=== tlb_op_ctrl ===
tlb_op_ctrl, gate families picked out:
Scale: 4 px per micron.
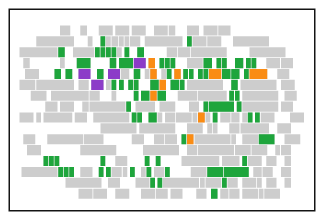

## config.mk

```make
export PLATFORM = sky130hd
export DESIGN_NAME = tlb_op_ctrl
export DESIGN_NICKNAME = d
export VERILOG_FILES = /design/src/rtl/tlb_op_ctrl.sv
export SDC_FILE = /design/constraint.sdc
export NUM_CORES = 1
export LEC_CHECK = 0
export ABC_AREA = 1
export CAP_MARGIN = 10
export CORE_AREA = 2 2 74 48
export CTS_CLUSTER_DIAMETER = 200
export DETAILED_ROUTE_END_ITERATION = 6
export DIE_AREA = 0 0 76 50
export GPL_TIMING_DRIVEN = 1
export PLACE_DENSITY = 0.76
export REMOVE_ABC_BUFFERS = 1
export SLEW_MARGIN = 20
export SYNTH_ARGS = -nofsm -noshare
export SYNTH_HDL_FRONTEND = slang
export SYNTH_SLANG_ARGS = --single-unit
```

## constraint.sdc

```tcl
create_clock -name clk -period 1.3 [get_ports clk]
set_input_delay 0.195 -clock clk [delete_from_list [all_inputs] [get_ports clk]]
set_output_delay 0.195 -clock clk [all_outputs]
set_load 0.02 [all_outputs]
```

## src/rtl/tlb_op_ctrl.sv

```systemverilog
// tlb_op_ctrl: sequences the MIPS TLB instructions (TLBP, TLBR, TLBWI, TLBWR)
// and maintains the CP0 Random register.
//
// Handshake: a request is taken on the cycle where op_valid && op_ready.
// op_ready is high only in IDLE. The requester holds op_valid (and op_type)
// until it sees op_ready. Nothing is queued. The request is acknowledged by a
// one-cycle done pulse.
//
// TLBNUM must equal 2**IDXW.
module tlb_op_ctrl #(
    parameter int TLBNUM = 32,
    parameter int IDXW   = 5
) (
    input  logic            clk,
    input  logic            rst,
    input  logic            op_valid,
    input  logic [1:0]      op_type,
    output logic            op_ready,
    input  logic [IDXW-1:0] cp0_index,
    input  logic [IDXW-1:0] cp0_wired,
    input  logic            wired_we,
    output logic            wtlbe,
    output logic [IDXW-1:0] wtlb_addr,
    input  logic            wtlb_finish,
    input  logic            pmatch_true,
    input  logic [IDXW-1:0] p_index,
    output logic [IDXW-1:0] r_index,
    output logic            rd_load,
    output logic            done,
    output logic            probe_miss,
    output logic [IDXW-1:0] res_index,
    output logic            pipe_flush,
    output logic [IDXW-1:0] random,
    output logic [2:0]      fsm_state
);

    typedef enum logic [2:0] {
        IDLE     = 3'd0,
        PROBE    = 3'd1,
        READ     = 3'd2,
        WRITE    = 3'd3,
        WAIT_FIN = 3'd4,
        DONE     = 3'd5
    } state_t;

    localparam logic [1:0] OP_TLBP  = 2'b00;
    localparam logic [1:0] OP_TLBR  = 2'b01;
    localparam logic [1:0] OP_TLBWR = 2'b11;

    localparam logic [IDXW-1:0] TOP_IDX = IDXW'(TLBNUM - 1);

    state_t          state_q;
    state_t          state_d;
    logic [1:0]      op_q;
    logic [IDXW-1:0] idx_q;
    logic            accept;

    assign accept = op_valid && (state_q == IDLE);

    // State register; reset aborts any operation in flight.
    always_ff @(posedge clk or posedge rst) begin
        if (rst) begin
            state_q <= IDLE;
        end else begin
            state_q <= state_d;
        end
    end

    // Next-state logic: dispatch on accept, single-cycle action states,
    // WAIT_FIN holds until the TLB reports the write complete.
    always_comb begin
        state_d = state_q;
        case (state_q)
            IDLE: begin
                if (accept) begin
                    case (op_type)
                        OP_TLBP: state_d = PROBE;
                        OP_TLBR: state_d = READ;
                        default: state_d = WRITE;
                    endcase
                end
            end
            PROBE:    state_d = DONE;
            READ:     state_d = DONE;
            WRITE:    state_d = WAIT_FIN;
            WAIT_FIN: if (wtlb_finish) state_d = DONE;
            DONE:     state_d = IDLE;
            default:  state_d = IDLE;
        endcase
    end

    // Latch the operation and its target index at accept. TLBWR snapshots
    // Random here so later Random updates cannot move the write.
    always_ff @(posedge clk or posedge rst) begin
        if (rst) begin
            op_q  <= 2'b00;
            idx_q <= '0;
        end else if (accept) begin
            op_q  <= op_type;
            idx_q <= (op_type == OP_TLBWR) ? random : cp0_index;
        end
    end

    // Read index is loaded on entry to READ so it is valid while rd_load is
    // high, and holds afterwards.
    always_ff @(posedge clk or posedge rst) begin
        if (rst) begin
            r_index <= '0;
        end else if (accept && (op_type == OP_TLBR)) begin
            r_index <= cp0_index;
        end
    end

    // Probe result captured from the TLB during PROBE; holds until the next TLBP.
    always_ff @(posedge clk or posedge rst) begin
        if (rst) begin
            probe_miss <= 1'b0;
            res_index  <= '0;
        end else if (state_q == PROBE) begin
            probe_miss <= !pmatch_true;
            res_index  <= pmatch_true ? p_index : '0;
        end
    end

    // Random counts down each cycle from TLBNUM-1 to Wired, then reloads.
    // A Wired write forces the reload; a Wired at or above the top pins it.
    always_ff @(posedge clk or posedge rst) begin
        if (rst) begin
            random <= TOP_IDX;
        end else if (wired_we) begin
            random <= TOP_IDX;
        end else if (cp0_wired >= TOP_IDX) begin
            random <= TOP_IDX;
        end else if (random == cp0_wired) begin
            random <= TOP_IDX;
        end else begin
            random <= random - IDXW'(1);
        end
    end

    assign op_ready   = (state_q == IDLE);
    assign wtlbe      = (state_q == WRITE);
    assign wtlb_addr  = idx_q;
    assign rd_load    = (state_q == READ);
    assign done       = (state_q == DONE);
    assign pipe_flush = (state_q == DONE) && op_q[1];
    assign fsm_state  = state_q;

endmodule

```

=== decode_ctrl_unit_flat ===
### src/rtl/ctrl_pkg.sv
`default_nettype none
// ============================================================================
// Module      : ctrl_pkg
// Description : Shared opcodes, condition codes, ALU-op encodings and the
//               ID/EX control word for the decode-stage control unit.
// Revision    : 1.0 - initial release
// ============================================================================
package ctrl_pkg;

    // Opcode patterns, matched against the top bits of the instruction
    localparam logic [10:0] OPC_ADDS  = 11'b10101011000;
    localparam logic [10:0] OPC_SUBS  = 11'b11101011000;
    localparam logic [10:0] OPC_AND   = 11'b10001010000;
    localparam logic [10:0] OPC_ORR   = 11'b10101010000;
    localparam logic [10:0] OPC_EOR   = 11'b11001010000;
    localparam logic [10:0] OPC_LDUR  = 11'b11111000010;
    localparam logic [10:0] OPC_STUR  = 11'b11111000000;
    localparam logic [10:0] OPC_LSR   = 11'b11010011010;
    localparam logic [10:0] OPC_LSL   = 11'b11010011011;
    localparam logic [9:0]  OPC_ADDI  = 10'b1001000100;
    localparam logic [9:0]  OPC_SUBI  = 10'b1101000100;
    localparam logic [5:0]  OPC_B     = 6'b000101;
    localparam logic [7:0]  OPC_CBZ   = 8'b10110100;
    localparam logic [7:0]  OPC_CBNZ  = 8'b10110101;
    localparam logic [7:0]  OPC_BCOND = 8'b01010100;

    // B.cond condition field
    typedef enum logic [3:0] {
        COND_EQ, COND_NE, COND_CS, COND_CC,
        COND_MI, COND_PL, COND_VS, COND_VC,
        COND_HI, COND_LS, COND_GE, COND_LT,
        COND_GT, COND_LE, COND_AL, COND_NV
    } cond_e;

    // ALU operations
    localparam logic [2:0] ALU_PASSB = 3'b000;
    localparam logic [2:0] ALU_ADD   = 3'b010;
    localparam logic [2:0] ALU_SUB   = 3'b011;
    localparam logic [2:0] ALU_AND   = 3'b100;
    localparam logic [2:0] ALU_ORR   = 3'b101;
    localparam logic [2:0] ALU_EOR   = 3'b110;

    // ALU B-operand source
    localparam logic [1:0] SRC_REG   = 2'b00;
    localparam logic [1:0] SRC_IMM9  = 2'b01;
    localparam logic [1:0] SRC_IMM12 = 2'b10;

    typedef struct packed {
        logic [1:0] alu_src;
        logic [2:0] alu_op;
        logic       mem_to_reg;
        logic       reg_write;
        logic       mem_write;
        logic       use_shift;
        logic       shift_left;
        logic       set_flag;
        logic       illegal;
    } ctl_word_t;

    // Bubble: no side effects, ALU idles on add
    localparam ctl_word_t CTL_BUBBLE = {SRC_REG, ALU_ADD, 7'b0000000};

endpackage : ctrl_pkg
`default_nettype wire

### src/rtl/decode_ctrl_unit_if.sv
`default_nettype none
// ============================================================================
// Module      : decode_ctrl_unit_if
// Description : ID-stage inputs, combinational branch outputs and the ID/EX
//               control register outputs of the decode control unit.
// Revision    : 1.0 - initial release
// ============================================================================
interface decode_ctrl_unit_if #(
    parameter int ALUOP_W   = 3,
    parameter int ILL_CNT_W = 8
);
    logic [31:0]          instr_id;
    logic                 instr_valid;
    logic                 stall;
    logic                 flush;
    logic                 zero_id;
    logic [3:0]           flags_ex;
    logic                 reg2loc_id;
    logic                 br_taken_id;
    logic                 uncond_br_id;
    logic                 ctl_valid;
    logic [1:0]           ctl_alu_src;
    logic [ALUOP_W-1:0]   ctl_alu_op;
    logic                 ctl_mem_to_reg;
    logic                 ctl_reg_write;
    logic                 ctl_mem_write;
    logic                 ctl_use_shift;
    logic                 ctl_shift_left;
    logic                 ctl_set_flag;
    logic                 ctl_illegal;
    logic [3:0]           nzcv;
    logic [ILL_CNT_W-1:0] ill_count;

    // Pipeline side: supplies the instruction, consumes the decode results
    modport master (
        output instr_id, instr_valid, stall, flush, zero_id, flags_ex,
        input  reg2loc_id, br_taken_id, uncond_br_id,
        input  ctl_valid, ctl_alu_src, ctl_alu_op, ctl_mem_to_reg, ctl_reg_write,
        input  ctl_mem_write, ctl_use_shift, ctl_shift_left, ctl_set_flag,
        input  ctl_illegal, nzcv, ill_count
    );

    // Decode unit side
    modport slave (
        input  instr_id, instr_valid, stall, flush, zero_id, flags_ex,
        output reg2loc_id, br_taken_id, uncond_br_id,
        output ctl_valid, ctl_alu_src, ctl_alu_op, ctl_mem_to_reg, ctl_reg_write,
        output ctl_mem_write, ctl_use_shift, ctl_shift_left, ctl_set_flag,
        output ctl_illegal, nzcv, ill_count
    );
endinterface : decode_ctrl_unit_if
`default_nettype wire

### src/rtl/cond_eval.sv
`default_nettype none
// ============================================================================
// Module      : cond_eval
// Description : Combinational B.cond evaluator. With full_bcond low only LT
//               can be taken; every other code reports not-taken.
// Revision    : 1.0 - initial release
// ============================================================================
module cond_eval
    import ctrl_pkg::*;
(
    input  wire logic [3:0] cond,
    input  wire logic [3:0] nzcv,
    input  wire logic       full_bcond,
    output logic            taken
);
    logic w_n, w_z, w_c, w_v;
    logic w_hold;

    assign {w_n, w_z, w_c, w_v} = nzcv;

    // Evaluate the condition code against the supplied flags
    always_comb begin
        w_hold = 1'b0;
        case (cond_e'(cond))
            COND_EQ: w_hold = w_z;
            COND_NE: w_hold = ~w_z;
            COND_CS: w_hold = w_c;
            COND_CC: w_hold = ~w_c;
            COND_MI: w_hold = w_n;
            COND_PL: w_hold = ~w_n;
            COND_VS: w_hold = w_v;
            COND_VC: w_hold = ~w_v;
            COND_HI: w_hold = w_c & ~w_z;
            COND_LS: w_hold = ~(w_c & ~w_z);
            COND_GE: w_hold = (w_n == w_v);
            COND_LT: w_hold = (w_n != w_v);
            COND_GT: w_hold = ~w_z & (w_n == w_v);
            COND_LE: w_hold = ~(~w_z & (w_n == w_v));
            COND_AL, COND_NV: w_hold = 1'b1;
        endcase
    end

    assign taken = (full_bcond || (cond_e'(cond) == COND_LT)) ? w_hold : 1'b0;

endmodule : cond_eval
`default_nettype wire

### src/rtl/decode_ctrl_unit.sv
`default_nettype none
// ============================================================================
// Module      : decode_ctrl_unit
// Description : ID-stage decode and branch resolution with EX flag
//               forwarding, ID/EX control register with bubble insertion,
//               architectural NZCV and a saturating illegal-opcode counter.
// Revision    : 1.0 - initial release
// ============================================================================
module decode_ctrl_unit
    import ctrl_pkg::*;
#(
    parameter int ALUOP_W    = 3,
    parameter int FULL_BCOND = 1,
    parameter int CBNZ_EN    = 1,
    parameter int ILL_CNT_W  = 8
) (
    input  wire logic         clk,
    input  wire logic         reset_n,
    decode_ctrl_unit_if.slave bus
);
    ctl_word_t            w_word;
    logic                 w_reg2loc;
    logic                 w_is_b;
    logic                 w_is_cbz;
    logic                 w_is_cbnz;
    logic                 w_is_bcond;
    logic                 w_legal;
    logic                 w_issue;
    logic                 w_cond_taken;
    logic                 w_fwd;
    logic [3:0]           w_flags;

    ctl_word_t            ctl_d,       ctl_q;
    logic                 ctl_valid_d, ctl_valid_q;
    logic [3:0]           nzcv_d,      nzcv_q;
    logic [ILL_CNT_W-1:0] ill_count_d, ill_count_q;

    // Match the opcode and build the control word; anything unmatched is illegal
    always_comb begin
        w_word     = CTL_BUBBLE;
        w_reg2loc  = 1'b0;
        w_is_b     = 1'b0;
        w_is_cbz   = 1'b0;
        w_is_cbnz  = 1'b0;
        w_is_bcond = 1'b0;
        w_legal    = 1'b1;
        if (bus.instr_id[31:21] == OPC_ADDS || bus.instr_id[31:21] == OPC_SUBS) begin
            w_reg2loc        = 1'b1;
            w_word.reg_write = 1'b1;
            w_word.set_flag  = 1'b1;
            w_word.alu_op    = (bus.instr_id[31:21] == OPC_SUBS) ? ALU_SUB : ALU_ADD;
        end else if (bus.instr_id[31:21] == OPC_AND) begin
            w_reg2loc        = 1'b1;
            w_word.reg_write = 1'b1;
            w_word.alu_op    = ALU_AND;
        end else if (bus.instr_id[31:21] == OPC_ORR) begin
            w_reg2loc        = 1'b1;
            w_word.reg_write = 1'b1;
            w_word.alu_op    = ALU_ORR;
        end else if (bus.instr_id[31:21] == OPC_EOR) begin
            w_reg2loc        = 1'b1;
            w_word.reg_write = 1'b1;
            w_word.alu_op    = ALU_EOR;
        end else if (bus.instr_id[31:21] == OPC_LDUR) begin
            w_word.alu_src    = SRC_IMM9;
            w_word.mem_to_reg = 1'b1;
            w_word.reg_write  = 1'b1;
        end else if (bus.instr_id[31:21] == OPC_STUR) begin
            w_word.alu_src   = SRC_IMM9;
            w_word.mem_write = 1'b1;
        end else if (bus.instr_id[31:21] == OPC_LSR || bus.instr_id[31:21] == OPC_LSL) begin
            w_word.reg_write  = 1'b1;
            w_word.use_shift  = 1'b1;
            w_word.shift_left = (bus.instr_id[31:21] == OPC_LSL);
        end else if (bus.instr_id[31:22] == OPC_ADDI || bus.instr_id[31:22] == OPC_SUBI) begin
            w_word.alu_src   = SRC_IMM12;
            w_word.reg_write = 1'b1;
            w_word.alu_op    = (bus.instr_id[31:22] == OPC_SUBI) ? ALU_SUB : ALU_ADD;
        end else if (bus.instr_id[31:26] == OPC_B) begin
            w_is_b = 1'b1;
        end else if (bus.instr_id[31:24] == OPC_CBZ) begin
            w_is_cbz      = 1'b1;
            w_word.alu_op = ALU_PASSB;
        end else if (CBNZ_EN != 0 && bus.instr_id[31:24] == OPC_CBNZ) begin
            w_is_cbnz     = 1'b1;
            w_word.alu_op = ALU_PASSB;
        end else if (bus.instr_id[31:24] == OPC_BCOND && !bus.instr_id[4] &&
                     (FULL_BCOND != 0 || cond_e'(bus.instr_id[3:0]) == COND_LT)) begin
            w_is_bcond = 1'b1;
        end else begin
            w_legal = 1'b0;
        end
        if (!w_legal) begin
            w_word.illegal = 1'b1;
        end
    end

    assign w_issue = bus.instr_valid & ~bus.stall & ~bus.flush;

    // A flag setter sitting in EX has not reached nzcv yet, so take its flags directly
    assign w_fwd   = ctl_valid_q & ctl_q.set_flag;
    assign w_flags = w_fwd ? bus.flags_ex : nzcv_q;

    cond_eval u_cond_eval (
        .cond       (bus.instr_id[3:0]),
        .nzcv       (w_flags),
        .full_bcond (FULL_BCOND != 0),
        .taken      (w_cond_taken)
    );

    assign bus.reg2loc_id   = w_reg2loc;
    assign bus.uncond_br_id = w_is_b;
    assign bus.br_taken_id  = w_issue & (w_is_b |
                                         (w_is_cbz   &  bus.zero_id) |
                                         (w_is_cbnz  & ~bus.zero_id) |
                                         (w_is_bcond &  w_cond_taken));

    // Next state: issue or bubble into EX, flag capture, saturating illegal count
    always_comb begin
        ctl_d       = w_issue ? w_word : CTL_BUBBLE;
        ctl_valid_d = w_issue;
        nzcv_d      = w_fwd ? bus.flags_ex : nzcv_q;
        ill_count_d = ill_count_q;
        if (w_issue && !w_legal && ill_count_q != {ILL_CNT_W{1'b1}}) begin
            ill_count_d = ill_count_q + ILL_CNT_W'(1);
        end
    end

    // ID/EX control register, flag register and counter
    always_ff @(posedge clk or negedge reset_n) begin
        if (!reset_n) begin
            ctl_q       <= CTL_BUBBLE;
            ctl_valid_q <= 1'b0;
            nzcv_q      <= 4'b0000;
            ill_count_q <= '0;
        end else begin
            ctl_q       <= ctl_d;
            ctl_valid_q <= ctl_valid_d;
            nzcv_q      <= nzcv_d;
            ill_count_q <= ill_count_d;
        end
    end

    assign bus.ctl_valid      = ctl_valid_q;
    assign bus.ctl_alu_src    = ctl_q.alu_src;
    assign bus.ctl_mem_to_reg = ctl_q.mem_to_reg;
    assign bus.ctl_reg_write  = ctl_q.reg_write;
    assign bus.ctl_mem_write  = ctl_q.mem_write;
    assign bus.ctl_use_shift  = ctl_q.use_shift;
    assign bus.ctl_shift_left = ctl_q.shift_left;
    assign bus.ctl_set_flag   = ctl_q.set_flag;
    assign bus.ctl_illegal    = ctl_q.illegal;
    assign bus.nzcv           = nzcv_q;
    assign bus.ill_count      = ill_count_q;

    // Zero-extend the internal 3-bit ALU op to the configured port width
    if (ALUOP_W > 3) begin : g_alu_op_wide
        assign bus.ctl_alu_op = {{(ALUOP_W-3){1'b0}}, ctl_q.alu_op};
    end else begin : g_alu_op_min
        assign bus.ctl_alu_op = ctl_q.alu_op;
    end

endmodule : decode_ctrl_unit
`default_nettype wire

### src/flat_wrapper.sv
// flat-port wrapper written by rule: the top's interface ports become plain ports
module decode_ctrl_unit_flat import ctrl_pkg::*;
#(
    parameter int ALUOP_W    = 3,
    parameter int FULL_BCOND = 1,
    parameter int CBNZ_EN    = 1,
    parameter int ILL_CNT_W  = 8
)
  (clk, reset_n, bus_instr_id, bus_instr_valid, bus_stall, bus_flush, bus_zero_id, bus_flags_ex, bus_reg2loc_id, bus_br_taken_id, bus_uncond_br_id, bus_ctl_valid, bus_ctl_alu_src, bus_ctl_alu_op, bus_ctl_mem_to_reg, bus_ctl_reg_write, bus_ctl_mem_write, bus_ctl_use_shift, bus_ctl_shift_left, bus_ctl_set_flag, bus_ctl_illegal, bus_nzcv, bus_ill_count);
  decode_ctrl_unit_if #(.ALUOP_W(ALUOP_W), .ILL_CNT_W(ILL_CNT_W)) bus_i ();
  input  wire logic clk;
  input  wire logic reset_n;
  input wire logic [$bits(bus_i.instr_id)-1:0] bus_instr_id;
  input wire logic [$bits(bus_i.instr_valid)-1:0] bus_instr_valid;
  input wire logic [$bits(bus_i.stall)-1:0] bus_stall;
  input wire logic [$bits(bus_i.flush)-1:0] bus_flush;
  input wire logic [$bits(bus_i.zero_id)-1:0] bus_zero_id;
  input wire logic [$bits(bus_i.flags_ex)-1:0] bus_flags_ex;
  output wire logic [$bits(bus_i.reg2loc_id)-1:0] bus_reg2loc_id;
  output wire logic [$bits(bus_i.br_taken_id)-1:0] bus_br_taken_id;
  output wire logic [$bits(bus_i.uncond_br_id)-1:0] bus_uncond_br_id;
  output wire logic [$bits(bus_i.ctl_valid)-1:0] bus_ctl_valid;
  output wire logic [$bits(bus_i.ctl_alu_src)-1:0] bus_ctl_alu_src;
  output wire logic [$bits(bus_i.ctl_alu_op)-1:0] bus_ctl_alu_op;
  output wire logic [$bits(bus_i.ctl_mem_to_reg)-1:0] bus_ctl_mem_to_reg;
  output wire logic [$bits(bus_i.ctl_reg_write)-1:0] bus_ctl_reg_write;
  output wire logic [$bits(bus_i.ctl_mem_write)-1:0] bus_ctl_mem_write;
  output wire logic [$bits(bus_i.ctl_use_shift)-1:0] bus_ctl_use_shift;
  output wire logic [$bits(bus_i.ctl_shift_left)-1:0] bus_ctl_shift_left;
  output wire logic [$bits(bus_i.ctl_set_flag)-1:0] bus_ctl_set_flag;
  output wire logic [$bits(bus_i.ctl_illegal)-1:0] bus_ctl_illegal;
  output wire logic [$bits(bus_i.nzcv)-1:0] bus_nzcv;
  output wire logic [$bits(bus_i.ill_count)-1:0] bus_ill_count;
  assign bus_i.instr_id = bus_instr_id;
  assign bus_i.instr_valid = bus_instr_valid;
  assign bus_i.stall = bus_stall;
  assign bus_i.flush = bus_flush;
  assign bus_i.zero_id = bus_zero_id;
  assign bus_i.flags_ex = bus_flags_ex;
  assign bus_reg2loc_id = bus_i.reg2loc_id;
  assign bus_br_taken_id = bus_i.br_taken_id;
  assign bus_uncond_br_id = bus_i.uncond_br_id;
  assign bus_ctl_valid = bus_i.ctl_valid;
  assign bus_ctl_alu_src = bus_i.ctl_alu_src;
  assign bus_ctl_alu_op = bus_i.ctl_alu_op;
  assign bus_ctl_mem_to_reg = bus_i.ctl_mem_to_reg;
  assign bus_ctl_reg_write = bus_i.ctl_reg_write;
  assign bus_ctl_mem_write = bus_i.ctl_mem_write;
  assign bus_ctl_use_shift = bus_i.ctl_use_shift;
  assign bus_ctl_shift_left = bus_i.ctl_shift_left;
  assign bus_ctl_set_flag = bus_i.ctl_set_flag;
  assign bus_ctl_illegal = bus_i.ctl_illegal;
  assign bus_nzcv = bus_i.nzcv;
  assign bus_ill_count = bus_i.ill_count;
  decode_ctrl_unit #(.ALUOP_W(ALUOP_W), .FULL_BCOND(FULL_BCOND), .CBNZ_EN(CBNZ_EN), .ILL_CNT_W(ILL_CNT_W)) u_core (.clk(clk), .reset_n(reset_n), .bus(bus_i));
endmodule
### config.mk
export PLATFORM = sky130hd
export DESIGN_NAME = decode_ctrl_unit_flat
export DESIGN_NICKNAME = d
export VERILOG_FILES = /design/src/rtl/ctrl_pkg.sv /design/src/rtl/decode_ctrl_unit_if.sv /design/src/rtl/cond_eval.sv /design/src/rtl/decode_ctrl_unit.sv /design/src/flat_wrapper.sv
export SDC_FILE = /design/constraint.sdc
export NUM_CORES = 1
export LEC_CHECK = 0
export CAP_MARGIN = 10
export CORE_MARGIN = 10
export CORE_UTILIZATION = 35
export DETAILED_ROUTE_END_ITERATION = 8
export GPL_TIMING_DRIVEN = 0
export PLACE_DENSITY_LB_ADDON = 0.25
export SLEW_MARGIN = 20
export SYNTH_ARGS = -nofsm -noshare
export SYNTH_HDL_FRONTEND = slang
export SYNTH_HIERARCHICAL = 1
export SYNTH_SLANG_ARGS = --single-unit
### constraint.sdc
create_clock -name clk -period 3.8 [get_ports clk]
set_clock_uncertainty 0.15 [all_clocks]
set_input_delay 0.95 -clock clk [delete_from_list [all_inputs] [get_ports clk]]
set_output_delay 0.95 -clock clk [all_outputs]
set_load 0.02 [all_outputs]
=== tmr_cap_filt ===
## config.mk

```make
export PLATFORM = sky130hd
export DESIGN_NAME = tmr_cap_filt
export DESIGN_NICKNAME = d
export VERILOG_FILES = /design/src/rtl/tmr_cap_filt_pkg.sv /design/src/rtl/cdc_sync.sv /design/src/rtl/tmr_cap_tick.sv /design/src/rtl/tmr_cap_filt.sv
export SDC_FILE = /design/constraint.sdc
export NUM_CORES = 1
export LEC_CHECK = 0
export CAP_MARGIN = 10
export CORE_UTILIZATION = 52
export CTS_CLUSTER_DIAMETER = 200
export DETAILED_ROUTE_END_ITERATION = 6
export GPL_TIMING_DRIVEN = 0
export PLACE_DENSITY = 0.79
export SLEW_MARGIN = 10
export SYNTH_ARGS = -nofsm -noshare
export SYNTH_HDL_FRONTEND = slang
export SYNTH_SLANG_ARGS = --single-unit
```

## constraint.sdc

```tcl
create_clock -name clk_i -period 2.5 [get_ports clk_i]
set_clock_uncertainty 0.2 [all_clocks]
set_input_delay 0.5 -clock clk_i [delete_from_list [all_inputs] [get_ports clk_i]]
set_output_delay 0.5 -clock clk_i [all_outputs]
set_load 0.02 [all_outputs]
```

## src/rtl/tmr_cap_filt_pkg.sv

```systemverilog
// Shared constants for the timer capture input filter: edge-select codes and filter FSM states.
// Latency: n/a (constants and a pure helper function only).
// Backpressure: n/a.
package tmr_cap_filt_pkg;

    // Edge-select codes driven on edge_sel_i
    localparam logic [1:0] TMR_CAP_EDGE_NONE = 2'b00;
    localparam logic [1:0] TMR_CAP_EDGE_RISE = 2'b01;
    localparam logic [1:0] TMR_CAP_EDGE_FALL = 2'b10;
    localparam logic [1:0] TMR_CAP_EDGE_BOTH = 2'b11;

    // Filter FSM state encodings
    localparam logic [0:0] TMR_FILT_STABLE = 1'b0;
    localparam logic [0:0] TMR_FILT_PEND   = 1'b1;

    // True when an accepted level change towards new_lvl is selected by sel.
    // new_lvl=1 means a rising edge, new_lvl=0 a falling edge.
    function automatic logic edge_qual(input logic [1:0] sel, input logic new_lvl);
        logic q;
        if (new_lvl)
            q = (sel == TMR_CAP_EDGE_RISE) || (sel == TMR_CAP_EDGE_BOTH);
        else
            q = (sel == TMR_CAP_EDGE_FALL) || (sel == TMR_CAP_EDGE_BOTH);
        return q;
    endfunction

endpackage

```

## src/rtl/cdc_sync.sv

```systemverilog
// Multi-flop synchroniser bringing an asynchronous level into the clk_i domain.
// Latency: STAGES clocks from d_i to q_o.
// Backpressure: none; free-running, samples every clock.
//
// Ports: clk_i/rst_i clock and async active-high reset, d_i async input, q_o synchronised output.
module cdc_sync #(
    parameter int STAGES = 2
) (
    input  logic clk_i,
    input  logic rst_i,
    input  logic d_i,
    output logic q_o
);

    logic [STAGES-1:0] sync_q;

    always_ff @(posedge clk_i or posedge rst_i) begin
        if (rst_i)
            sync_q <= '0;
        else
            sync_q <= {sync_q[STAGES-2:0], d_i};
    end

    assign q_o = sync_q[STAGES-1];

endmodule

```

## src/rtl/tmr_cap_tick.sv

```systemverilog
// Sample-tick generator: one tick every smp_div_i+1 clocks while enabled.
// Latency: tick is combinational from the divider count; first tick smp_div_i+1 clocks after enable.
// Backpressure: none; free-running while en_i is high, held at zero otherwise.
//
// Ports: clk_i/rst_i clock and async active-high reset, en_i enable,
//        smp_div_i divide value, tick_o one-clock sample strobe.
module tmr_cap_tick #(
    parameter int DIV_WIDTH = 8
) (
    input  logic                 clk_i,
    input  logic                 rst_i,
    input  logic                 en_i,
    input  logic [DIV_WIDTH-1:0] smp_div_i,
    output logic                 tick_o
);

    logic [DIV_WIDTH-1:0] div_cnt;

    // >= rather than == so that shrinking smp_div_i mid-count wraps on the
    // next clock instead of running all the way round the counter.
    assign tick_o = en_i && (div_cnt >= smp_div_i);

    always_ff @(posedge clk_i or posedge rst_i) begin
        if (rst_i)
            div_cnt <= '0;
        else if (!en_i || tick_o)
            div_cnt <= '0;
        else
            div_cnt <= div_cnt + 1'b1;
    end

endmodule

```

## src/rtl/tmr_cap_filt.sv

```systemverilog
// Capture-pin conditioner: synchronise, sample on a tick, reject short pulses, emit prescaled edge events.
// Latency: with smp_div_i=0, cap_o follows a stable cap_i change after SYNC_STAGE+max(filt_len_i,1) clocks.
// Backpressure: none; evt_o is a one-clock pulse with no handshake.
//
// Ports: clk_i/rst_i clock and async active-high reset; en_i block enable;
//        smp_div_i tick divider; filt_len_i consecutive-sample length (0 acts as 1);
//        edge_sel_i edge select; evt_psc_i event prescale; cap_i raw pin;
//        cap_o filtered level; evt_o qualified-edge event.
// Optional build macro TMR_CAP_FILT_GLITCH_CNT_EN adds glitch_clr_i and the
// saturating 8-bit rejected-glitch counter glitch_cnt_o.
module tmr_cap_filt
    import tmr_cap_filt_pkg::*;
#(
    parameter int SYNC_STAGE = 2,
    parameter int DIV_WIDTH  = 8,
    parameter int FILT_WIDTH = 4,
    parameter int PSC_WIDTH  = 3
) (
    input  logic                  clk_i,
    input  logic                  rst_i,
    input  logic                  en_i,
    input  logic [DIV_WIDTH-1:0]  smp_div_i,
    input  logic [FILT_WIDTH-1:0] filt_len_i,
    input  logic [1:0]            edge_sel_i,
    input  logic [PSC_WIDTH-1:0]  evt_psc_i,
    input  logic                  cap_i,
    output logic                  cap_o,
    output logic                  evt_o
`ifdef TMR_CAP_FILT_GLITCH_CNT_EN
    ,
    input  logic                  glitch_clr_i,
    output logic [7:0]            glitch_cnt_o
`endif
);

    logic                  s_smp;
    logic                  tick;
    logic                  lvl_q;
    logic                  evt_q;
    logic [0:0]            state_q;
    logic [FILT_WIDTH-1:0] f_cnt;
    logic [PSC_WIDTH-1:0]  psc_cnt;

    logic [FILT_WIDTH-1:0] filt_eff;
    logic [FILT_WIDTH:0]   f_cnt_inc;
    logic                  differ;
    logic                  accept;
    logic                  qual;

    cdc_sync #(
        .STAGES (SYNC_STAGE)
    ) u_sync (
        .clk_i (clk_i),
        .rst_i (rst_i),
        .d_i   (cap_i),
        .q_o   (s_smp)
    );

    tmr_cap_tick #(
        .DIV_WIDTH (DIV_WIDTH)
    ) u_tick (
        .clk_i     (clk_i),
        .rst_i     (rst_i),
        .en_i      (en_i),
        .smp_div_i (smp_div_i),
        .tick_o    (tick)
    );

    // A filter length of 0 behaves like 1 (accept on the first differing tick).
    assign filt_eff  = (filt_len_i == '0) ? {{(FILT_WIDTH-1){1'b0}}, 1'b1} : filt_len_i;
    // One extra bit so the +1 compare cannot wrap at the counter's top value.
    assign f_cnt_inc = {1'b0, f_cnt} + 1'b1;
    assign differ    = (s_smp != lvl_q);
    assign accept    = en_i && tick && differ && (f_cnt_inc >= {1'b0, filt_eff});
    assign qual      = accept && edge_qual(edge_sel_i, s_smp);

    // Filter FSM. When disabled the level simply tracks the synchronised pin,
    // so re-enabling starts from a matched state and cannot fire an event.
    always_ff @(posedge clk_i or posedge rst_i) begin
        if (rst_i) begin
            lvl_q   <= 1'b0;
            f_cnt   <= '0;
            state_q <= TMR_FILT_STABLE;
        end else if (!en_i) begin
            lvl_q   <= s_smp;
            f_cnt   <= '0;
            state_q <= TMR_FILT_STABLE;
        end else if (tick) begin
            if (!differ) begin
                f_cnt   <= '0;
                state_q <= TMR_FILT_STABLE;
            end else if (accept) begin
                lvl_q   <= s_smp;
                f_cnt   <= '0;
                state_q <= TMR_FILT_STABLE;
            end else begin
                f_cnt   <= f_cnt_inc[FILT_WIDTH-1:0];
                state_q <= TMR_FILT_PEND;
            end
        end
    end

    // Edge prescaler. evt_q is registered on the same edge that updates lvl_q,
    // so the event pulse lines up with the first clock of the new cap_o level.
    always_ff @(posedge clk_i or posedge rst_i) begin
        if (rst_i) begin
            psc_cnt <= '0;
            evt_q   <= 1'b0;
        end else begin
            evt_q <= 1'b0;
            if (!en_i) begin
                psc_cnt <= '0;
            end else if (qual) begin
                if (psc_cnt >= evt_psc_i) begin
                    evt_q   <= 1'b1;
                    psc_cnt <= '0;
                end else begin
                    psc_cnt <= psc_cnt + 1'b1;
                end
            end
        end
    end

    assign cap_o = lvl_q;
    assign evt_o = evt_q;

`ifdef TMR_CAP_FILT_GLITCH_CNT_EN
    // A glitch is a pending change abandoned because a matching sample arrived.
    logic       glitch;
    logic [7:0] glitch_cnt_q;

    assign glitch = en_i && tick && !differ && (state_q == TMR_FILT_PEND);

    always_ff @(posedge clk_i or posedge rst_i) begin
        if (rst_i)
            glitch_cnt_q <= 8'd0;
        else if (glitch_clr_i)
            glitch_cnt_q <= 8'd0;
        else if (glitch && (glitch_cnt_q != 8'hFF))
            glitch_cnt_q <= glitch_cnt_q + 8'd1;
    end

    assign glitch_cnt_o = glitch_cnt_q;
`endif

endmodule

```

decode_ctrl_unit_flat, clock wiring as the flow saved it:
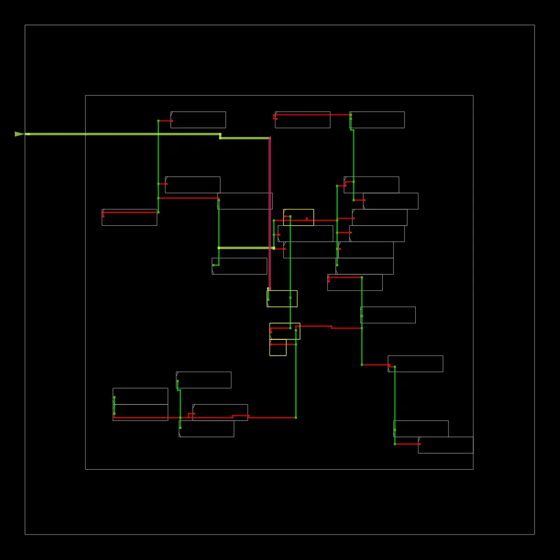
clock buffers: 3
Clock Latency Late Sink: 0.27 ns
number of clock buffers inserted by TritonCTS: 3
clk sink count: 25

==> flow_metrics.env, decode_ctrl_unit_flat <==
# source this file to load flow results
export IMPL_status="finished, violations left"
export IMPL_failed_checks="setup timing"
export IMPL_synth_cell_area_sq_um=1490
export IMPL_finalHoldViolations=0
export IMPL_wl_mm=4.27
export IMPL_antenna_diode_count=0
export IMPL_rsz_0062_raised_after_global_routing="true"
export IMPL_fin_ws_ns=-0.115
export IMPL_ys_ff=25
export IMPL_critPathLaunchType="primary input"
export IMPL_switching_power_mw=0.233
export IMPL_synth_edff_count=0
export IMPL_first_global_vias=1460
export IMPL_synthToLayoutAreaGrowth_pct=49.7
export IMPL_top_layer="met4"
export IMPL_design_final_nets=257
export IMPL_adder_share_pct=0.840
export IMPL_post_synth_xor_area_fraction_pct=5.29
export IMPL_report_final_setup_viol=1
export IMPL_placement_rows=23
export IMPL_endpoint="bus_br_taken_id"
export IMPL_port_buffers=50
export IMPL_synth_top_cell_by_count="sky130_fd_sc_hd__dfrtp_1"
==> decode_ctrl_unit_flat: through the flow <==
stage,cell area [sq um],utilization (%)
3_3_place_gp,2060,50.7
3_5_place_dp,2050,50.5
4_1_cts,2200,54.3
2_1_floorplan,1490,-
6_report,2230,54.9
5_1_grt,2230,54.9
==> decode_ctrl_unit_flat: critical path, cell delays in order <==
cell                       delay (ns)
sky130_fd_sc_hd__buf_6           0.09
sky130_fd_sc_hd__mux2_4          0.28
sky130_fd_sc_hd__or3b_4          0.39
sky130_fd_sc_hd__a211oi_4        0.22
sky130_fd_sc_hd__o31ai_2         0.08
sky130_fd_sc_hd__a31oi_1         0.23
sky130_fd_sc_hd__nand3_1         0.09
sky130_fd_sc_hd__o21ai_1         0.10
sky130_fd_sc_hd__a21oi_1         0.09
sky130_fd_sc_hd__nor2_1          0.13
sky130_fd_sc_hd__buf_4           0.16
==> decode_ctrl_unit_flat: repair_timing <==
item	in CTS	in global routing
hold buffers	0	0
gates cloned	0	0
pin swaps	14	9
setup buffers	4	2
gates resized	32	7
setup endpoints to repair	3	2
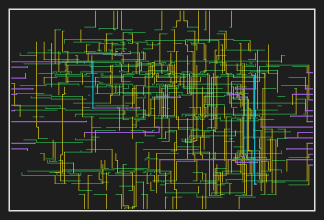
tlb_op_ctrl: metal layers overlaid
Scale: 4 px per micron.
Yellow is M2, wire length 1,440 microns. Cyan is M4, wire length 71.4 microns. Purple is M3, wire length 217 microns. Green is M1, wire length 1,660 microns.

## Picture notes: 'gate families picked out' of tlb_op_ctrl
Purple is xor and xnor cells, cells 4. Orange is aoi and oai cells, cells 9. Green is nand cells, cells 79.
share of the final layout cell area in multi-input gates: 29.6%
dominant logic cell type in the layout: sky130_fd_sc_hd__nand2_1
number of standard cells in the layout, taps in and fillers out: 280

==> flow_metrics.env, tlb_op_ctrl <==
# source this file to load flow results
export IMPL_worstReg2RegEnd="r_index[3]$_DFFE_PP0P_"
export IMPL_area_combinational_sq_um=633
export IMPL_netlist_instances=155
export IMPL_failed_checks="setup timing"
export IMPL_root_buffer="sky130_fd_sc_hd__clkbuf_8"
export IMPL_timing_worst_slew_pin_value_ns=0.266
export IMPL_chip_width_microns=76
export IMPL_largest_area_cell="sky130_fd_sc_hd__dfrtp_1"
export IMPL_worst_reg2reg_path_depth=8
export IMPL_drt_vias_per_instance=4.53
export IMPL_yosysSeqAreaShare_pct=51.2
export IMPL_status="finished, violations left"
export IMPL_placedCellCount=271
export IMPL_antenna_left=0
export IMPL_wire_length_on_met1_mm=1.66
export IMPL_floorplanUtilization_pct=39.8
export IMPL_r2r_start="fsm_state[1]$_DFFE_PP0P_"
export IMPL_top_level_ports=52
export IMPL_met2WireLength_mm=1.44
export IMPL_tool_warnings=27
export IMPL_post_synth_xor_area_fraction_pct=2.84
export IMPL_fin_ws_ns=-0.0986
export IMPL_report_final_setup_viol=14
export IMPL_drcViolationCount=0
export IMPL_finClkSkew_ns=0.00620
export IMPL_p_clk_mw=0.452
export IMPL_cell_total_in_the_yosys_stat_output=155
export IMPL_dr_pass1_iters=4
export IMPL_synth_compound_area_share_pct=4.96
export IMPL_rsz_0062_raised_after_global_routing="true"
export IMPL_power_dens_cells_nw_per_um2=1880
export IMPL_synth_distinct_cells=20
export IMPL_route_detailed_wl_per_inst_microns=12.1
export IMPL_critPathMaxFanout=5
## tlb_op_ctrl: cell type report
class                           count  area share (%)
Inverter                           19            3.57
Sequential cell                    25            29.6
Clock buffer                        3            1.93
Multi-Input combinational cell    111            29.6
Clock inverter                      1           0.234
Timing Repair Buffer               76            32.5
Tap cell                           45            2.63
## tlb_op_ctrl: what timing repair did
item,4_1_cts,5_1_grt
resized,89,32
setup endpoints to repair,41,30
pin swaps,10,13
setup buffers,4,1
cloned,0,0
## tlb_op_ctrl: synthesized netlist by cell type (all sizes together)
library cell,count
a21oi,2
dfrtp,20
dfstp,5
ha,1
inv,19
nand2,66
nand3,13
nor2,13
nor3,2
nor4,1
o21a,2
o21ai,6
o22ai,1
xnor2,2
xor2,2
## tlb_op_ctrl: critical path: stages, from the launching register on
cell	delay [ns]
sky130_fd_sc_hd__dfrtp_2	0.46
sky130_fd_sc_hd__nor4_2	0.29
sky130_fd_sc_hd__buf_4	0.19
tmr_cap_filt, clock wires, drivers and flops:
Scale: 10 px per micron.
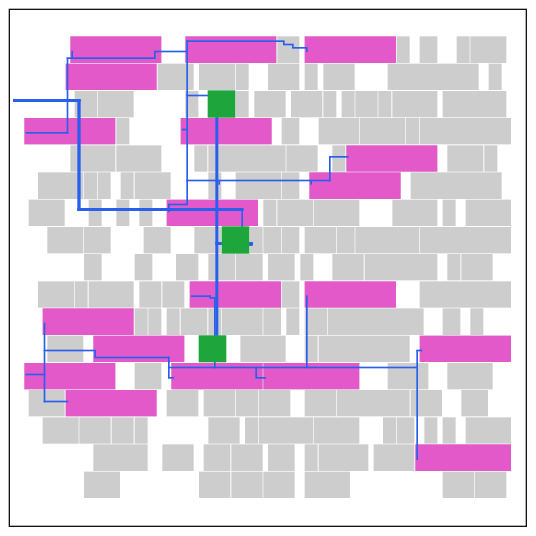
Green is clock-net drivers, count 3. Magenta is flip-flops, count 19. Blue is clock wires, length 230 microns.
Position of the flops: spread over the die.

tmr_cap_filt, gate families picked out:
Scale: 6 px per micron.
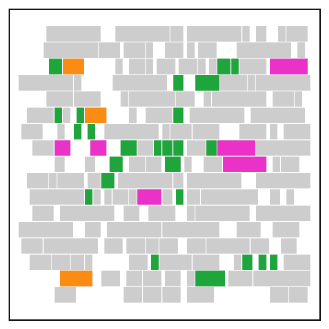
Green is nand cells, cells 25. Orange is mux cells, cells 3. Magenta is non-inverting ao/oa cells, cells 6.

==> flow_metrics.env, tmr_cap_filt <==
# source this file to load flow results
export IMPL_dp_hpwl_mm=2.10
export IMPL_synth_distinct_cells=33
export IMPL_placedCellCount=185
export IMPL_drive_above_1_share_pct=24.2
export IMPL_netlist_instances=136
export IMPL_ys_ff=19
export IMPL_number_of_standard_cells_in_the_layout_taps_in_and_fillers_out=193
export IMPL_adder_share_pct=17.6
export IMPL_endpoint="cap_o$_DFFE_PP0P_"
export IMPL_maxPowerGroup="registers"
export IMPL_fin_crit_sh_pct=99.6
export IMPL_synthMuxAreaShare_pct=2.45
export IMPL_dominant_logic_cell_type_in_the_layout="sky130_fd_sc_hd__dfrtp_1"
export IMPL_numCtsBuffers=3
export IMPL_met3WireLength_microns=159
export IMPL_powerSeq_mw=0.327
export IMPL_wire_length_on_met1_mm=1.46
export IMPL_drt_vias_per_instance=5.89
export IMPL_grt_use_met2_pct=46.8
export IMPL_clk_pin_slew_worst_paths_ns=0.11
export IMPL_r2r_start="f_cnt[0]$_DFFE_PP0N_"
export IMPL_status="finished clean"
export IMPL_yosys_dominant_comb_family="simple AND/OR/NAND/NOR gates"
export IMPL_most_common_layout_cells="sky130_fd_sc_hd__dfrtp_1, sky130_fd_sc_hd__inv_1, sky130_fd_sc_hd__clkdlybuf4s50_1"
export IMPL_design_final_nets=205
export IMPL_pre_cts_slack_ns=-0.630
-- tmr_cap_filt: layout make-up --
cell class	instances	area [sq um]
Fill cell	157	484
Clock buffer	4	26.3
Buffer	1	3.75
Inverter	19	71.3
Timing Repair Buffer	25	244
Tap cell	28	35.0
Multi-Input combinational cell	97	912
Sequential cell	19	478
-- tmr_cap_filt: synthesized netlist by cell type (all sizes together) --
cell,number,area [sq um]
nor4,1,6.26
o211ai,2,15.0
nand2b,3,18.8
a211oi,1,7.51
a311o,1,11.3
inv,19,71.3
or3,2,17.5
a211o,1,10.0
nand3,6,30.0
o221ai,1,8.76
a21oi,8,40.0
and3b,1,8.76
ha,18,225
a21o,2,15.0
a31o,1,8.76
a31oi,3,18.8
nor2,9,33.8
mux2i,2,20.0
or3b,1,8.76
clkbuf,1,3.75
nor3,2,10.0
and3,3,20.0
nand3b,2,15.0
o21ai,2,10.0
nand2,12,45.0
mux2,1,11.3
xnor2,2,17.5
xor2,7,61.3
nand4,2,12.5
dfrtp,19,475
o221a,1,20.0
-- tmr_cap_filt: state kept, by name (all words and copies together), names as in the netlist --
name	flops
cap_o	1
evt_o	1
f_cnt	4
psc_cnt	3
u_sync.sync_q	2
u_tick.div_cnt	8

==> gallery <==
M3 wires.
(a)
Scale: 6 px per micron.
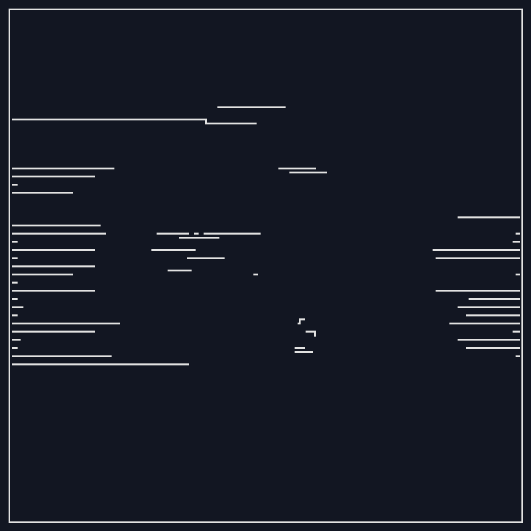
(b)
Scale: 6 px per micron.
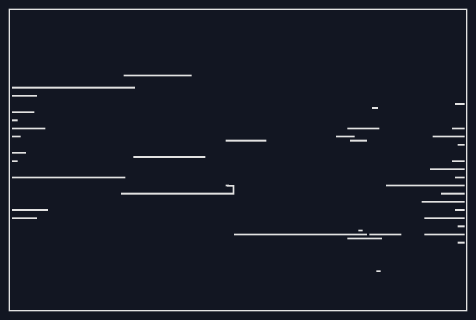
(c)
Scale: 10 px per micron.
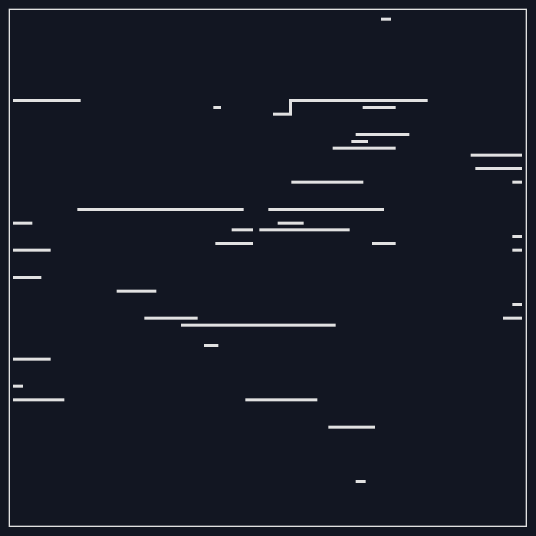
tmr_cap_filt is (c).
tlb_op_ctrl is (b).
decode_ctrl_unit_flat is (a).
Of these, smallest die: (c)
Of these, largest die: (a)


=== otn_frame_rx ===
otn_frame_rx, clock wiring as the flow saved it:
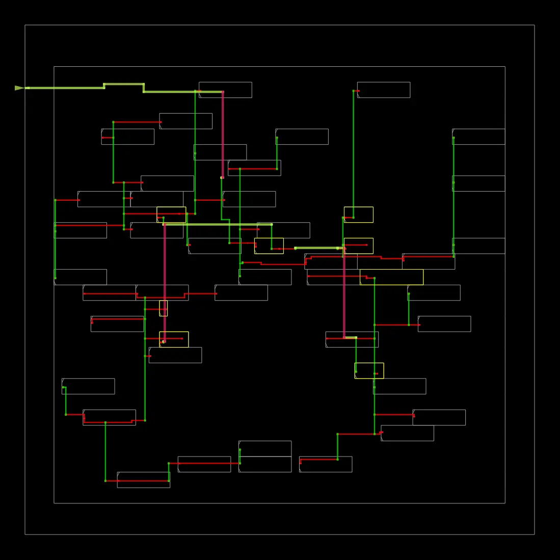

===== src/rtl/otn_frame_rx.sv =====
// otn_frame_rx: serial FAS hunt/deframer with BIP-8 check and ARQ verdicts.
// Optional macro OTN_RX_ARQ_EN compiles in the BIP-8 checker and ack/nack.
module otn_frame_rx #(
  parameter int          FRAME_BITS  = 1024,
  parameter logic [15:0] FAS_PATTERN = 16'hF628,
  parameter int          LOS_COUNT   = 3
) (
  input  logic i_clk,
  input  logic i_rst_n,
  input  logic i_otn_rx_data,
  input  logic i_otn_rx_valid,
  input  logic i_arq_en,
  output logic o_frame_data,
  output logic o_frame_data_valid,
  output logic o_frame_data_fas,
  output logic o_frame_end,
  output logic o_in_sync,
  output logic o_otn_tx_ack,
  output logic o_retrans_req
);

  localparam int IW = $clog2(FRAME_BITS);
  localparam logic [IW-1:0] IDX_FAS_END = IW'(15);
  localparam logic [IW-1:0] IDX_PL0     = IW'(16);
  localparam logic [IW-1:0] IDX_PL_END  = IW'(FRAME_BITS - 9);
  localparam logic [IW-1:0] IDX_LAST    = IW'(FRAME_BITS - 1);
  localparam logic [7:0]    LOS         = 8'(LOS_COUNT);

  typedef enum logic [1:0] {HUNT, PRESYNC, SYNC} state_t;

  state_t        state_q;
  logic [IW-1:0] idx_q, idx_d;
  logic [15:0]   sr_q, sr_d;
  logic [7:0]    miss_q;
  logic          fwd_q, fwd_d;
  logic          data_q, dv_q, fas_q, end_q, sync_q;
  logic          match, at_fas_end, at_pl0, at_pl_end, in_pl;

  always_comb begin
    sr_d       = {sr_q[14:0], i_otn_rx_data};
    match      = (sr_d == FAS_PATTERN);
    at_fas_end = (idx_q == IDX_FAS_END);
    at_pl0     = (idx_q == IDX_PL0);
    at_pl_end  = (idx_q == IDX_PL_END);
    in_pl      = (idx_q >= IDX_PL0) && (idx_q <= IDX_PL_END);
    idx_d      = (idx_q == IDX_LAST) ? '0 : idx_q + IW'(1);
    // forwarding decision for a frame is taken on its first payload bit
    fwd_d      = at_pl0 ? (state_q == SYNC) : fwd_q;
  end

  always_ff @(posedge i_clk or negedge i_rst_n) begin
    if (!i_rst_n) begin
      state_q <= HUNT;
      idx_q   <= '0;
      sr_q    <= '0;
      miss_q  <= '0;
      fwd_q   <= 1'b0;
      data_q  <= 1'b0;
      dv_q    <= 1'b0;
      fas_q   <= 1'b0;
      end_q   <= 1'b0;
      sync_q  <= 1'b0;
    end else begin
      dv_q  <= 1'b0;
      fas_q <= 1'b0;
      end_q <= 1'b0;
      if (i_otn_rx_valid) begin
        sr_q   <= sr_d;
        idx_q  <= idx_d;
        fwd_q  <= fwd_d;
        data_q <= i_otn_rx_data & fwd_d & in_pl;
        dv_q   <= fwd_d & in_pl;
        fas_q  <= fwd_d & at_pl0;
        end_q  <= fwd_d & at_pl_end;
        unique case (state_q)
          HUNT: begin
            if (match) begin
              state_q <= PRESYNC;
              idx_q   <= IDX_PL0;
            end
          end
          PRESYNC: begin
            if (at_fas_end) begin
              if (match) begin
                state_q <= SYNC;
                sync_q  <= 1'b1;
              end else begin
                state_q <= HUNT;
              end
            end
          end
          SYNC: begin
            if (at_fas_end) begin
              if (match) begin
                miss_q <= '0;
              end else if (miss_q + 8'd1 == LOS) begin
                miss_q  <= '0;
                state_q <= HUNT;
                sync_q  <= 1'b0;
              end else begin
                miss_q <= miss_q + 8'd1;
              end
            end
          end
          default: state_q <= HUNT;
        endcase
      end
    end
  end

  assign o_frame_data       = data_q;
  assign o_frame_data_valid = dv_q;
  assign o_frame_data_fas   = fas_q;
  assign o_frame_end        = end_q;
  assign o_in_sync          = sync_q;

  logic unused_bits;

`ifdef OTN_RX_ARQ_EN
  logic [7:0] bip_q;
  logic       err_q, ack_q, retr_q;
  logic       in_trl, bit_err, err_all;
  logic [2:0] j;

  always_comb begin
    j       = idx_q[2:0];
    in_trl  = (idx_q > IDX_PL_END);
    bit_err = i_otn_rx_data ^ bip_q[j];
    err_all = err_q | bit_err;
  end

  always_ff @(posedge i_clk or negedge i_rst_n) begin
    if (!i_rst_n) begin
      bip_q  <= '0;
      err_q  <= 1'b0;
      ack_q  <= 1'b0;
      retr_q <= 1'b0;
    end else begin
      ack_q  <= 1'b0;
      retr_q <= 1'b0;
      if (i_otn_rx_valid) begin
        if (at_pl0) begin
          bip_q <= {7'd0, i_otn_rx_data};
          err_q <= 1'b0;
        end else if (in_pl) begin
          bip_q[j] <= bip_q[j] ^ i_otn_rx_data;
        end else if (in_trl) begin
          err_q <= err_all;
        end
        if (idx_q == IDX_LAST && fwd_q && i_arq_en) begin
          ack_q  <= ~err_all;
          retr_q <= err_all;
        end
      end
    end
  end

  assign o_otn_tx_ack  = ack_q;
  assign o_retrans_req = retr_q;
  assign unused_bits   = sr_q[15];
`else
  assign o_otn_tx_ack  = 1'b0;
  assign o_retrans_req = 1'b0;
  assign unused_bits   = sr_q[15] ^ i_arq_en;
`endif

endmodule


===== config.mk =====
export PLATFORM = sky130hd
export DESIGN_NAME = otn_frame_rx
export DESIGN_NICKNAME = d
export VERILOG_FILES = /design/src/rtl/otn_frame_rx.sv
export SDC_FILE = /design/constraint.sdc
export NUM_CORES = 1
export LEC_CHECK = 0
export CORE_MARGIN = 5
export CORE_UTILIZATION = 35
export DETAILED_ROUTE_END_ITERATION = 6
export GPL_ROUTABILITY_DRIVEN = 1
export HOLD_SLACK_MARGIN = 0.1
export PLACE_DENSITY = 0.51
export SYNTH_ARGS = -nofsm -noshare
export SYNTH_HDL_FRONTEND = slang
export SYNTH_SLANG_ARGS = --single-unit

===== constraint.sdc =====
create_clock -name i_clk -period 2.7 [get_ports i_clk]
set_input_delay 0.54 -clock i_clk [delete_from_list [all_inputs] [get_ports i_clk]]
set_output_delay 0.54 -clock i_clk [all_outputs]
set_load 0.01 [all_outputs]

=== ex_mem_pipe_reg ===
**config.mk**
```make
export PLATFORM = sky130hd
export DESIGN_NAME = ex_mem_pipe_reg
export DESIGN_NICKNAME = d
export VERILOG_FILES = /design/src/rtl/ex_mem_pipe_reg.sv
export SDC_FILE = /design/constraint.sdc
export NUM_CORES = 1
export LEC_CHECK = 0
export ABC_AREA = 1
export CORE_UTILIZATION = 55
export CTS_CLUSTER_DIAMETER = 50
export DETAILED_ROUTE_END_ITERATION = 8
export DONT_BUFFER_PORTS = 1
export HOLD_SLACK_MARGIN = 0.12
export PLACE_DENSITY = 0.7
export SLEW_MARGIN = 20
export SYNTH_ARGS = -nofsm -noshare
export SYNTH_HDL_FRONTEND = slang
export SYNTH_SLANG_ARGS = --single-unit
export TNS_END_PERCENT = 1
```
**constraint.sdc**
```tcl
create_clock -name clk -period 4.5 [get_ports clk]
set_clock_uncertainty 0.2 [all_clocks]
set_input_delay 0.45 -clock clk [delete_from_list [all_inputs] [get_ports clk]]
set_output_delay 0.45 -clock clk [all_outputs]
set_load 0.02 [all_outputs]
```
**src/rtl/ex_mem_pipe_reg.sv**
```systemverilog
// EX/MEM pipeline boundary register with valid/ready handshake, one-entry skid
// buffer, flush (bubble insertion) and a saturating stall-cycle counter.
module ex_mem_pipe_reg #(
    parameter int DATA_W     = 32,
    parameter int REG_ADDR_W = 4,
    parameter int CNT_W      = 16
) (
    input  logic                  clk,
    input  logic                  reset,
    input  logic                  flush,
    input  logic                  in_valid,
    output logic                  in_ready,
    input  logic                  reg_write_enable_in,
    input  logic                  mem_write_enable_in,
    input  logic                  mem_read_enable_in,
    input  logic [DATA_W-1:0]     alu_result_in,
    input  logic [DATA_W-1:0]     store_data_in,
    input  logic [REG_ADDR_W-1:0] dest_reg_in,
    output logic                  out_valid,
    input  logic                  out_ready,
    output logic                  reg_write_enable_out,
    output logic                  mem_write_enable_out,
    output logic                  mem_read_enable_out,
    output logic [DATA_W-1:0]     alu_result_out,
    output logic [DATA_W-1:0]     store_data_out,
    output logic [REG_ADDR_W-1:0] dest_reg_out,
    output logic [CNT_W-1:0]      stall_count
);

    typedef enum logic [1:0] {
        ST_EMPTY = 2'd0,
        ST_FULL  = 2'd1,
        ST_SKID  = 2'd2
    } state_t;

    state_t                  state_q, state_d;
    logic [2:0]              main_ctrl_q, main_ctrl_d;
    logic [2:0]              skid_ctrl_q, skid_ctrl_d;
    logic [DATA_W-1:0]       main_alu_q, main_alu_d;
    logic [DATA_W-1:0]       main_store_q, main_store_d;
    logic [REG_ADDR_W-1:0]   main_dest_q, main_dest_d;
    logic [DATA_W-1:0]       skid_alu_q, skid_alu_d;
    logic [DATA_W-1:0]       skid_store_q, skid_store_d;
    logic [REG_ADDR_W-1:0]   skid_dest_q, skid_dest_d;
    logic [CNT_W-1:0]        stall_q, stall_d;
    logic [2:0]              ctrl_in;
    logic                    acc;
    logic                    dep;

    // in_ready depends on the state register only, so out_ready never reaches it.
    assign in_ready  = (state_q == ST_EMPTY) || (state_q == ST_FULL);
    assign out_valid = (state_q == ST_FULL) || (state_q == ST_SKID);
    assign acc       = in_valid & in_ready;
    assign dep       = out_valid & out_ready;
    assign ctrl_in   = {reg_write_enable_in, mem_write_enable_in, mem_read_enable_in};

    always_comb begin
        state_d      = state_q;
        main_ctrl_d  = main_ctrl_q;
        main_alu_d   = main_alu_q;
        main_store_d = main_store_q;
        main_dest_d  = main_dest_q;
        skid_ctrl_d  = skid_ctrl_q;
        skid_alu_d   = skid_alu_q;
        skid_store_d = skid_store_q;
        skid_dest_d  = skid_dest_q;

        if (flush) begin
            // Payloads keep their last value; only the enables are dropped.
            state_d     = ST_EMPTY;
            main_ctrl_d = 3'b000;
            skid_ctrl_d = 3'b000;
        end else begin
            case (state_q)
                ST_EMPTY: begin
                    if (acc) begin
                        main_ctrl_d  = ctrl_in;
                        main_alu_d   = alu_result_in;
                        main_store_d = store_data_in;
                        main_dest_d  = dest_reg_in;
                        state_d      = ST_FULL;
                    end
                end
                ST_FULL: begin
                    if (acc && dep) begin
                        main_ctrl_d  = ctrl_in;
                        main_alu_d   = alu_result_in;
                        main_store_d = store_data_in;
                        main_dest_d  = dest_reg_in;
                    end else if (acc) begin
                        skid_ctrl_d  = ctrl_in;
                        skid_alu_d   = alu_result_in;
                        skid_store_d = store_data_in;
                        skid_dest_d  = dest_reg_in;
                        state_d      = ST_SKID;
                    end else if (dep) begin
                        state_d = ST_EMPTY;
                    end
                end
                ST_SKID: begin
                    if (dep) begin
                        main_ctrl_d  = skid_ctrl_q;
                        main_alu_d   = skid_alu_q;
                        main_store_d = skid_store_q;
                        main_dest_d  = skid_dest_q;
                        state_d      = ST_FULL;
                    end
                end
                default: state_d = ST_EMPTY;
            endcase
        end
    end

    always_comb begin
        stall_d = stall_q;
        if (out_valid && !out_ready && (stall_q != {CNT_W{1'b1}})) begin
            stall_d = stall_q + 1'b1;
        end
    end

    always_ff @(posedge clk or negedge reset) begin
        if (!reset) begin
            state_q      <= ST_EMPTY;
            main_ctrl_q  <= 3'b000;
            main_alu_q   <= '0;
            main_store_q <= '0;
            main_dest_q  <= '0;
            skid_ctrl_q  <= 3'b000;
            skid_alu_q   <= '0;
            skid_store_q <= '0;
            skid_dest_q  <= '0;
            stall_q      <= '0;
        end else begin
            state_q      <= state_d;
            main_ctrl_q  <= main_ctrl_d;
            main_alu_q   <= main_alu_d;
            main_store_q <= main_store_d;
            main_dest_q  <= main_dest_d;
            skid_ctrl_q  <= skid_ctrl_d;
            skid_alu_q   <= skid_alu_d;
            skid_store_q <= skid_store_d;
            skid_dest_q  <= skid_dest_d;
            stall_q      <= stall_d;
        end
    end

    assign reg_write_enable_out = main_ctrl_q[2] & out_valid;
    assign mem_write_enable_out = main_ctrl_q[1] & out_valid;
    assign mem_read_enable_out  = main_ctrl_q[0] & out_valid;
    assign alu_result_out       = main_alu_q;
    assign store_data_out       = main_store_q;
    assign dest_reg_out         = main_dest_q;
    assign stall_count          = stall_q;

endmodule

```

==> screenshots <==
Clock wires, drivers and flops.
panel A
Scale: 4 px per micron.
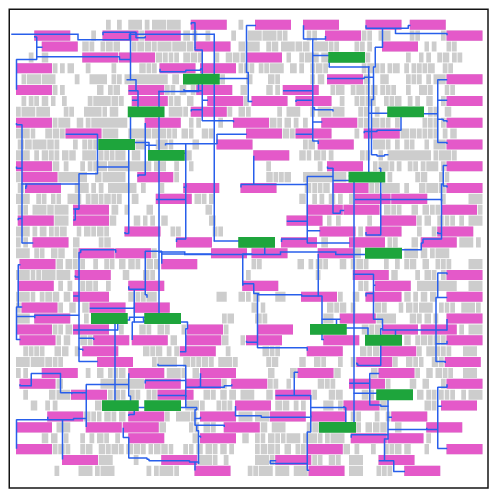
panel B
Scale: 6 px per micron.
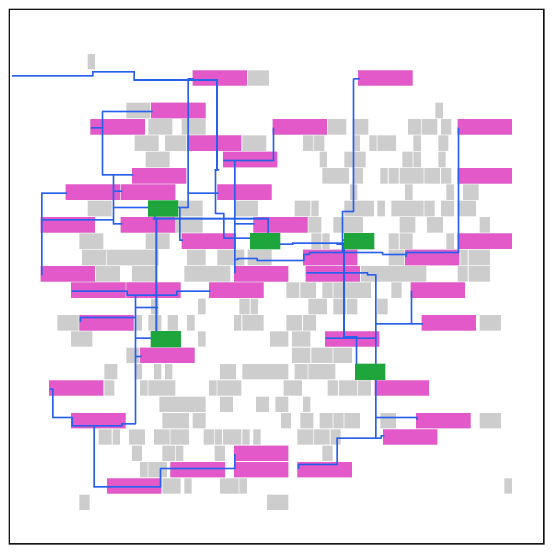
panel A -> ex_mem_pipe_reg
panel B -> otn_frame_rx

Key to panel B:
Magenta is flip-flops, count 41. Green is clock-net drivers, count 5. Blue is clock wires, length 613 microns.
There are 6 routed clock nets. Position of the flops: spread over the die.

otn_frame_rx, metal layers overlaid:
Scale: 3 px per micron.
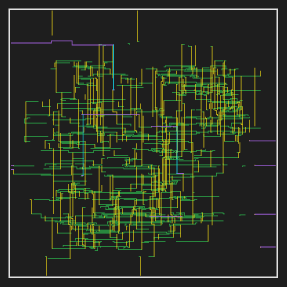
Purple is M3, wire length 105 microns. Green is M1, wire length 2,310 microns. Yellow is M2, wire length 1,790 microns. Cyan is M4, wire length 51.0 microns.
final routed wirelength across all metal layers: 4.25 mm
Avg WL per Cell: 14.8 microns

otn_frame_rx, gate families picked out:
Scale: 3 px per micron.
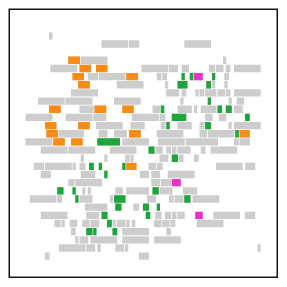
Green is nand cells, cells 36. Magenta is non-inverting ao/oa cells, cells 3. Orange is mux cells, cells 17.
share of the final layout cell area in multi-input gates: 44.0%
number of standard cells in the layout, taps in and fillers out: 287
dominant logic cell type in the layout: sky130_fd_sc_hd__dfrtp_1

Notes on 'clock wiring as the flow saved it' of otn_frame_rx above:
clk sink count: 41
Clock Latency Late Sink: 0.29 ns
number of clock buffers inserted by TritonCTS: 5
layout sequential cell count: 41
power of the clock network: 0.518 mW

==> flow_metrics.env, otn_frame_rx <==
# source this file to load flow results
export IMPL_final_hold_worst_slack_ns=0.378
export IMPL_fin_crit_sh_pct=78.2
export IMPL_grt_met1_usage_pct=17.7
export IMPL_finalHoldViolations=0
export IMPL_chip_area_sq_um=7890
export IMPL_synth_top_area_share_pct=47.2
export IMPL_period_needed_ns=2.11
export IMPL_met2WireLength_mm=1.79
export IMPL_cts_hold_repair_buffers=0
export IMPL_globalRouteTotalUtil_pct=12.5
export IMPL_power_leakage_nw=1.02
export IMPL_final_core_utilization_pct=40.7
export IMPL_comb_multi_input_count=144
export IMPL_critPathMaxFanout=8
export IMPL_status="finished clean"
export IMPL_crit_type="primary input to flip-flop"
export IMPL_global_route_overflow_total=0
export IMPL_drive_above_1_share_pct=20.3
export IMPL_worst_endpoint_arrival_ns=2.30
export IMPL_register_area_sq_um=1030
export IMPL_grt_start_max_net_pins=42
export IMPL_cpLargestDelayFamily="simple AND/OR/NAND/NOR gates"
export IMPL_wire_length_of_the_first_global_routing_pass_mm=7.60
export IMPL_synth_top_cell_by_count="sky130_fd_sc_hd__dfrtp_1"
export IMPL_yosysSeqAreaShare_pct=47.2
-- otn_frame_rx: worst paths after layout --
path	end	slack, ns	startpoint
setup / recovery	idx_q[7]$_DFFE_PN0P_	0.59	i_otn_rx_data
hold / removal	idx_q[7]$_DFFE_PN0P_	0.38	i_rst_n
setup reg to reg	miss_q[0]$_DFFE_PN0P_	0.64	miss_q[0]$_DFFE_PN0P_
hold reg to reg	sr_q[14]$_DFFE_PN0P_	0.51	sr_q[14]$_DFFE_PN0P_
max in group asynchronous	state_q[1]$_DFFE_PN0P_	1.75	i_rst_n
min in group i_clk	sr_q[14]$_DFFE_PN0P_	0.51	sr_q[14]$_DFFE_PN0P_
-- otn_frame_rx: where the power goes --
part / leakage [nW] / internal [mW] / switching (mW)
Sequential: 0.520 / 0.742 / 0.123
Clock: 0.0585 / 0.302 / 0.216
Combinational: 0.439 / 0.143 / 0.117
Total: 1.02 / 1.19 / 0.456
-- otn_frame_rx: cells by family after synthesis --
family          synth area share, %
simple gates                   23.5
flops                          47.2
compound gates                 12.5
buf+inv                        3.68
mux                            8.68
xor+xnor                       2.01
fa+ha+maj                      2.30
other cells                   0.172
ex_mem_pipe_reg, M3 wires:
Scale: 4 px per micron.
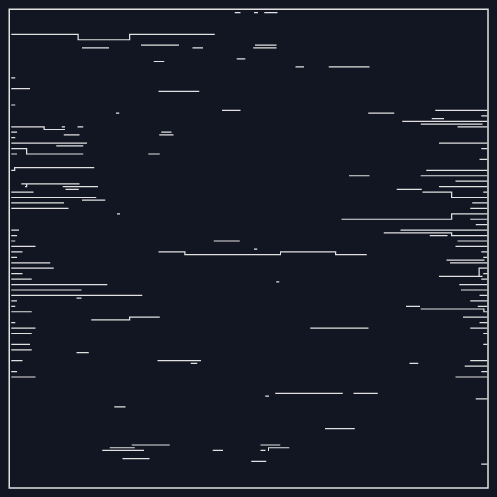
The layer holds 5.7% of the routed length. The wires run mostly horizontal. The layer carries 1,030 microns of wire. The longest straight run is 32.4 microns.
final routed wirelength across all metal layers: 18.0 mm
routed via count: 6,340

==> flow_metrics.env, ex_mem_pipe_reg <==
# source this file to load flow results
export IMPL_comb_multi_input_count=653
export IMPL_synth_top_area_share_pct=52.9
export IMPL_slowest_delay_ns=0.53
export IMPL_reg2reg_slack_ns=1.44
export IMPL_vdd_ir_drop_worst_mv=0.454
export IMPL_netlist_instances=963
export IMPL_numCtsBuffers=17
export IMPL_cts_path_max_buffers=2
export IMPL_relSlewSlack_pct=46.7
export IMPL_holdPathEnd="stall_count[14]$_DFFE_PN0P_"
export IMPL_maxPowerGroup="registers"
export IMPL_fin_ws_ns=1.44
export IMPL_totalNegativeSetupSlack_ns=0
export IMPL_design_final_nets=1090
export IMPL_flops=160
export IMPL_fin_crit_sh_pct=67.9
export IMPL_antenna_diode_count=0
export IMPL_timing_worst_slew_pin_value_ns=0.799
export IMPL_first_global_vias=6161
export IMPL_period_needed_ns=3.06
export IMPL_finalHoldViolations=0
export IMPL_seq_cell_share_pct=44.5
export IMPL_critPathMaxFanout=35
export IMPL_status="finished clean"
export IMPL_drcViolationCount=0
export IMPL_htree_levels=4
export IMPL_floorplanUtilization_pct=56.7
export IMPL_worstSkewPairLatency_ns=0.42
export IMPL_timing_hold_worst_start="out_ready"
export IMPL_worstReg2RegEnd="alu_result_out[0]$_DFFE_PN0P_"
export IMPL_grt_start_max_net_pins=161
export IMPL_antenna_left=0
export IMPL_power_leakage_nw=4.53
export IMPL_power_combinational_total_mw=1.80
export IMPL_cellInternalPower_mw=3.66
export IMPL_ys_async_sr_fraction_pct=100
export IMPL_syn_avg_cell_area_sq_um=7.86
export IMPL_placedCellCount=1089
export IMPL_slew_violations=0
export IMPL_final_area_sq_um=9000
export IMPL_drive_above_1_share_pct=4.70
-- ex_mem_pipe_reg: flip-flops by register name (all words and copies together) (netlist names) --
name            flops
main_ctrl_q         3
stall_count        16
state_q             2
dest_reg_out        4
skid_store_q       32
skid_ctrl_q         3
store_data_out     32
skid_dest_q         4
skid_alu_q         32
alu_result_out     32
-- ex_mem_pipe_reg: layer usage --
metal / share of wire (%) / track usage (%)
met1: 45 / 35.1
met2: 47 / 42.6
met3: 5.7 / 6.70
met4: 2.5 / 11.1
met5: 0 / 0
-- ex_mem_pipe_reg: kinds of logic after synthesis --
| group | Yosys count | synth area share (%) |
|---|---|---|
| flops | 160 | 52.9 |
| simple gates | 491 | 26.6 |
| compound gates | 150 | 10.3 |
| fa+ha+maj | 5 | 0.827 |
| buf+inv | 150 | 8.60 |
| xor+xnor | 7 | 0.810 |
-- ex_mem_pipe_reg: placed cells by master (no fill, tap or decap), drive strengths merged --
master,n
nand2,369
clkinvlp,4
nor2,23
nand3,91
a21oi,5
nand4,7
clkinv,2
clkbuf,19
o21ai,144
dlygate4sd3,76
inv,98
bufinv,5
dfrtp,160
nor3,1
xnor2,7
ha,5
buf,5
o21a,1

=== control_step_sequencer_flat ===
control_step_sequencer_flat, clock wiring as the flow saved it:
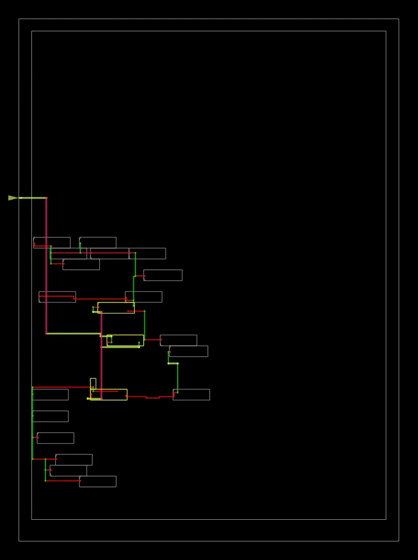

[src/rtl/control_step_sequencer_if.sv]
// Control/status bundle between the picoRISC step sequencer and its environment.
// The sequencer is the slave; whatever drives run/fc_cpu/branch requests is the master.
interface control_step_sequencer_if;
  logic         run;
  logic         fc_cpu;
  logic         one_byte;
  logic         br_req;
  logic [7:0]   br_tgt;
  logic         end_instr;
  logic         irq;
  logic         halt;
  logic [255:0] T;
  logic [7:0]   step;
  logic         busy;
  logic         waiting;
  logic         trap;
  logic         halted;

  modport master (
    output run, fc_cpu, one_byte, br_req, br_tgt, end_instr, irq, halt,
    input  T, step, busy, waiting, trap, halted
  );

  modport slave (
    input  run, fc_cpu, one_byte, br_req, br_tgt, end_instr, irq, halt,
    output T, step, busy, waiting, trap, halted
  );
endinterface

[src/rtl/control_step_sequencer.sv]
// Hardwired control-unit step generator: owns step counter CNT and the one-hot
// step vector T consumed by the operational-signal decoder.
module control_step_sequencer #(
  parameter int unsigned LAST_STEP = 56,
  parameter int unsigned IRQ_STEP  = 43,
  parameter int unsigned TRAP_STEP = 255,
  parameter int unsigned TIMEOUT   = 255
) (
  input  logic                        clk,
  input  logic                        rst_n,
  control_step_sequencer_if.slave     bus
);

  localparam logic [7:0] LAST       = 8'(LAST_STEP);
  localparam logic [7:0] IRQ        = 8'(IRQ_STEP);
  localparam logic [7:0] TRAP       = 8'(TRAP_STEP);
  localparam logic [7:0] WAIT_LIMIT = 8'(TIMEOUT - 1);

  typedef enum logic [1:0] {
    CLS_IDLE,
    CLS_TRAP,
    CLS_WAIT,
    CLS_RUN
  } step_class_e;

  logic [7:0]  cnt_q, cnt_d;
  logic [7:0]  wcnt_q, wcnt_d;
  logic        trap_q, trap_d;
  logic        halted_q, halted_d;
  logic [7:0]  seq_next;
  logic        set_halt;
  logic        is_wait_step;
  logic        tgt_illegal;
  step_class_e cls;

  // Memory read steps 2,6,17,47,54 and write steps 24,44,51 stall on fc_cpu.
  always_comb begin
    case (cnt_q)
      8'd2, 8'd6, 8'd17, 8'd47, 8'd54, 8'd24, 8'd44, 8'd51: is_wait_step = 1'b1;
      default:                                             is_wait_step = 1'b0;
    endcase
  end

  always_comb begin
    if (cnt_q == TRAP)                    cls = CLS_TRAP;
    else if (cnt_q == 8'd0)               cls = CLS_IDLE;
    else if (is_wait_step && !bus.fc_cpu) cls = CLS_WAIT;
    else                                  cls = CLS_RUN;
  end

  assign tgt_illegal = (bus.br_tgt == 8'd0) || (bus.br_tgt == 8'd4) || (bus.br_tgt > LAST);

  // Successor of a step that is allowed to advance this cycle.
  always_comb begin
    // NOTE: every combinational output gets a default first so no path leaves it unassigned (no latch).
    seq_next = 8'(cnt_q + 8'd1);
    set_halt = 1'b0;
    if (bus.end_instr) begin
      if (bus.halt) begin
        seq_next = 8'd0;
        set_halt = 1'b1;
      end else if (bus.irq) begin
        seq_next = IRQ;
      end else begin
        seq_next = 8'd1;
      end
    end else if (bus.br_req) begin
      seq_next = tgt_illegal ? TRAP : bus.br_tgt;
    end else if (cnt_q == 8'd3) begin
      seq_next = bus.one_byte ? 8'd8 : 8'd5;
    end else if (cnt_q == 8'd4 || cnt_q >= LAST) begin
      seq_next = TRAP;
    end
  end

  always_comb begin
    cnt_d    = cnt_q;
    wcnt_d   = wcnt_q;
    halted_d = halted_q;
    unique case (cls)
      CLS_TRAP: ;
      CLS_IDLE: begin
        if (bus.run) begin
          cnt_d    = 8'd1;
          halted_d = 1'b0;
        end
      end
      CLS_WAIT: begin
        if (wcnt_q >= WAIT_LIMIT) cnt_d  = TRAP;
        else                      wcnt_d = 8'(wcnt_q + 8'd1);
      end
      CLS_RUN: begin
        cnt_d = seq_next;
        if (set_halt) halted_d = 1'b1;
      end
    endcase
    if (cnt_d != cnt_q) wcnt_d = 8'd0;
    trap_d = trap_q | (cnt_d == TRAP);
  end

  always_ff @(posedge clk or negedge rst_n) begin
    if (!rst_n) begin
      cnt_q    <= 8'd0;
      wcnt_q   <= 8'd0;
      trap_q   <= 1'b0;
      halted_q <= 1'b0;
    end else begin
      // NOTE: non-blocking assignments so every flop samples the pre-edge values.
      cnt_q    <= cnt_d;
      wcnt_q   <= wcnt_d;
      trap_q   <= trap_d;
      halted_q <= halted_d;
    end
  end

  assign bus.T       = 256'd1 << cnt_q;
  assign bus.step    = cnt_q;
  assign bus.busy    = (cnt_q != 8'd0) && (cnt_q != TRAP);
  assign bus.waiting = is_wait_step && !bus.fc_cpu;
  assign bus.trap    = trap_q;
  assign bus.halted  = halted_q;

endmodule
[src/flat_wrapper.sv]
// flat-port wrapper written by rule: the top's interface ports become plain ports
module control_step_sequencer_flat 
#(
  parameter int unsigned LAST_STEP = 56,
  parameter int unsigned IRQ_STEP  = 43,
  parameter int unsigned TRAP_STEP = 255,
  parameter int unsigned TIMEOUT   = 255
)
  (clk, rst_n, bus_run, bus_fc_cpu, bus_one_byte, bus_br_req, bus_br_tgt, bus_end_instr, bus_irq, bus_halt, bus_T, bus_step, bus_busy, bus_waiting, bus_trap, bus_halted);
  control_step_sequencer_if bus_i ();
  input  logic clk;
  input  logic rst_n;
  input wire logic [$bits(bus_i.run)-1:0] bus_run;
  input wire logic [$bits(bus_i.fc_cpu)-1:0] bus_fc_cpu;
  input wire logic [$bits(bus_i.one_byte)-1:0] bus_one_byte;
  input wire logic [$bits(bus_i.br_req)-1:0] bus_br_req;
  input wire logic [$bits(bus_i.br_tgt)-1:0] bus_br_tgt;
  input wire logic [$bits(bus_i.end_instr)-1:0] bus_end_instr;
  input wire logic [$bits(bus_i.irq)-1:0] bus_irq;
  input wire logic [$bits(bus_i.halt)-1:0] bus_halt;
  output wire logic [$bits(bus_i.T)-1:0] bus_T;
  output wire logic [$bits(bus_i.step)-1:0] bus_step;
  output wire logic [$bits(bus_i.busy)-1:0] bus_busy;
  output wire logic [$bits(bus_i.waiting)-1:0] bus_waiting;
  output wire logic [$bits(bus_i.trap)-1:0] bus_trap;
  output wire logic [$bits(bus_i.halted)-1:0] bus_halted;
  assign bus_i.run = bus_run;
  assign bus_i.fc_cpu = bus_fc_cpu;
  assign bus_i.one_byte = bus_one_byte;
  assign bus_i.br_req = bus_br_req;
  assign bus_i.br_tgt = bus_br_tgt;
  assign bus_i.end_instr = bus_end_instr;
  assign bus_i.irq = bus_irq;
  assign bus_i.halt = bus_halt;
  assign bus_T = bus_i.T;
  assign bus_step = bus_i.step;
  assign bus_busy = bus_i.busy;
  assign bus_waiting = bus_i.waiting;
  assign bus_trap = bus_i.trap;
  assign bus_halted = bus_i.halted;
  control_step_sequencer #(.LAST_STEP(LAST_STEP), .IRQ_STEP(IRQ_STEP), .TRAP_STEP(TRAP_STEP), .TIMEOUT(TIMEOUT)) u_core (.clk(clk), .rst_n(rst_n), .bus(bus_i));
endmodule
[config.mk]
export PLATFORM = sky130hd
export DESIGN_NAME = control_step_sequencer_flat
export DESIGN_NICKNAME = d
export VERILOG_FILES = /design/src/rtl/control_step_sequencer_if.sv /design/src/rtl/control_step_sequencer.sv /design/src/flat_wrapper.sv
export SDC_FILE = /design/constraint.sdc
export NUM_CORES = 1
export LEC_CHECK = 0
export ABC_AREA = 1
export CAP_MARGIN = 20
export CORE_ASPECT_RATIO = 1.4
export CORE_MARGIN = 3
export CORE_UTILIZATION = 30
export CTS_BUF_LIST = sky130_fd_sc_hd__clkbuf_16
export DETAILED_ROUTE_END_ITERATION = 10
export PLACE_DENSITY = 0.76
export SKIP_LAST_GASP = 1
export SLEW_MARGIN = 25
export SYNTH_ARGS = -nofsm -noshare
export SYNTH_HDL_FRONTEND = slang
export SYNTH_SLANG_ARGS = --single-unit
[constraint.sdc]
create_clock -name clk -period 3.1 [get_ports clk]
set_clock_uncertainty 0.15 [all_clocks]
set_input_delay 0.62 -clock clk [delete_from_list [all_inputs] [get_ports clk]]
set_output_delay 0.62 -clock clk [all_outputs]
set_load 0.02 [all_outputs]
=== pll_reset_sequencer ===
### config.mk
export PLATFORM = sky130hd
export DESIGN_NAME = pll_reset_sequencer
export DESIGN_NICKNAME = d
export VERILOG_FILES = /design/src/rtl/pll_reset_sequencer_pkg.sv /design/src/rtl/pll_reset_sequencer_sync_bit.sv /design/src/rtl/pll_reset_sequencer.sv
export SDC_FILE = /design/constraint.sdc
export NUM_CORES = 1
export LEC_CHECK = 0
export CAP_MARGIN = 10
export CORE_ASPECT_RATIO = 1.2
export CORE_UTILIZATION = 45
export CTS_BUF_LIST = sky130_fd_sc_hd__clkbuf_16
export CTS_CLUSTER_DIAMETER = 80
export DETAILED_ROUTE_END_ITERATION = 8
export HOLD_SLACK_MARGIN = 0.02
export PLACE_DENSITY = 0.64
export SLEW_MARGIN = 10
export SYNTH_ARGS = -nofsm -noshare
export SYNTH_HDL_FRONTEND = slang
export SYNTH_SLANG_ARGS = --single-unit
### constraint.sdc
create_clock -name clock -period 2.5 [get_ports clock]
set_input_delay 0.5 -clock clock [delete_from_list [all_inputs] [get_ports clock]]
set_output_delay 0.5 -clock clock [all_outputs]
set_load 0.05 [all_outputs]
### src/rtl/pll_reset_sequencer_pkg.sv
// Shared types for the PLL lock to reset-release sequencer.
// Holds the FSM state encoding, the loss-counter width and a small max helper.
package pll_reset_pkg;

    typedef enum logic [2:0] {
        WAIT_LOCK,
        STABLE,
        SDRAM_WAIT,
        CORE_WAIT,
        RUN
    } pll_rst_state_t;

    localparam int LOSS_CNT_W = 8;

    function automatic int max3(input int a, input int b, input int c);
        int m;
        m = (a > b) ? a : b;
        return (m > c) ? m : c;
    endfunction

endpackage

### src/rtl/pll_reset_sequencer_sync_bit.sv
// Generic multi-flop synchroniser for a single asynchronous flag.
// Synchronous active-high clear forces every stage to 0.
module sync_bit #(
    parameter int SYNC_STAGES = 2
) (
    input  logic clk,
    input  logic clr,
    input  logic d,
    output logic q
);

    logic [SYNC_STAGES-1:0] r_chain;

    always_ff @(posedge clk) begin
        if (clr) begin
            r_chain <= '0;
        end else begin
            r_chain <= {r_chain[SYNC_STAGES-2:0], d};
        end
    end

    assign q = r_chain[SYNC_STAGES-1];

endmodule

### src/rtl/pll_reset_sequencer.sv
// Turns the PLL lock flag into ordered SDRAM / core reset releases and a ready flag.
// Optional lock-loss counter enabled by defining PLL_RESET_LOSS_COUNT_EN.
module pll_reset_sequencer
    import pll_reset_pkg::*;
#(
    parameter int SYNC_STAGES        = 2,
    parameter int LOCK_STABLE_CYCLES = 1024,
    parameter int SDRAM_WAIT_CYCLES  = 10000,
    parameter int CORE_DELAY_CYCLES  = 16
) (
    input  logic                  clock,
    input  logic                  reset,
    input  logic                  pll_locked,
    output logic                  sdram_reset,
    output logic                  core_reset,
    output logic                  ready,
    output logic [LOSS_CNT_W-1:0] lock_losses,
    output pll_rst_state_t        dbg_state
);

    localparam int CNT_W = $clog2(max3(LOCK_STABLE_CYCLES, SDRAM_WAIT_CYCLES, CORE_DELAY_CYCLES)) + 1;
    localparam logic [CNT_W-1:0] STABLE_TERM = CNT_W'(LOCK_STABLE_CYCLES - 1);
    localparam logic [CNT_W-1:0] SDRAM_TERM  = CNT_W'(SDRAM_WAIT_CYCLES - 1);
    localparam logic [CNT_W-1:0] CORE_TERM   = CNT_W'(CORE_DELAY_CYCLES - 1);

    pll_rst_state_t   r_state;
    pll_rst_state_t   w_next_state;
    logic [CNT_W-1:0] r_cnt;
    logic             w_locked_s;
    logic             w_lock_lost;
    logic             r_sdram_reset;
    logic             r_core_reset;
    logic             r_ready;

    sync_bit #(.SYNC_STAGES(SYNC_STAGES)) u_sync (
        .clk (clock),
        .clr (reset),
        .d   (pll_locked),
        .q   (w_locked_s)
    );

    always_comb begin
        w_next_state = r_state;
        w_lock_lost  = 1'b0;
        case (r_state)
            WAIT_LOCK:  if (w_locked_s) w_next_state = STABLE;
            STABLE:     if (r_cnt == STABLE_TERM) w_next_state = SDRAM_WAIT;
            SDRAM_WAIT: if (r_cnt == SDRAM_TERM) w_next_state = CORE_WAIT;
            CORE_WAIT:  if (r_cnt == CORE_TERM) w_next_state = RUN;
            RUN:        w_next_state = RUN;
            default:    w_next_state = WAIT_LOCK;
        endcase
        // Lock loss overrides any terminal-count advance in the same cycle.
        if (r_state != WAIT_LOCK && !w_locked_s) begin
            w_next_state = WAIT_LOCK;
            w_lock_lost  = 1'b1;
        end
    end

    always_ff @(posedge clock) begin
        if (reset) begin
            r_state       <= WAIT_LOCK;
            r_cnt         <= '0;
            r_sdram_reset <= 1'b1;
            r_core_reset  <= 1'b1;
            r_ready       <= 1'b0;
        end else begin
            r_state <= w_next_state;
            if (w_next_state != r_state) begin
                r_cnt <= '0;
            end else if (r_state == STABLE || r_state == SDRAM_WAIT || r_state == CORE_WAIT) begin
                r_cnt <= r_cnt + 1'b1;
            end
            // Outputs decode the next state so they change on the same edge as r_state.
            r_sdram_reset <= (w_next_state == WAIT_LOCK) || (w_next_state == STABLE);
            r_core_reset  <= (w_next_state == WAIT_LOCK) || (w_next_state == STABLE) ||
                             (w_next_state == SDRAM_WAIT);
            r_ready       <= (w_next_state == RUN);
        end
    end

`ifdef PLL_RESET_LOSS_COUNT_EN
    logic [LOSS_CNT_W-1:0] r_lock_losses;

    always_ff @(posedge clock) begin
        if (reset) begin
            r_lock_losses <= '0;
        end else if (w_lock_lost && r_lock_losses != '1) begin
            r_lock_losses <= r_lock_losses + 1'b1;
        end
    end

    assign lock_losses = r_lock_losses;
`else
    assign lock_losses = '0;
`endif

    assign sdram_reset = r_sdram_reset;
    assign core_reset  = r_core_reset;
    assign ready       = r_ready;
    assign dbg_state   = r_state;

endmodule

=== pwm_multi_ch ===
[config.mk]
export PLATFORM = sky130hd
export DESIGN_NAME = pwm_multi_ch
export DESIGN_NICKNAME = d
export VERILOG_FILES = /design/src/rtl/pwm_multi_ch.sv
export SDC_FILE = /design/constraint.sdc
export NUM_CORES = 1
export LEC_CHECK = 0
export ABC_AREA = 1
export CORE_MARGIN = 8
export CORE_UTILIZATION = 59
export DETAILED_ROUTE_END_ITERATION = 10
export PLACE_DENSITY = 0.83
export SLEW_MARGIN = 0
export SYNTH_ARGS = -nofsm -noshare
export SYNTH_HDL_FRONTEND = slang
export SYNTH_SLANG_ARGS = --single-unit
[constraint.sdc]
create_clock -name clk -period 2.9 [get_ports clk]
set_input_delay 0.29 -clock clk [delete_from_list [all_inputs] [get_ports clk]]
set_output_delay 0.29 -clock clk [all_outputs]
set_load 0.1 [all_outputs]
[src/rtl/pwm_multi_ch.sv]
// Multi-channel PWM with a shared period counter and boundary-synchronised shadow registers.
// Define PWM_SLEW_EN to have duties walk toward their targets by at most SLEW_STEP per period.
module pwm_multi_ch #(
    parameter int N         = 16,
    parameter int CH        = 3,
    parameter int SLEW_STEP = 1
) (
    input  logic            clk,
    input  logic            Rst,
    input  logic [N-1:0]    period,
    input  logic [CH*N-1:0] duty,
    input  logic            load,
    input  logic [CH-1:0]   en,
    output logic [CH-1:0]   PWM,
    output logic            period_end,
    output logic            pending
);

    localparam logic [N-1:0] ONE = N'(1);

    logic [N-1:0]          cnt_q, cnt_d;
    logic [N-1:0]          period_s_q, period_s_d;
    logic [N-1:0]          period_a_q, period_a_d;
    logic [CH-1:0][N-1:0]  duty_s_q, duty_s_d;
    logic [CH-1:0][N-1:0]  duty_a_q, duty_a_d;
    logic [CH-1:0][N-1:0]  duty_in, duty_nx;
    logic [CH-1:0]         pwm_q, pwm_d;
    logic                  period_end_q;
    logic                  pend_q, pend_d;
    logic                  boundary, mismatch;

    assign duty_in  = duty;
    assign boundary = (period_a_q == '0) || (cnt_q == period_a_q - ONE);

`ifdef PWM_SLEW_EN
    localparam logic [N-1:0] STEP = N'(SLEW_STEP);

    function automatic logic [N-1:0] slew_to(input logic [N-1:0] a, input logic [N-1:0] s);
        logic [N-1:0] diff;
        if (s >= a) begin
            diff = s - a;
            return a + ((diff > STEP) ? STEP : diff);
        end
        diff = a - s;
        return a - ((diff > STEP) ? STEP : diff);
    endfunction

    always_comb begin
        duty_nx = duty_a_q;
        for (int i = 0; i < CH; i++) duty_nx[i] = slew_to(duty_a_q[i], duty_s_q[i]);
    end
`else
    assign duty_nx = duty_s_q;
`endif

    always_comb begin
        cnt_d      = boundary ? '0 : cnt_q + ONE;
        period_s_d = period_s_q;
        duty_s_d   = duty_s_q;
        period_a_d = period_a_q;
        duty_a_d   = duty_a_q;
        pend_d     = pend_q;
        if (load) begin
            period_s_d = period;
            duty_s_d   = duty_in;
        end
        if (boundary) begin
            period_a_d = period_s_q;
            duty_a_d   = duty_nx;
`ifndef PWM_SLEW_EN
            // A load landing on a boundary bypasses the shadow stage entirely.
            if (load) begin
                period_a_d = period;
                duty_a_d   = duty_in;
            end
`endif
        end
        mismatch = (period_a_d != period_s_d) || (duty_a_d != duty_s_d);
        if (boundary)  pend_d = mismatch;
        else if (load) pend_d = 1'b1;
    end

    // Zero period forces the outputs low even though cnt < duty may hold.
    always_comb begin
        pwm_d = '0;
        for (int i = 0; i < CH; i++)
            pwm_d[i] = en[i] && (period_a_q != '0) && (cnt_q < duty_a_q[i]);
    end

    always_ff @(posedge clk) begin
        if (Rst) begin
            cnt_q        <= '0;
            period_s_q   <= '0;
            period_a_q   <= '0;
            duty_s_q     <= '0;
            duty_a_q     <= '0;
            pwm_q        <= '0;
            period_end_q <= 1'b0;
            pend_q       <= 1'b0;
        end else begin
            cnt_q        <= cnt_d;
            period_s_q   <= period_s_d;
            period_a_q   <= period_a_d;
            duty_s_q     <= duty_s_d;
            duty_a_q     <= duty_a_d;
            pwm_q        <= pwm_d;
            period_end_q <= boundary;
            pend_q       <= pend_d;
        end
    end

    assign PWM        = pwm_q;
    assign period_end = period_end_q;
    assign pending    = pend_q;

endmodule


==> screenshots <==
Gate families picked out.
image #1
Scale: 2 px per micron.
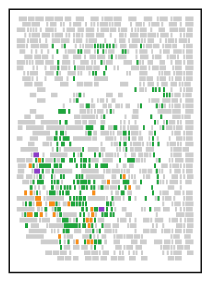
image #2
Scale: 2 px per micron.
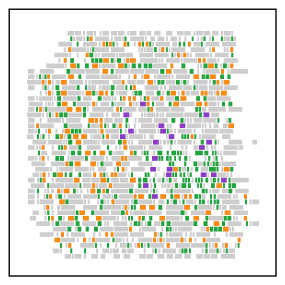
image #3
Scale: 4 px per micron.
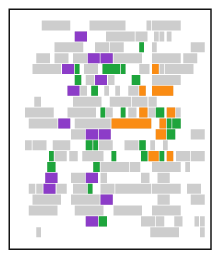
- control_step_sequencer_flat = image #1
- pll_reset_sequencer = image #3
- pwm_multi_ch = image #2
- largest die: image #2
- fewest cells: image #3

Key to image #2:
Purple is xor and xnor cells, cells 21, where center. Green is nand cells, cells 316. Orange is aoi and oai cells, cells 172.

pll_reset_sequencer, metal layers overlaid:
Scale: 4 px per micron.
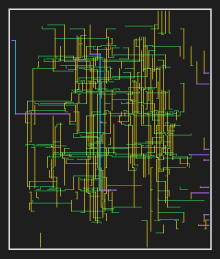
Cyan is M4, wire length 52.4 microns. Yellow is M2, wire length 1,150 microns. Green is M1, wire length 907 microns. Purple is M3, wire length 46.1 microns.
GRT Overall Usage: 17.1%
Avg WL per Cell: 12.5 microns
routed via count: 907
final routed wirelength across all metal layers: 2.15 mm

==> flow_metrics.env, pll_reset_sequencer <==
# source this file to load flow results
export IMPL_worstSetupPathDepth=1
export IMPL_worstReg2RegEnd="r_cnt[2]$_SDFFE_PP0P_"
export IMPL_power_frac_comb_pct=8.0
export IMPL_period_needed_ns=2.13
export IMPL_adder_share_pct=1.00
export IMPL_synthToLayoutAreaGrowth_pct=11.4
export IMPL_yosysWarningCount=0
export IMPL_nWellTaps=33
export IMPL_fin_crit_sh_pct=85.3
export IMPL_cpLargestDelayFamily="buffers and inverters"
export IMPL_wire_length_on_met1_microns=907
export IMPL_global_route_overflow_total=0
export IMPL_status="finished clean"
export IMPL_chip_area_sq_um=2980
export IMPL_worst_endpoint_arrival_ns=1.63
export IMPL_crit_buf_inv=1
export IMPL_nonClockBufferCount=9
export IMPL_critical_path_slowest_cell="sky130_fd_sc_hd__clkdlybuf4s50_1"
export IMPL_dp_hpwl_mm=1.62
export IMPL_ys_ff=23
export IMPL_register_area_sq_um=460
export IMPL_wire_length_of_the_first_global_routing_pass_mm=3.80
export IMPL_placement_rows=20
export IMPL_final_core_utilization_pct=53.9
export IMPL_grt_met3_usage_pct=2.31
export IMPL_post_synth_xor_area_fraction_pct=9.84
export IMPL_final_nonclk_buf_share_pct=6.31
export IMPL_port_buffers=8
export IMPL_flops=23
export IMPL_power_leakage_nw=0.498
export IMPL_syn_avg_cell_area_sq_um=9.51
export IMPL_placedCellCount=168
export IMPL_final_hold_worst_slack_ns=0.450
export IMPL_cts_hold_repair_buffers=0
export IMPL_num_clock_buffers=3
## pll_reset_sequencer: cell usage in the layout, fill, tap and decap left out, drive strengths merged, types with 3 or more instances in the layout
| cell type | count |
|---|---|
| and2 | 4 |
| clkbuf | 3 |
| clkdlybuf4s50 | 8 |
| conb | 8 |
| dfxtp | 23 |
| nand2 | 11 |
| nand2b | 4 |
| nand3 | 6 |
| nand4 | 3 |
| nor2 | 6 |
| nor3 | 18 |
| xnor2 | 4 |
| xor2 | 10 |
## pll_reset_sequencer: cell usage after synthesis (all sizes together) (2+ instances only)
master | count | share of area, %
dfxtp | 23 | 37
nor3 | 18 | 11
nand2 | 11 | 3.3
buf | 10 | 6.8
xor2 | 10 | 7.0
nand3 | 6 | 2.4
nor2 | 6 | 1.8
and2 | 4 | 2.1
nand2b | 4 | 2.0
xnor2 | 4 | 2.8
nand4 | 3 | 2.0
a21oi | 2 | 0.80
a31oi | 2 | 1.0
and3b | 2 | 1.4
and4 | 2 | 1.5
clkbuf | 2 | 0.60
inv | 2 | 0.60
nor2b | 2 | 1.0
nor3b | 2 | 1.2
nor4b | 2 | 1.9
o21ai | 2 | 0.80
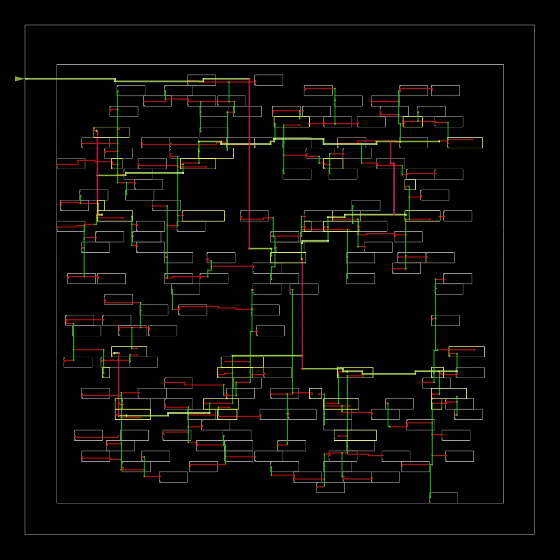
pwm_multi_ch: clock wiring as the flow saved it
layout sequential cell count: 149
number of clock buffers inserted by TritonCTS: 17
clk sink count: 149
Clock Latency Late Sink: 0.43 ns
clock tree skew after final layout: 0.0110 ns

==> flow_metrics.env, pwm_multi_ch <==
# source this file to load flow results
export IMPL_vdd_ir_drop_worst_mv=0.767
export IMPL_antenna_found_initial=0
export IMPL_final_core_utilization_pct=70.7
export IMPL_crit_path_end_kind="flip-flop"
export IMPL_design_final_nets=1273
export IMPL_synth_cell_area_sq_um=8030
export IMPL_power_dens_cells_nw_per_um2=1100
export IMPL_synth_distinct_cells=30
export IMPL_timing_fmax_mhz=392
export IMPL_wire_length_of_the_first_global_routing_pass_mm=29.4
export IMPL_status="finished clean"
export IMPL_grt_use_met2_pct=34.2
export IMPL_max_cap_violations=0
export IMPL_share_of_the_final_layout_cell_area_in_multi_input_gates_pct=41.6
export IMPL_floorplan_nets=1220
export IMPL_dp_hpwl_mm=11.7
export IMPL_area_dominant_class="combinational gates"
export IMPL_clk_pin_slew_worst_paths_ns=0.06
export IMPL_critical_path_slowest_cell="sky130_fd_sc_hd__buf_4"
export IMPL_floorplanUtilization_pct=60.4
export IMPL_fillers=1081
export IMPL_globalRouteTotalUtil_pct=20.1
export IMPL_cell_total_in_the_yosys_stat_output=1103
export IMPL_antenna_left=0
export IMPL_yosys_stat_chipArea_sq_um=8030
export IMPL_dr_total_vias=6794
export IMPL_inverters_excl_clock=216
export IMPL_final_clk_cell_share_pct=6.56
export IMPL_yosys_dominant_comb_family="simple AND/OR/NAND/NOR gates"
export IMPL_hold_path_class="primary input to flip-flop"
export IMPL_floorplan_core_area_sq_um=13300
export IMPL_report_final_setup_viol=0
export IMPL_first_global_vias=6547
export IMPL_final_nonclk_buf_share_pct=9.11
export IMPL_flop_cell="sky130_fd_sc_hd__dfxtp_1"
pwm_multi_ch: routing by layer:
metal	vias to the layer above	share of wire, %
met2	117	49
li1	3535	-
met4	0	2.0
met3	34	4.4
met5	-	0
met1	3108	45
pwm_multi_ch: path summary, 6_finish.rpt:
path         cells after the start                      end
max                             15  duty_a_q[36]$_SDFF_PP0_
min                              2        PWM[1]$_SDFF_PP0_
min reg2reg                      2  duty_a_q[15]$_SDFF_PP0_
max reg2reg                     15  duty_a_q[36]$_SDFF_PP0_
pwm_multi_ch: per-stage QoR:
step,total power [mW],setup slack [ns],hold WS [ns]
after global placement,7.85,0.529,0.475
after CTS,10.3,0.370,0.225
after floorplan,7.40,0.959,0.432
final,10.3,0.348,0.236
after global routing,11.1,0.133,0.227
after detailed placement,7.99,0.411,0.486
pwm_multi_ch: sequential cells by signal, indices dropped and copies added, names as in the netlist:
register    cells
PWM             3
duty_nx        48
period_a_q     16
period_s_q     16
cnt_q          16
pending         1
duty_a_q       48
period_end      1
pwm_multi_ch: where the power goes:
group,internal (mW),switching [mW],total (mW)
clock,1.42,0.870,2.29
sequential,2.51,0.312,2.83
combinational,1.77,3.44,5.20
control_step_sequencer_flat, metal layers overlaid:
Scale: 2 px per micron.
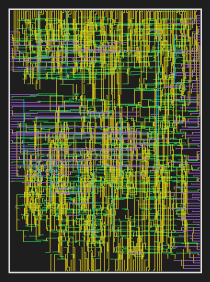
Green is M1, wire length 7,260 microns. Purple is M3, wire length 2,200 microns. Yellow is M2, wire length 9,550 microns. Cyan is M4, wire length 364 microns.
final routed wirelength across all metal layers: 19.4 mm
GRT Overall Usage: 27.6%
routed via count: 5,406
Avg WL per Cell: 17.4 microns

About 'clock wiring as the flow saved it' of control_step_sequencer_flat:
clock buffers: 3
number of clock buffers inserted by TritonCTS: 3

==> flow_metrics.env, control_step_sequencer_flat <==
# source this file to load flow results
export IMPL_floorplan_nets=701
export IMPL_post_cts_setup_buffer_count=0
export IMPL_flops=18
export IMPL_crit_buf_inv=2
export IMPL_nWellTaps=141
export IMPL_grt_use_met2_pct=47.5
export IMPL_min_delay_path_depth=1
export IMPL_timing_hold_worst_start="u_core.bus.trap$_DFF_PN0_"
export IMPL_period_needed_ns=3.10
export IMPL_endpoint="bus_T[52]"
export IMPL_synthToLayoutAreaGrowth_pct=107
export IMPL_maxPowerGroup="combinational logic"
export IMPL_vdd_ir_drop_worst_mv=0.295
export IMPL_largest_area_cell="sky130_fd_sc_hd__nor2_1"
export IMPL_fin_ws_ns=0.00247
export IMPL_cts_hold_repair_buffers=0
export IMPL_placedCellCount=1103
export IMPL_antenna_found_initial=0
export IMPL_floorplan_core_area_sq_um=10900
export IMPL_synth_top_area_share_pct=32.9
export IMPL_status="finished clean"
export IMPL_dominant_logic_cell_type_in_the_layout="sky130_fd_sc_hd__nor2_1"
export IMPL_tritoncts="yes"
export IMPL_chip_area_sq_um=12500
export IMPL_cell_total_in_the_yosys_stat_output=676
export IMPL_timing_fmax_mhz=323
export IMPL_dp_hpwl_mm=15.5
export IMPL_drive_above_1_share_pct=11.1
export IMPL_tool_warnings=33
export IMPL_critPathMaxFanout=9
export IMPL_placement_rows=45
export IMPL_final_area_sq_um=6930
[control_step_sequencer_flat: synth_stat cells (2+ instances only)]
cell type	number
sky130_fd_sc_hd__a21oi_1	8
sky130_fd_sc_hd__buf_1	2
sky130_fd_sc_hd__buf_4	3
sky130_fd_sc_hd__clkbuf_1	27
sky130_fd_sc_hd__dfrtp_1	18
sky130_fd_sc_hd__ha_1	8
sky130_fd_sc_hd__inv_1	49
sky130_fd_sc_hd__inv_2	9
sky130_fd_sc_hd__nand2_1	159
sky130_fd_sc_hd__nand2_2	6
sky130_fd_sc_hd__nand2_4	3
sky130_fd_sc_hd__nand3_1	25
sky130_fd_sc_hd__nand3_2	4
sky130_fd_sc_hd__nand4_1	14
sky130_fd_sc_hd__nor2_1	293
sky130_fd_sc_hd__nor2_2	9
sky130_fd_sc_hd__nor2_4	5
sky130_fd_sc_hd__nor2_8	3
sky130_fd_sc_hd__nor3_1	6
sky130_fd_sc_hd__o21ai_0	10
sky130_fd_sc_hd__o21ai_1	3
sky130_fd_sc_hd__xor2_1	3

=== viterbi_seq_ctrl_flat ===
--- src/rtl/viterbi_seq_ctrl_pkg.sv ---
// Shared types and constants for the Viterbi symbol sequencer.
package viterbi_seq_ctrl_pkg;

  localparam int NUM_STATES    = 4;
  localparam int NUM_BRANCHES  = 8;
  localparam int FRAME_LEN_DEF = 16;
  localparam int ST_W          = $clog2(NUM_STATES);
  localparam int BR_W          = $clog2(NUM_BRANCHES);

  typedef enum logic [2:0] {
    ST_IDLE     = 3'd0,
    ST_EVAL     = 3'd1,
    ST_COMMIT   = 3'd2,
    ST_TB_START = 3'd3,
    ST_TB_WAIT  = 3'd4
  } seq_state_e;

endpackage

--- src/rtl/viterbi_seq_ctrl_if.sv ---
// Bundle between the sequencer and its requester / datapath units.
// Handshake: the requester holds seq_rdy high with rx stable; a one-cycle
// data_ack marks the capture, after which rx may change or seq_rdy may drop.
interface viterbi_seq_ctrl_if #(
  parameter int CNT_W = 6
);
  logic [1:0]       rx;
  logic             seq_rdy;
  logic             tb_done;
  logic             data_ack;
  logic [1:0]       rx_hold;
  logic [1:0]       cur_state;
  logic             input_bit;
  logic             bm_valid;
  logic             pm_init;
  logic             pm_commit;
  logic             tb_start;
  logic [CNT_W-1:0] sym_cnt;
  logic             busy;

  modport master (
    output rx, seq_rdy, tb_done,
    input  data_ack, rx_hold, cur_state, input_bit, bm_valid,
           pm_init, pm_commit, tb_start, sym_cnt, busy
  );

  modport slave (
    input  rx, seq_rdy, tb_done,
    output data_ack, rx_hold, cur_state, input_bit, bm_valid,
           pm_init, pm_commit, tb_start, sym_cnt, busy
  );
endinterface

--- src/rtl/viterbi_seq_ctrl_sym_counter.sv ---
// Committed-symbol counter for one frame, with terminal flag on the last symbol.
module viterbi_sym_counter
  import viterbi_seq_ctrl_pkg::*;
#(
  parameter int FRAME_LEN = FRAME_LEN_DEF,
  parameter int CNT_W     = 6
) (
  input  logic             clk,
  input  logic             rst,
  input  logic             inc_i,
  input  logic             clr_i,
  output logic [CNT_W-1:0] cnt_o,
  output logic             term_o
);
  logic [CNT_W-1:0] cnt_q, cnt_d;

  always_comb begin
    cnt_d = cnt_q;
    if (clr_i) cnt_d = '0;
    else if (inc_i) cnt_d = cnt_q + CNT_W'(1);
  end

  always_ff @(posedge clk or posedge rst) begin
    if (rst) cnt_q <= '0;
    else     cnt_q <= cnt_d;
  end

  assign cnt_o  = cnt_q;
  assign term_o = (cnt_q == CNT_W'(FRAME_LEN - 1));
endmodule

--- src/rtl/viterbi_seq_ctrl.sv ---
// Sequences one received symbol through the 8 trellis branches, commits the
// path metrics and hands each full frame to the traceback unit.
module viterbi_seq_ctrl
  import viterbi_seq_ctrl_pkg::*;
#(
  parameter int FRAME_LEN = FRAME_LEN_DEF,
  parameter int CNT_W     = 6
) (
  input  logic                     clk,
  input  logic                     rst,
  viterbi_seq_ctrl_if.slave        bus,
  output seq_state_e               fsm_state_o
);
  seq_state_e       state_q;
  logic [BR_W-1:0]  br_q;
  logic [1:0]       rx_hold_q;
  logic             data_ack_q;
  logic             bm_valid_q;
  logic             pm_init_q;
  logic             pm_commit_q;
  logic             tb_start_q;
  logic             busy_q;
  logic [CNT_W-1:0] cnt;
  logic             cnt_term;
  logic             cnt_inc;
  logic             cnt_clr;

  // The count advances on the edge that closes the commit cycle, so the
  // terminal flag seen during COMMIT still refers to the symbol being committed.
  assign cnt_inc = (state_q == ST_COMMIT);
  assign cnt_clr = (state_q == ST_TB_WAIT) && bus.tb_done;

  viterbi_sym_counter #(
    .FRAME_LEN (FRAME_LEN),
    .CNT_W     (CNT_W)
  ) u_sym_counter (
    .clk    (clk),
    .rst    (rst),
    .inc_i  (cnt_inc),
    .clr_i  (cnt_clr),
    .cnt_o  (cnt),
    .term_o (cnt_term)
  );

  always_ff @(posedge clk or posedge rst) begin
    if (rst) begin
      state_q     <= ST_IDLE;
      br_q        <= '0;
      rx_hold_q   <= '0;
      data_ack_q  <= 1'b0;
      bm_valid_q  <= 1'b0;
      pm_init_q   <= 1'b0;
      pm_commit_q <= 1'b0;
      tb_start_q  <= 1'b0;
      busy_q      <= 1'b0;
    end else begin
      data_ack_q  <= 1'b0;
      pm_commit_q <= 1'b0;
      tb_start_q  <= 1'b0;
      case (state_q)
        ST_IDLE: begin
          if (bus.seq_rdy) begin
            rx_hold_q  <= bus.rx;
            data_ack_q <= 1'b1;
            br_q       <= '0;
            bm_valid_q <= 1'b1;
            pm_init_q  <= (cnt == '0);
            busy_q     <= 1'b1;
            state_q    <= ST_EVAL;
          end
        end
        ST_EVAL: begin
          if (br_q == BR_W'(NUM_BRANCHES - 1)) begin
            br_q        <= '0;
            bm_valid_q  <= 1'b0;
            pm_init_q   <= 1'b0;
            pm_commit_q <= 1'b1;
            state_q     <= ST_COMMIT;
          end else begin
            br_q <= br_q + BR_W'(1);
          end
        end
        ST_COMMIT: begin
          if (cnt_term) begin
            tb_start_q <= 1'b1;
            state_q    <= ST_TB_START;
          end else begin
            busy_q  <= 1'b0;
            state_q <= ST_IDLE;
          end
        end
        ST_TB_START: state_q <= ST_TB_WAIT;
        ST_TB_WAIT: begin
          if (bus.tb_done) begin
            busy_q  <= 1'b0;
            state_q <= ST_IDLE;
          end
        end
        default: begin
          busy_q  <= 1'b0;
          state_q <= ST_IDLE;
        end
      endcase
    end
  end

  assign bus.data_ack  = data_ack_q;
  assign bus.rx_hold   = rx_hold_q;
  assign bus.cur_state = br_q[BR_W-1:1];
  assign bus.input_bit = br_q[0];
  assign bus.bm_valid  = bm_valid_q;
  assign bus.pm_init   = pm_init_q;
  assign bus.pm_commit = pm_commit_q;
  assign bus.tb_start  = tb_start_q;
  assign bus.sym_cnt   = cnt;
  assign bus.busy      = busy_q;
  assign fsm_state_o   = state_q;
endmodule
--- src/flat_wrapper.sv ---
// flat-port wrapper written by rule: the top's interface ports become plain ports
module viterbi_seq_ctrl_flat import viterbi_seq_ctrl_pkg::*;
#(
  parameter int FRAME_LEN = FRAME_LEN_DEF,
  parameter int CNT_W     = 6
)
  (clk, rst, fsm_state_o, bus_rx, bus_seq_rdy, bus_tb_done, bus_data_ack, bus_rx_hold, bus_cur_state, bus_input_bit, bus_bm_valid, bus_pm_init, bus_pm_commit, bus_tb_start, bus_sym_cnt, bus_busy);
  viterbi_seq_ctrl_if #(.CNT_W(CNT_W)) bus_i ();
  input  logic clk;
  input  logic rst;
  output seq_state_e fsm_state_o;
  input wire logic [$bits(bus_i.rx)-1:0] bus_rx;
  input wire logic [$bits(bus_i.seq_rdy)-1:0] bus_seq_rdy;
  input wire logic [$bits(bus_i.tb_done)-1:0] bus_tb_done;
  output wire logic [$bits(bus_i.data_ack)-1:0] bus_data_ack;
  output wire logic [$bits(bus_i.rx_hold)-1:0] bus_rx_hold;
  output wire logic [$bits(bus_i.cur_state)-1:0] bus_cur_state;
  output wire logic [$bits(bus_i.input_bit)-1:0] bus_input_bit;
  output wire logic [$bits(bus_i.bm_valid)-1:0] bus_bm_valid;
  output wire logic [$bits(bus_i.pm_init)-1:0] bus_pm_init;
  output wire logic [$bits(bus_i.pm_commit)-1:0] bus_pm_commit;
  output wire logic [$bits(bus_i.tb_start)-1:0] bus_tb_start;
  output wire logic [$bits(bus_i.sym_cnt)-1:0] bus_sym_cnt;
  output wire logic [$bits(bus_i.busy)-1:0] bus_busy;
  assign bus_i.rx = bus_rx;
  assign bus_i.seq_rdy = bus_seq_rdy;
  assign bus_i.tb_done = bus_tb_done;
  assign bus_data_ack = bus_i.data_ack;
  assign bus_rx_hold = bus_i.rx_hold;
  assign bus_cur_state = bus_i.cur_state;
  assign bus_input_bit = bus_i.input_bit;
  assign bus_bm_valid = bus_i.bm_valid;
  assign bus_pm_init = bus_i.pm_init;
  assign bus_pm_commit = bus_i.pm_commit;
  assign bus_tb_start = bus_i.tb_start;
  assign bus_sym_cnt = bus_i.sym_cnt;
  assign bus_busy = bus_i.busy;
  viterbi_seq_ctrl #(.FRAME_LEN(FRAME_LEN), .CNT_W(CNT_W)) u_core (.clk(clk), .rst(rst), .bus(bus_i), .fsm_state_o(fsm_state_o));
endmodule
--- config.mk ---
export PLATFORM = sky130hd
export DESIGN_NAME = viterbi_seq_ctrl_flat
export DESIGN_NICKNAME = d
export VERILOG_FILES = /design/src/rtl/viterbi_seq_ctrl_pkg.sv /design/src/rtl/viterbi_seq_ctrl_if.sv /design/src/rtl/viterbi_seq_ctrl_sym_counter.sv /design/src/rtl/viterbi_seq_ctrl.sv /design/src/flat_wrapper.sv
export SDC_FILE = /design/constraint.sdc
export NUM_CORES = 1
export LEC_CHECK = 0
export CORE_UTILIZATION = 50
export CTS_CLUSTER_DIAMETER = 40
export DETAILED_ROUTE_END_ITERATION = 12
export MAX_ROUTING_LAYER = met4
export PLACE_DENSITY = 0.81
export SLEW_MARGIN = 0
export SYNTH_ARGS = -nofsm -noshare
export SYNTH_HDL_FRONTEND = slang
export SYNTH_SLANG_ARGS = --single-unit
--- constraint.sdc ---
create_clock -name clk -period 3.55 [get_ports clk]
set_input_delay 0.355 -clock clk [delete_from_list [all_inputs] [get_ports clk]]
set_output_delay 0.355 -clock clk [all_outputs]
set_load 0.03 [all_outputs]
=== seq_divider ===
**src/rtl/seq_divider.sv**
```systemverilog
// seq_divider: 16/8 unsigned restoring divider, one quotient bit per clock.
// Optional build macro SEQ_DIVIDER_ZERO_FAST_EN: a zero divisor completes one
// cycle after acceptance instead of running all 16 iterations.
module seq_divider (
    input  logic        clk,
    input  logic        rst_n,
    input  logic        start,
    input  logic [15:0] dividend,
    input  logic [7:0]  divisor,
    output logic [15:0] quotient,
    output logic [7:0]  remainder,
    output logic        div_by_zero,
    output logic        busy,
    output logic        done
);
    typedef enum logic [1:0] {IDLE, RUN, DONE} state_t;

    state_t      state_q, state_d;
    logic [15:0] q_q, q_d;
    logic [7:0]  d_q, d_d;
    logic [7:0]  r_q, r_d;
    logic [3:0]  cnt_q, cnt_d;
    logic        dbz_q, dbz_d;
    logic [15:0] quotient_q, quotient_d;
    logic [7:0]  remainder_q, remainder_d;
    logic        div_by_zero_q, div_by_zero_d;
    logic        busy_q, busy_d;
    logic        done_q, done_d;
    logic [8:0]  t;
    logic        ge;
    logic [7:0]  diff;

    // Trial subtraction: R < D always holds, so T - D fits in 8 bits when T >= D.
    assign t    = {r_q, q_q[15]};
    assign ge   = t >= {1'b0, d_q};
    assign diff = t[7:0] - d_q;

    // Next-state logic: accept, iterate, and publish results on the 16th step.
    always_comb begin
        state_d       = state_q;
        q_d           = q_q;
        d_d           = d_q;
        r_d           = r_q;
        cnt_d         = cnt_q;
        dbz_d         = dbz_q;
        quotient_d    = quotient_q;
        remainder_d   = remainder_q;
        div_by_zero_d = div_by_zero_q;
        done_d        = 1'b0;
        case (state_q)
            RUN: begin
                q_d   = {q_q[14:0], ge};
                r_d   = ge ? diff : t[7:0];
                cnt_d = cnt_q + 4'd1;
                if (cnt_q == 4'd15) begin
                    state_d       = DONE;
                    quotient_d    = q_d;
                    remainder_d   = r_d;
                    div_by_zero_d = dbz_q;
                    done_d        = 1'b1;
                end
            end
            default: begin
                if (start) begin
                    state_d = RUN;
                    q_d     = dividend;
                    d_d     = divisor;
                    r_d     = 8'd0;
                    cnt_d   = 4'd0;
                    dbz_d   = (divisor == 8'd0);
`ifdef SEQ_DIVIDER_ZERO_FAST_EN
                    if (divisor == 8'd0) begin
                        state_d       = DONE;
                        quotient_d    = 16'hFFFF;
                        remainder_d   = dividend[7:0];
                        div_by_zero_d = 1'b1;
                        done_d        = 1'b1;
                    end
`endif
                end else begin
                    state_d = IDLE;
                end
            end
        endcase
        busy_d = (state_d == RUN);
    end

    // State and registered outputs; reset discards any operation in flight.
    always_ff @(posedge clk or negedge rst_n) begin
        if (!rst_n) begin
            state_q       <= IDLE;
            q_q           <= '0;
            d_q           <= '0;
            r_q           <= '0;
            cnt_q         <= '0;
            dbz_q         <= 1'b0;
            quotient_q    <= '0;
            remainder_q   <= '0;
            div_by_zero_q <= 1'b0;
            busy_q        <= 1'b0;
            done_q        <= 1'b0;
        end else begin
            state_q       <= state_d;
            q_q           <= q_d;
            d_q           <= d_d;
            r_q           <= r_d;
            cnt_q         <= cnt_d;
            dbz_q         <= dbz_d;
            quotient_q    <= quotient_d;
            remainder_q   <= remainder_d;
            div_by_zero_q <= div_by_zero_d;
            busy_q        <= busy_d;
            done_q        <= done_d;
        end
    end

    assign quotient    = quotient_q;
    assign remainder   = remainder_q;
    assign div_by_zero = div_by_zero_q;
    assign busy        = busy_q;
    assign done        = done_q;
endmodule

```
**config.mk**
```make
export PLATFORM = sky130hd
export DESIGN_NAME = seq_divider
export DESIGN_NICKNAME = d
export VERILOG_FILES = /design/src/rtl/seq_divider.sv
export SDC_FILE = /design/constraint.sdc
export NUM_CORES = 1
export LEC_CHECK = 0
export ABC_AREA = 1
export CAP_MARGIN = 30
export CORE_MARGIN = 5
export CORE_UTILIZATION = 45
export CTS_CLUSTER_SIZE = 20
export DETAILED_ROUTE_END_ITERATION = 8
export PLACE_DENSITY = 0.7
export RECOVER_POWER = 50
export SLEW_MARGIN = 5
export SYNTH_ARGS = -nofsm -noshare
export SYNTH_HDL_FRONTEND = slang
export SYNTH_SLANG_ARGS = --single-unit
```
**constraint.sdc**
```tcl
create_clock -name clk -period 2.3 [get_ports clk]
set_input_delay 0.46 -clock clk [delete_from_list [all_inputs] [get_ports clk]]
set_output_delay 0.46 -clock clk [all_outputs]
set_load 0.01 [all_outputs]
```

==> screenshots <==
Clock wiring as the flow saved it.
shot_01.png
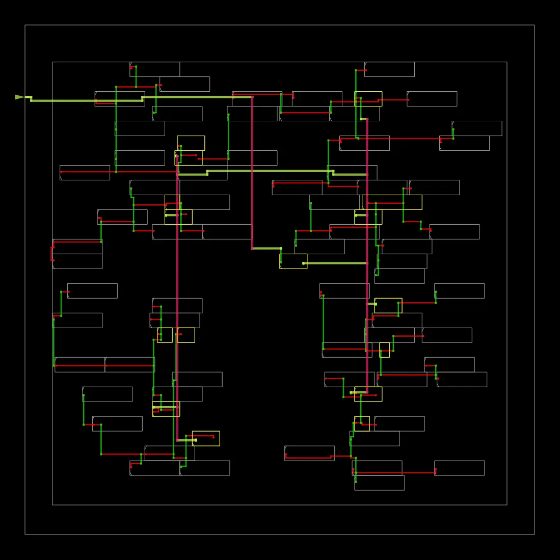
shot_02.png
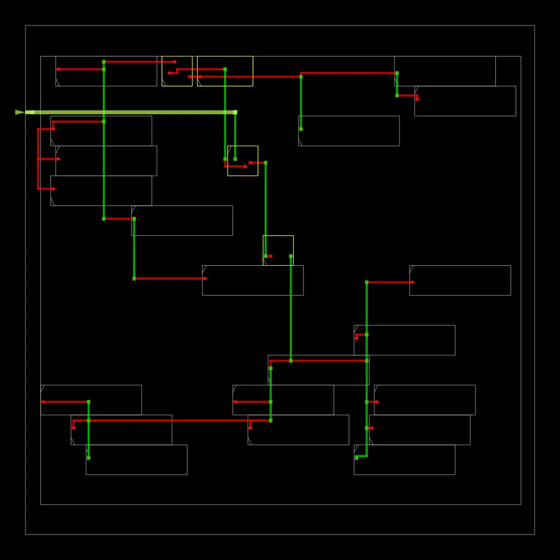
shot_02.png is viterbi_seq_ctrl_flat.
shot_01.png is seq_divider.

seq_divider, clock wires, drivers and flops:
Scale: 4 px per micron.
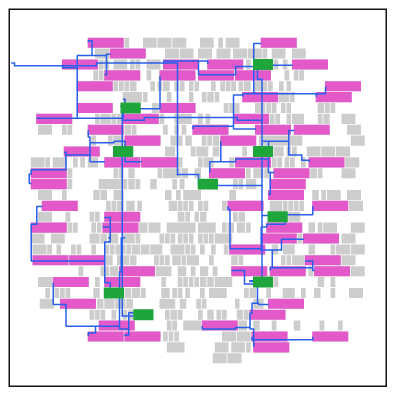
Green is clock-net drivers, count 9. Blue is clock wires, length 835 microns. Magenta is flip-flops, count 66.
Position of the flops: spread over the die.

==> flow_metrics.env, seq_divider <==
# source this file to load flow results
export IMPL_failed_checks="capacitance limit, slew limit"
export IMPL_slowest_delay_ns=0.42
export IMPL_clock_sink_count=66
export IMPL_total_power_mw=6.53
export IMPL_grt_met3_usage_pct=5.05
export IMPL_synth_distinct_cells=29
export IMPL_placedCellCount=525
export IMPL_hold_path_class="primary input to async pin"
export IMPL_largest_area_cell="sky130_fd_sc_hd__dfrtp_1"
export IMPL_grt_met1_usage_pct=25.3
export IMPL_final_core_utilization_pct=58.5
export IMPL_yosys_stat_chipArea_sq_um=3160
export IMPL_crit_path_end_kind="flip-flop"
export IMPL_synthToLayoutAreaGrowth_pct=26.3
export IMPL_fin_crit_sh_pct=80.1
export IMPL_dr_total_vias=2668
export IMPL_slew_violations=30
export IMPL_status="finished, violations left"
export IMPL_finClkSkew_ns=0.0118
export IMPL_power_dens_cells_nw_per_um2=1630
export IMPL_yosysSeqAreaShare_pct=52.2
export IMPL_crit_path_start="r_q[2]$_DFFE_PN0P_"
export IMPL_timing_fmax_mhz=543
export IMPL_report_final_setup_viol=0
export IMPL_wl_mm=7.22
export IMPL_port_buffers=53
export IMPL_grt_busiest_layer="met2"
export IMPL_floorplan_core_area_sq_um=6830
export IMPL_drt_vias_per_instance=4.93
export IMPL_max_cap_violations=1
export IMPL_worstReg2RegEnd="remainder[2]$_DFFE_PN0P_"
export IMPL_synth_top_area_share_pct=52.2
export IMPL_dr_pass1_iters=4
export IMPL_reg2reg_slack_ns=0.46
export IMPL_grt_start_max_net_pins=38
export IMPL_final_area_sq_um=4000
export IMPL_totalNegativeSetupSlack_ns=0
export IMPL_root_buffer="sky130_fd_sc_hd__clkbuf_8"
-- seq_divider: cell type report --
cell class              instances  area [sq um]
repair buffers                 62           579
clock inverters                 6          66.3
well taps                      96           120
fillers                       624          2840
clock buffers                  10           138
flip-flops and latches         66          1650
multi-input cells             259          1280
inverters                      42           158
-- seq_divider: where the power goes --
part	leakage (nW)	total, mW	switching [mW]	internal (mW)
Sequential	0.806	2.05	0.312	1.74
Clock	0.0945	0.987	0.458	0.529
Combinational	1.10	3.49	2.02	1.47
-- seq_divider: cells by family (layout without fill, tap and decap cells) --
logic type                 count (synthesis)  in the layout  synth area share [%]
buffers and inverters                     54            120                  7.08
xor gates and xnor gates                   3              3                 0.831
AOI/OAI and AO/OA                         34             34                  6.60
DFF                                       66             66                  52.2
adders and majority gates                 10             10                  4.19
and+or+nand+nor                          212            212                  29.1
-- seq_divider: metal layers --
layer | part of all wire [%] | wire, microns | vias to the layer above
met5 | 0 | 0 | -
met4 | 1.8 | 130 | 0
met3 | 6.3 | 453 | 13
met2 | 44 | 3210 | 75
met1 | 47 | 3420 | 1263
li1 | - | - | 1317
viterbi_seq_ctrl_flat, M3 wires:
Scale: 10 px per micron.
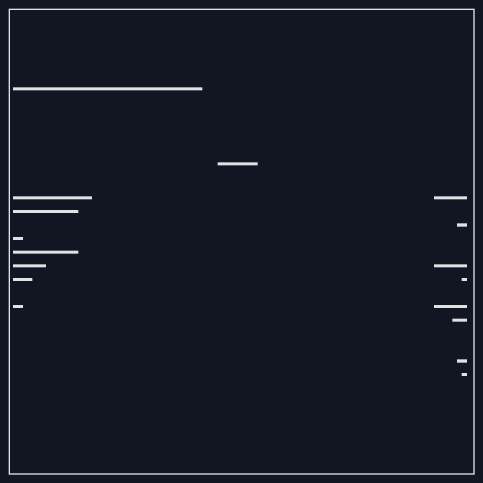
The longest straight run is 18.6 microns. The wires run mostly horizontal.
global routing usage on met3: 5.49%
routed via count: 747
final routed wirelength across all metal layers: 1.85 mm

viterbi_seq_ctrl_flat, clock wires, drivers and flops:
Scale: 10 px per micron.
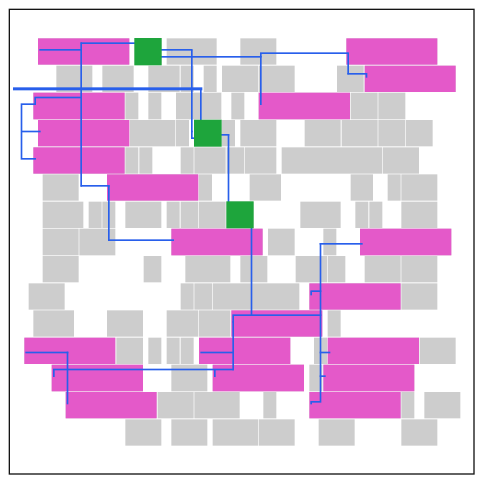
Magenta is flip-flops, count 20. Blue is clock wires, length 211 microns. Green is clock-net drivers, count 3.
There are 4 routed clock nets.
clock tree skew after final layout: 0.00262 ns
Clock Latency Late Sink: 0.29 ns
Clock Power Share: 11.1%

==> flow_metrics.env, viterbi_seq_ctrl_flat <==
# source this file to load flow results
export IMPL_status="finished clean"
export IMPL_grt_busiest_layer="met2"
export IMPL_slew_violations=0
export IMPL_floorplanUtilization_pct=55.1
export IMPL_grt_start_max_net_pins=21
export IMPL_yosys_dominant_comb_family="simple AND/OR/NAND/NOR gates"
export IMPL_drt_iter0_markers=12
export IMPL_worstReg2RegEnd="u_core.br_q[0]$_DFFE_PP0P_"
export IMPL_adder_share_pct=5.10
export IMPL_total_power_mw=1.17
export IMPL_wire_length_of_the_first_global_routing_pass_mm=3.17
export IMPL_floorplan_nets=98
export IMPL_power_combinational_total_mw=0.615
export IMPL_drive_above_1_share_pct=8.85
export IMPL_fin_ws_ns=1.46
export IMPL_chip_area_sq_um=2150
export IMPL_switching_share_pct=43.9
export IMPL_synth_edff_count=0
export IMPL_maxPowerGroup="combinational logic"
export IMPL_report_final_setup_viol=0
export IMPL_relSlewSlack_pct=51.6
export IMPL_chipHeight_microns=46.3
export IMPL_yosys_stat_chipArea_sq_um=982
export IMPL_fin_crit_sh_pct=58.9
export IMPL_synth_top_area_share_pct=51.0
export IMPL_hold_path_class="primary input to async pin"
export IMPL_post_synth_main_area_contributors="sky130_fd_sc_hd__dfrtp_1, sky130_fd_sc_hd__ha_1, sky130_fd_sc_hd__nand2_1"
export IMPL_vdd_ir_drop_worst_mv=0.521
export IMPL_yosysWarningCount=0
export IMPL_design_final_nets=124
export IMPL_worstSetupPathDepth=1
export IMPL_synthMuxAreaShare_pct=3.31
export IMPL_globalRouteTotalUtil_pct=21.8
export IMPL_chip_width_microns=46.3
## viterbi_seq_ctrl_flat: synthesized netlist by cell type (all sizes together), types with 2 or more instances
cell type	instances
a21oi	3
a221oi	3
a22o	2
a32o	2
buf	2
clkbuf	2
dfrtp	20
ha	4
inv	6
mux2	2
nand2	11
nand4bb	2
nor2	10
o31ai	2
## viterbi_seq_ctrl_flat: metrics by stage
step / util, % / cell area [sq um] / hold WS [ns]
2_1_floorplan: - / 982 / 0.319
3_3_place_gp: 69.5 / 1240 / 0.472
3_5_place_dp: 69.5 / 1240 / 0.469
4_1_cts: 71.6 / 1280 / 0.498
5_1_grt: 71.6 / 1280 / 0.521
6_report: 71.6 / 1280 / 0.475
## viterbi_seq_ctrl_flat: routing by layer
metal / up-vias / wire length (microns)
met5: - / 0
met4: 0 / 0
met3: 0 / 60
met2: 18 / 871
met1: 363 / 917
li1: 366 / -
## viterbi_seq_ctrl_flat: cell type report
cell class | count | area [sq um] | share of cell area, %
clock buffer | 4 | 36.3 | 2.84
multi-input combinational | 58 | 435 | 34.1
sequential | 20 | 500 | 39.2
inverter | 6 | 22.5 | 1.76
tap | 25 | 31.3 | 2.45
timing repair buffer | 25 | 250 | 19.6


## Gallery

Gate families picked out.
Plate I
Scale: 2 px per micron.
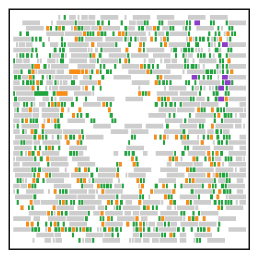
Plate II
Scale: 3 px per micron.
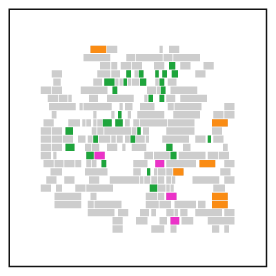
Plate III
Scale: 3 px per micron.
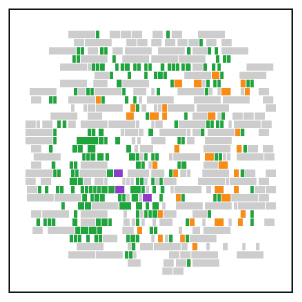
Plate IV
Scale: 6 px per micron.
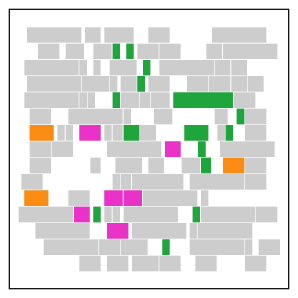
viterbi_seq_ctrl_flat is Plate IV.
decode_ctrl_unit_flat is Plate II.
seq_divider is Plate III.
ex_mem_pipe_reg is Plate I.
Of these, largest die: Plate I
Of these, smallest die: Plate IV

Key to Plate III:
Green is nand cells, cells 197. Orange is aoi and oai cells, cells 34. Purple is xor and xnor cells, cells 3.


==> notes/layouts.md <==
Pictures saved along the way, in no particular order.

Metal layers overlaid.
picture 1
Scale: 2 px per micron.
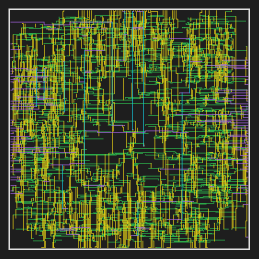
picture 2
Scale: 2 px per micron.
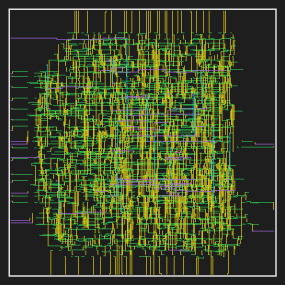
picture 3
Scale: 3 px per micron.
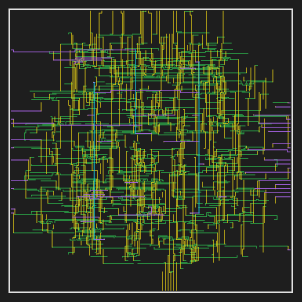
picture 4
Scale: 3 px per micron.
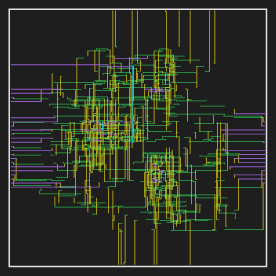
picture 5
Scale: 6 px per micron.
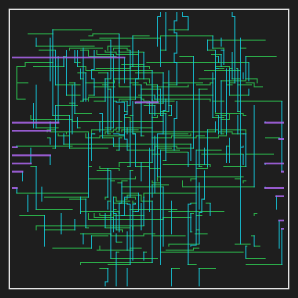
ex_mem_pipe_reg -> picture 1
viterbi_seq_ctrl_flat -> picture 5
seq_divider -> picture 3
decode_ctrl_unit_flat -> picture 4
pwm_multi_ch -> picture 2
Of these, smallest die: picture 5

Power is estimated from default activity; no workload was simulated.
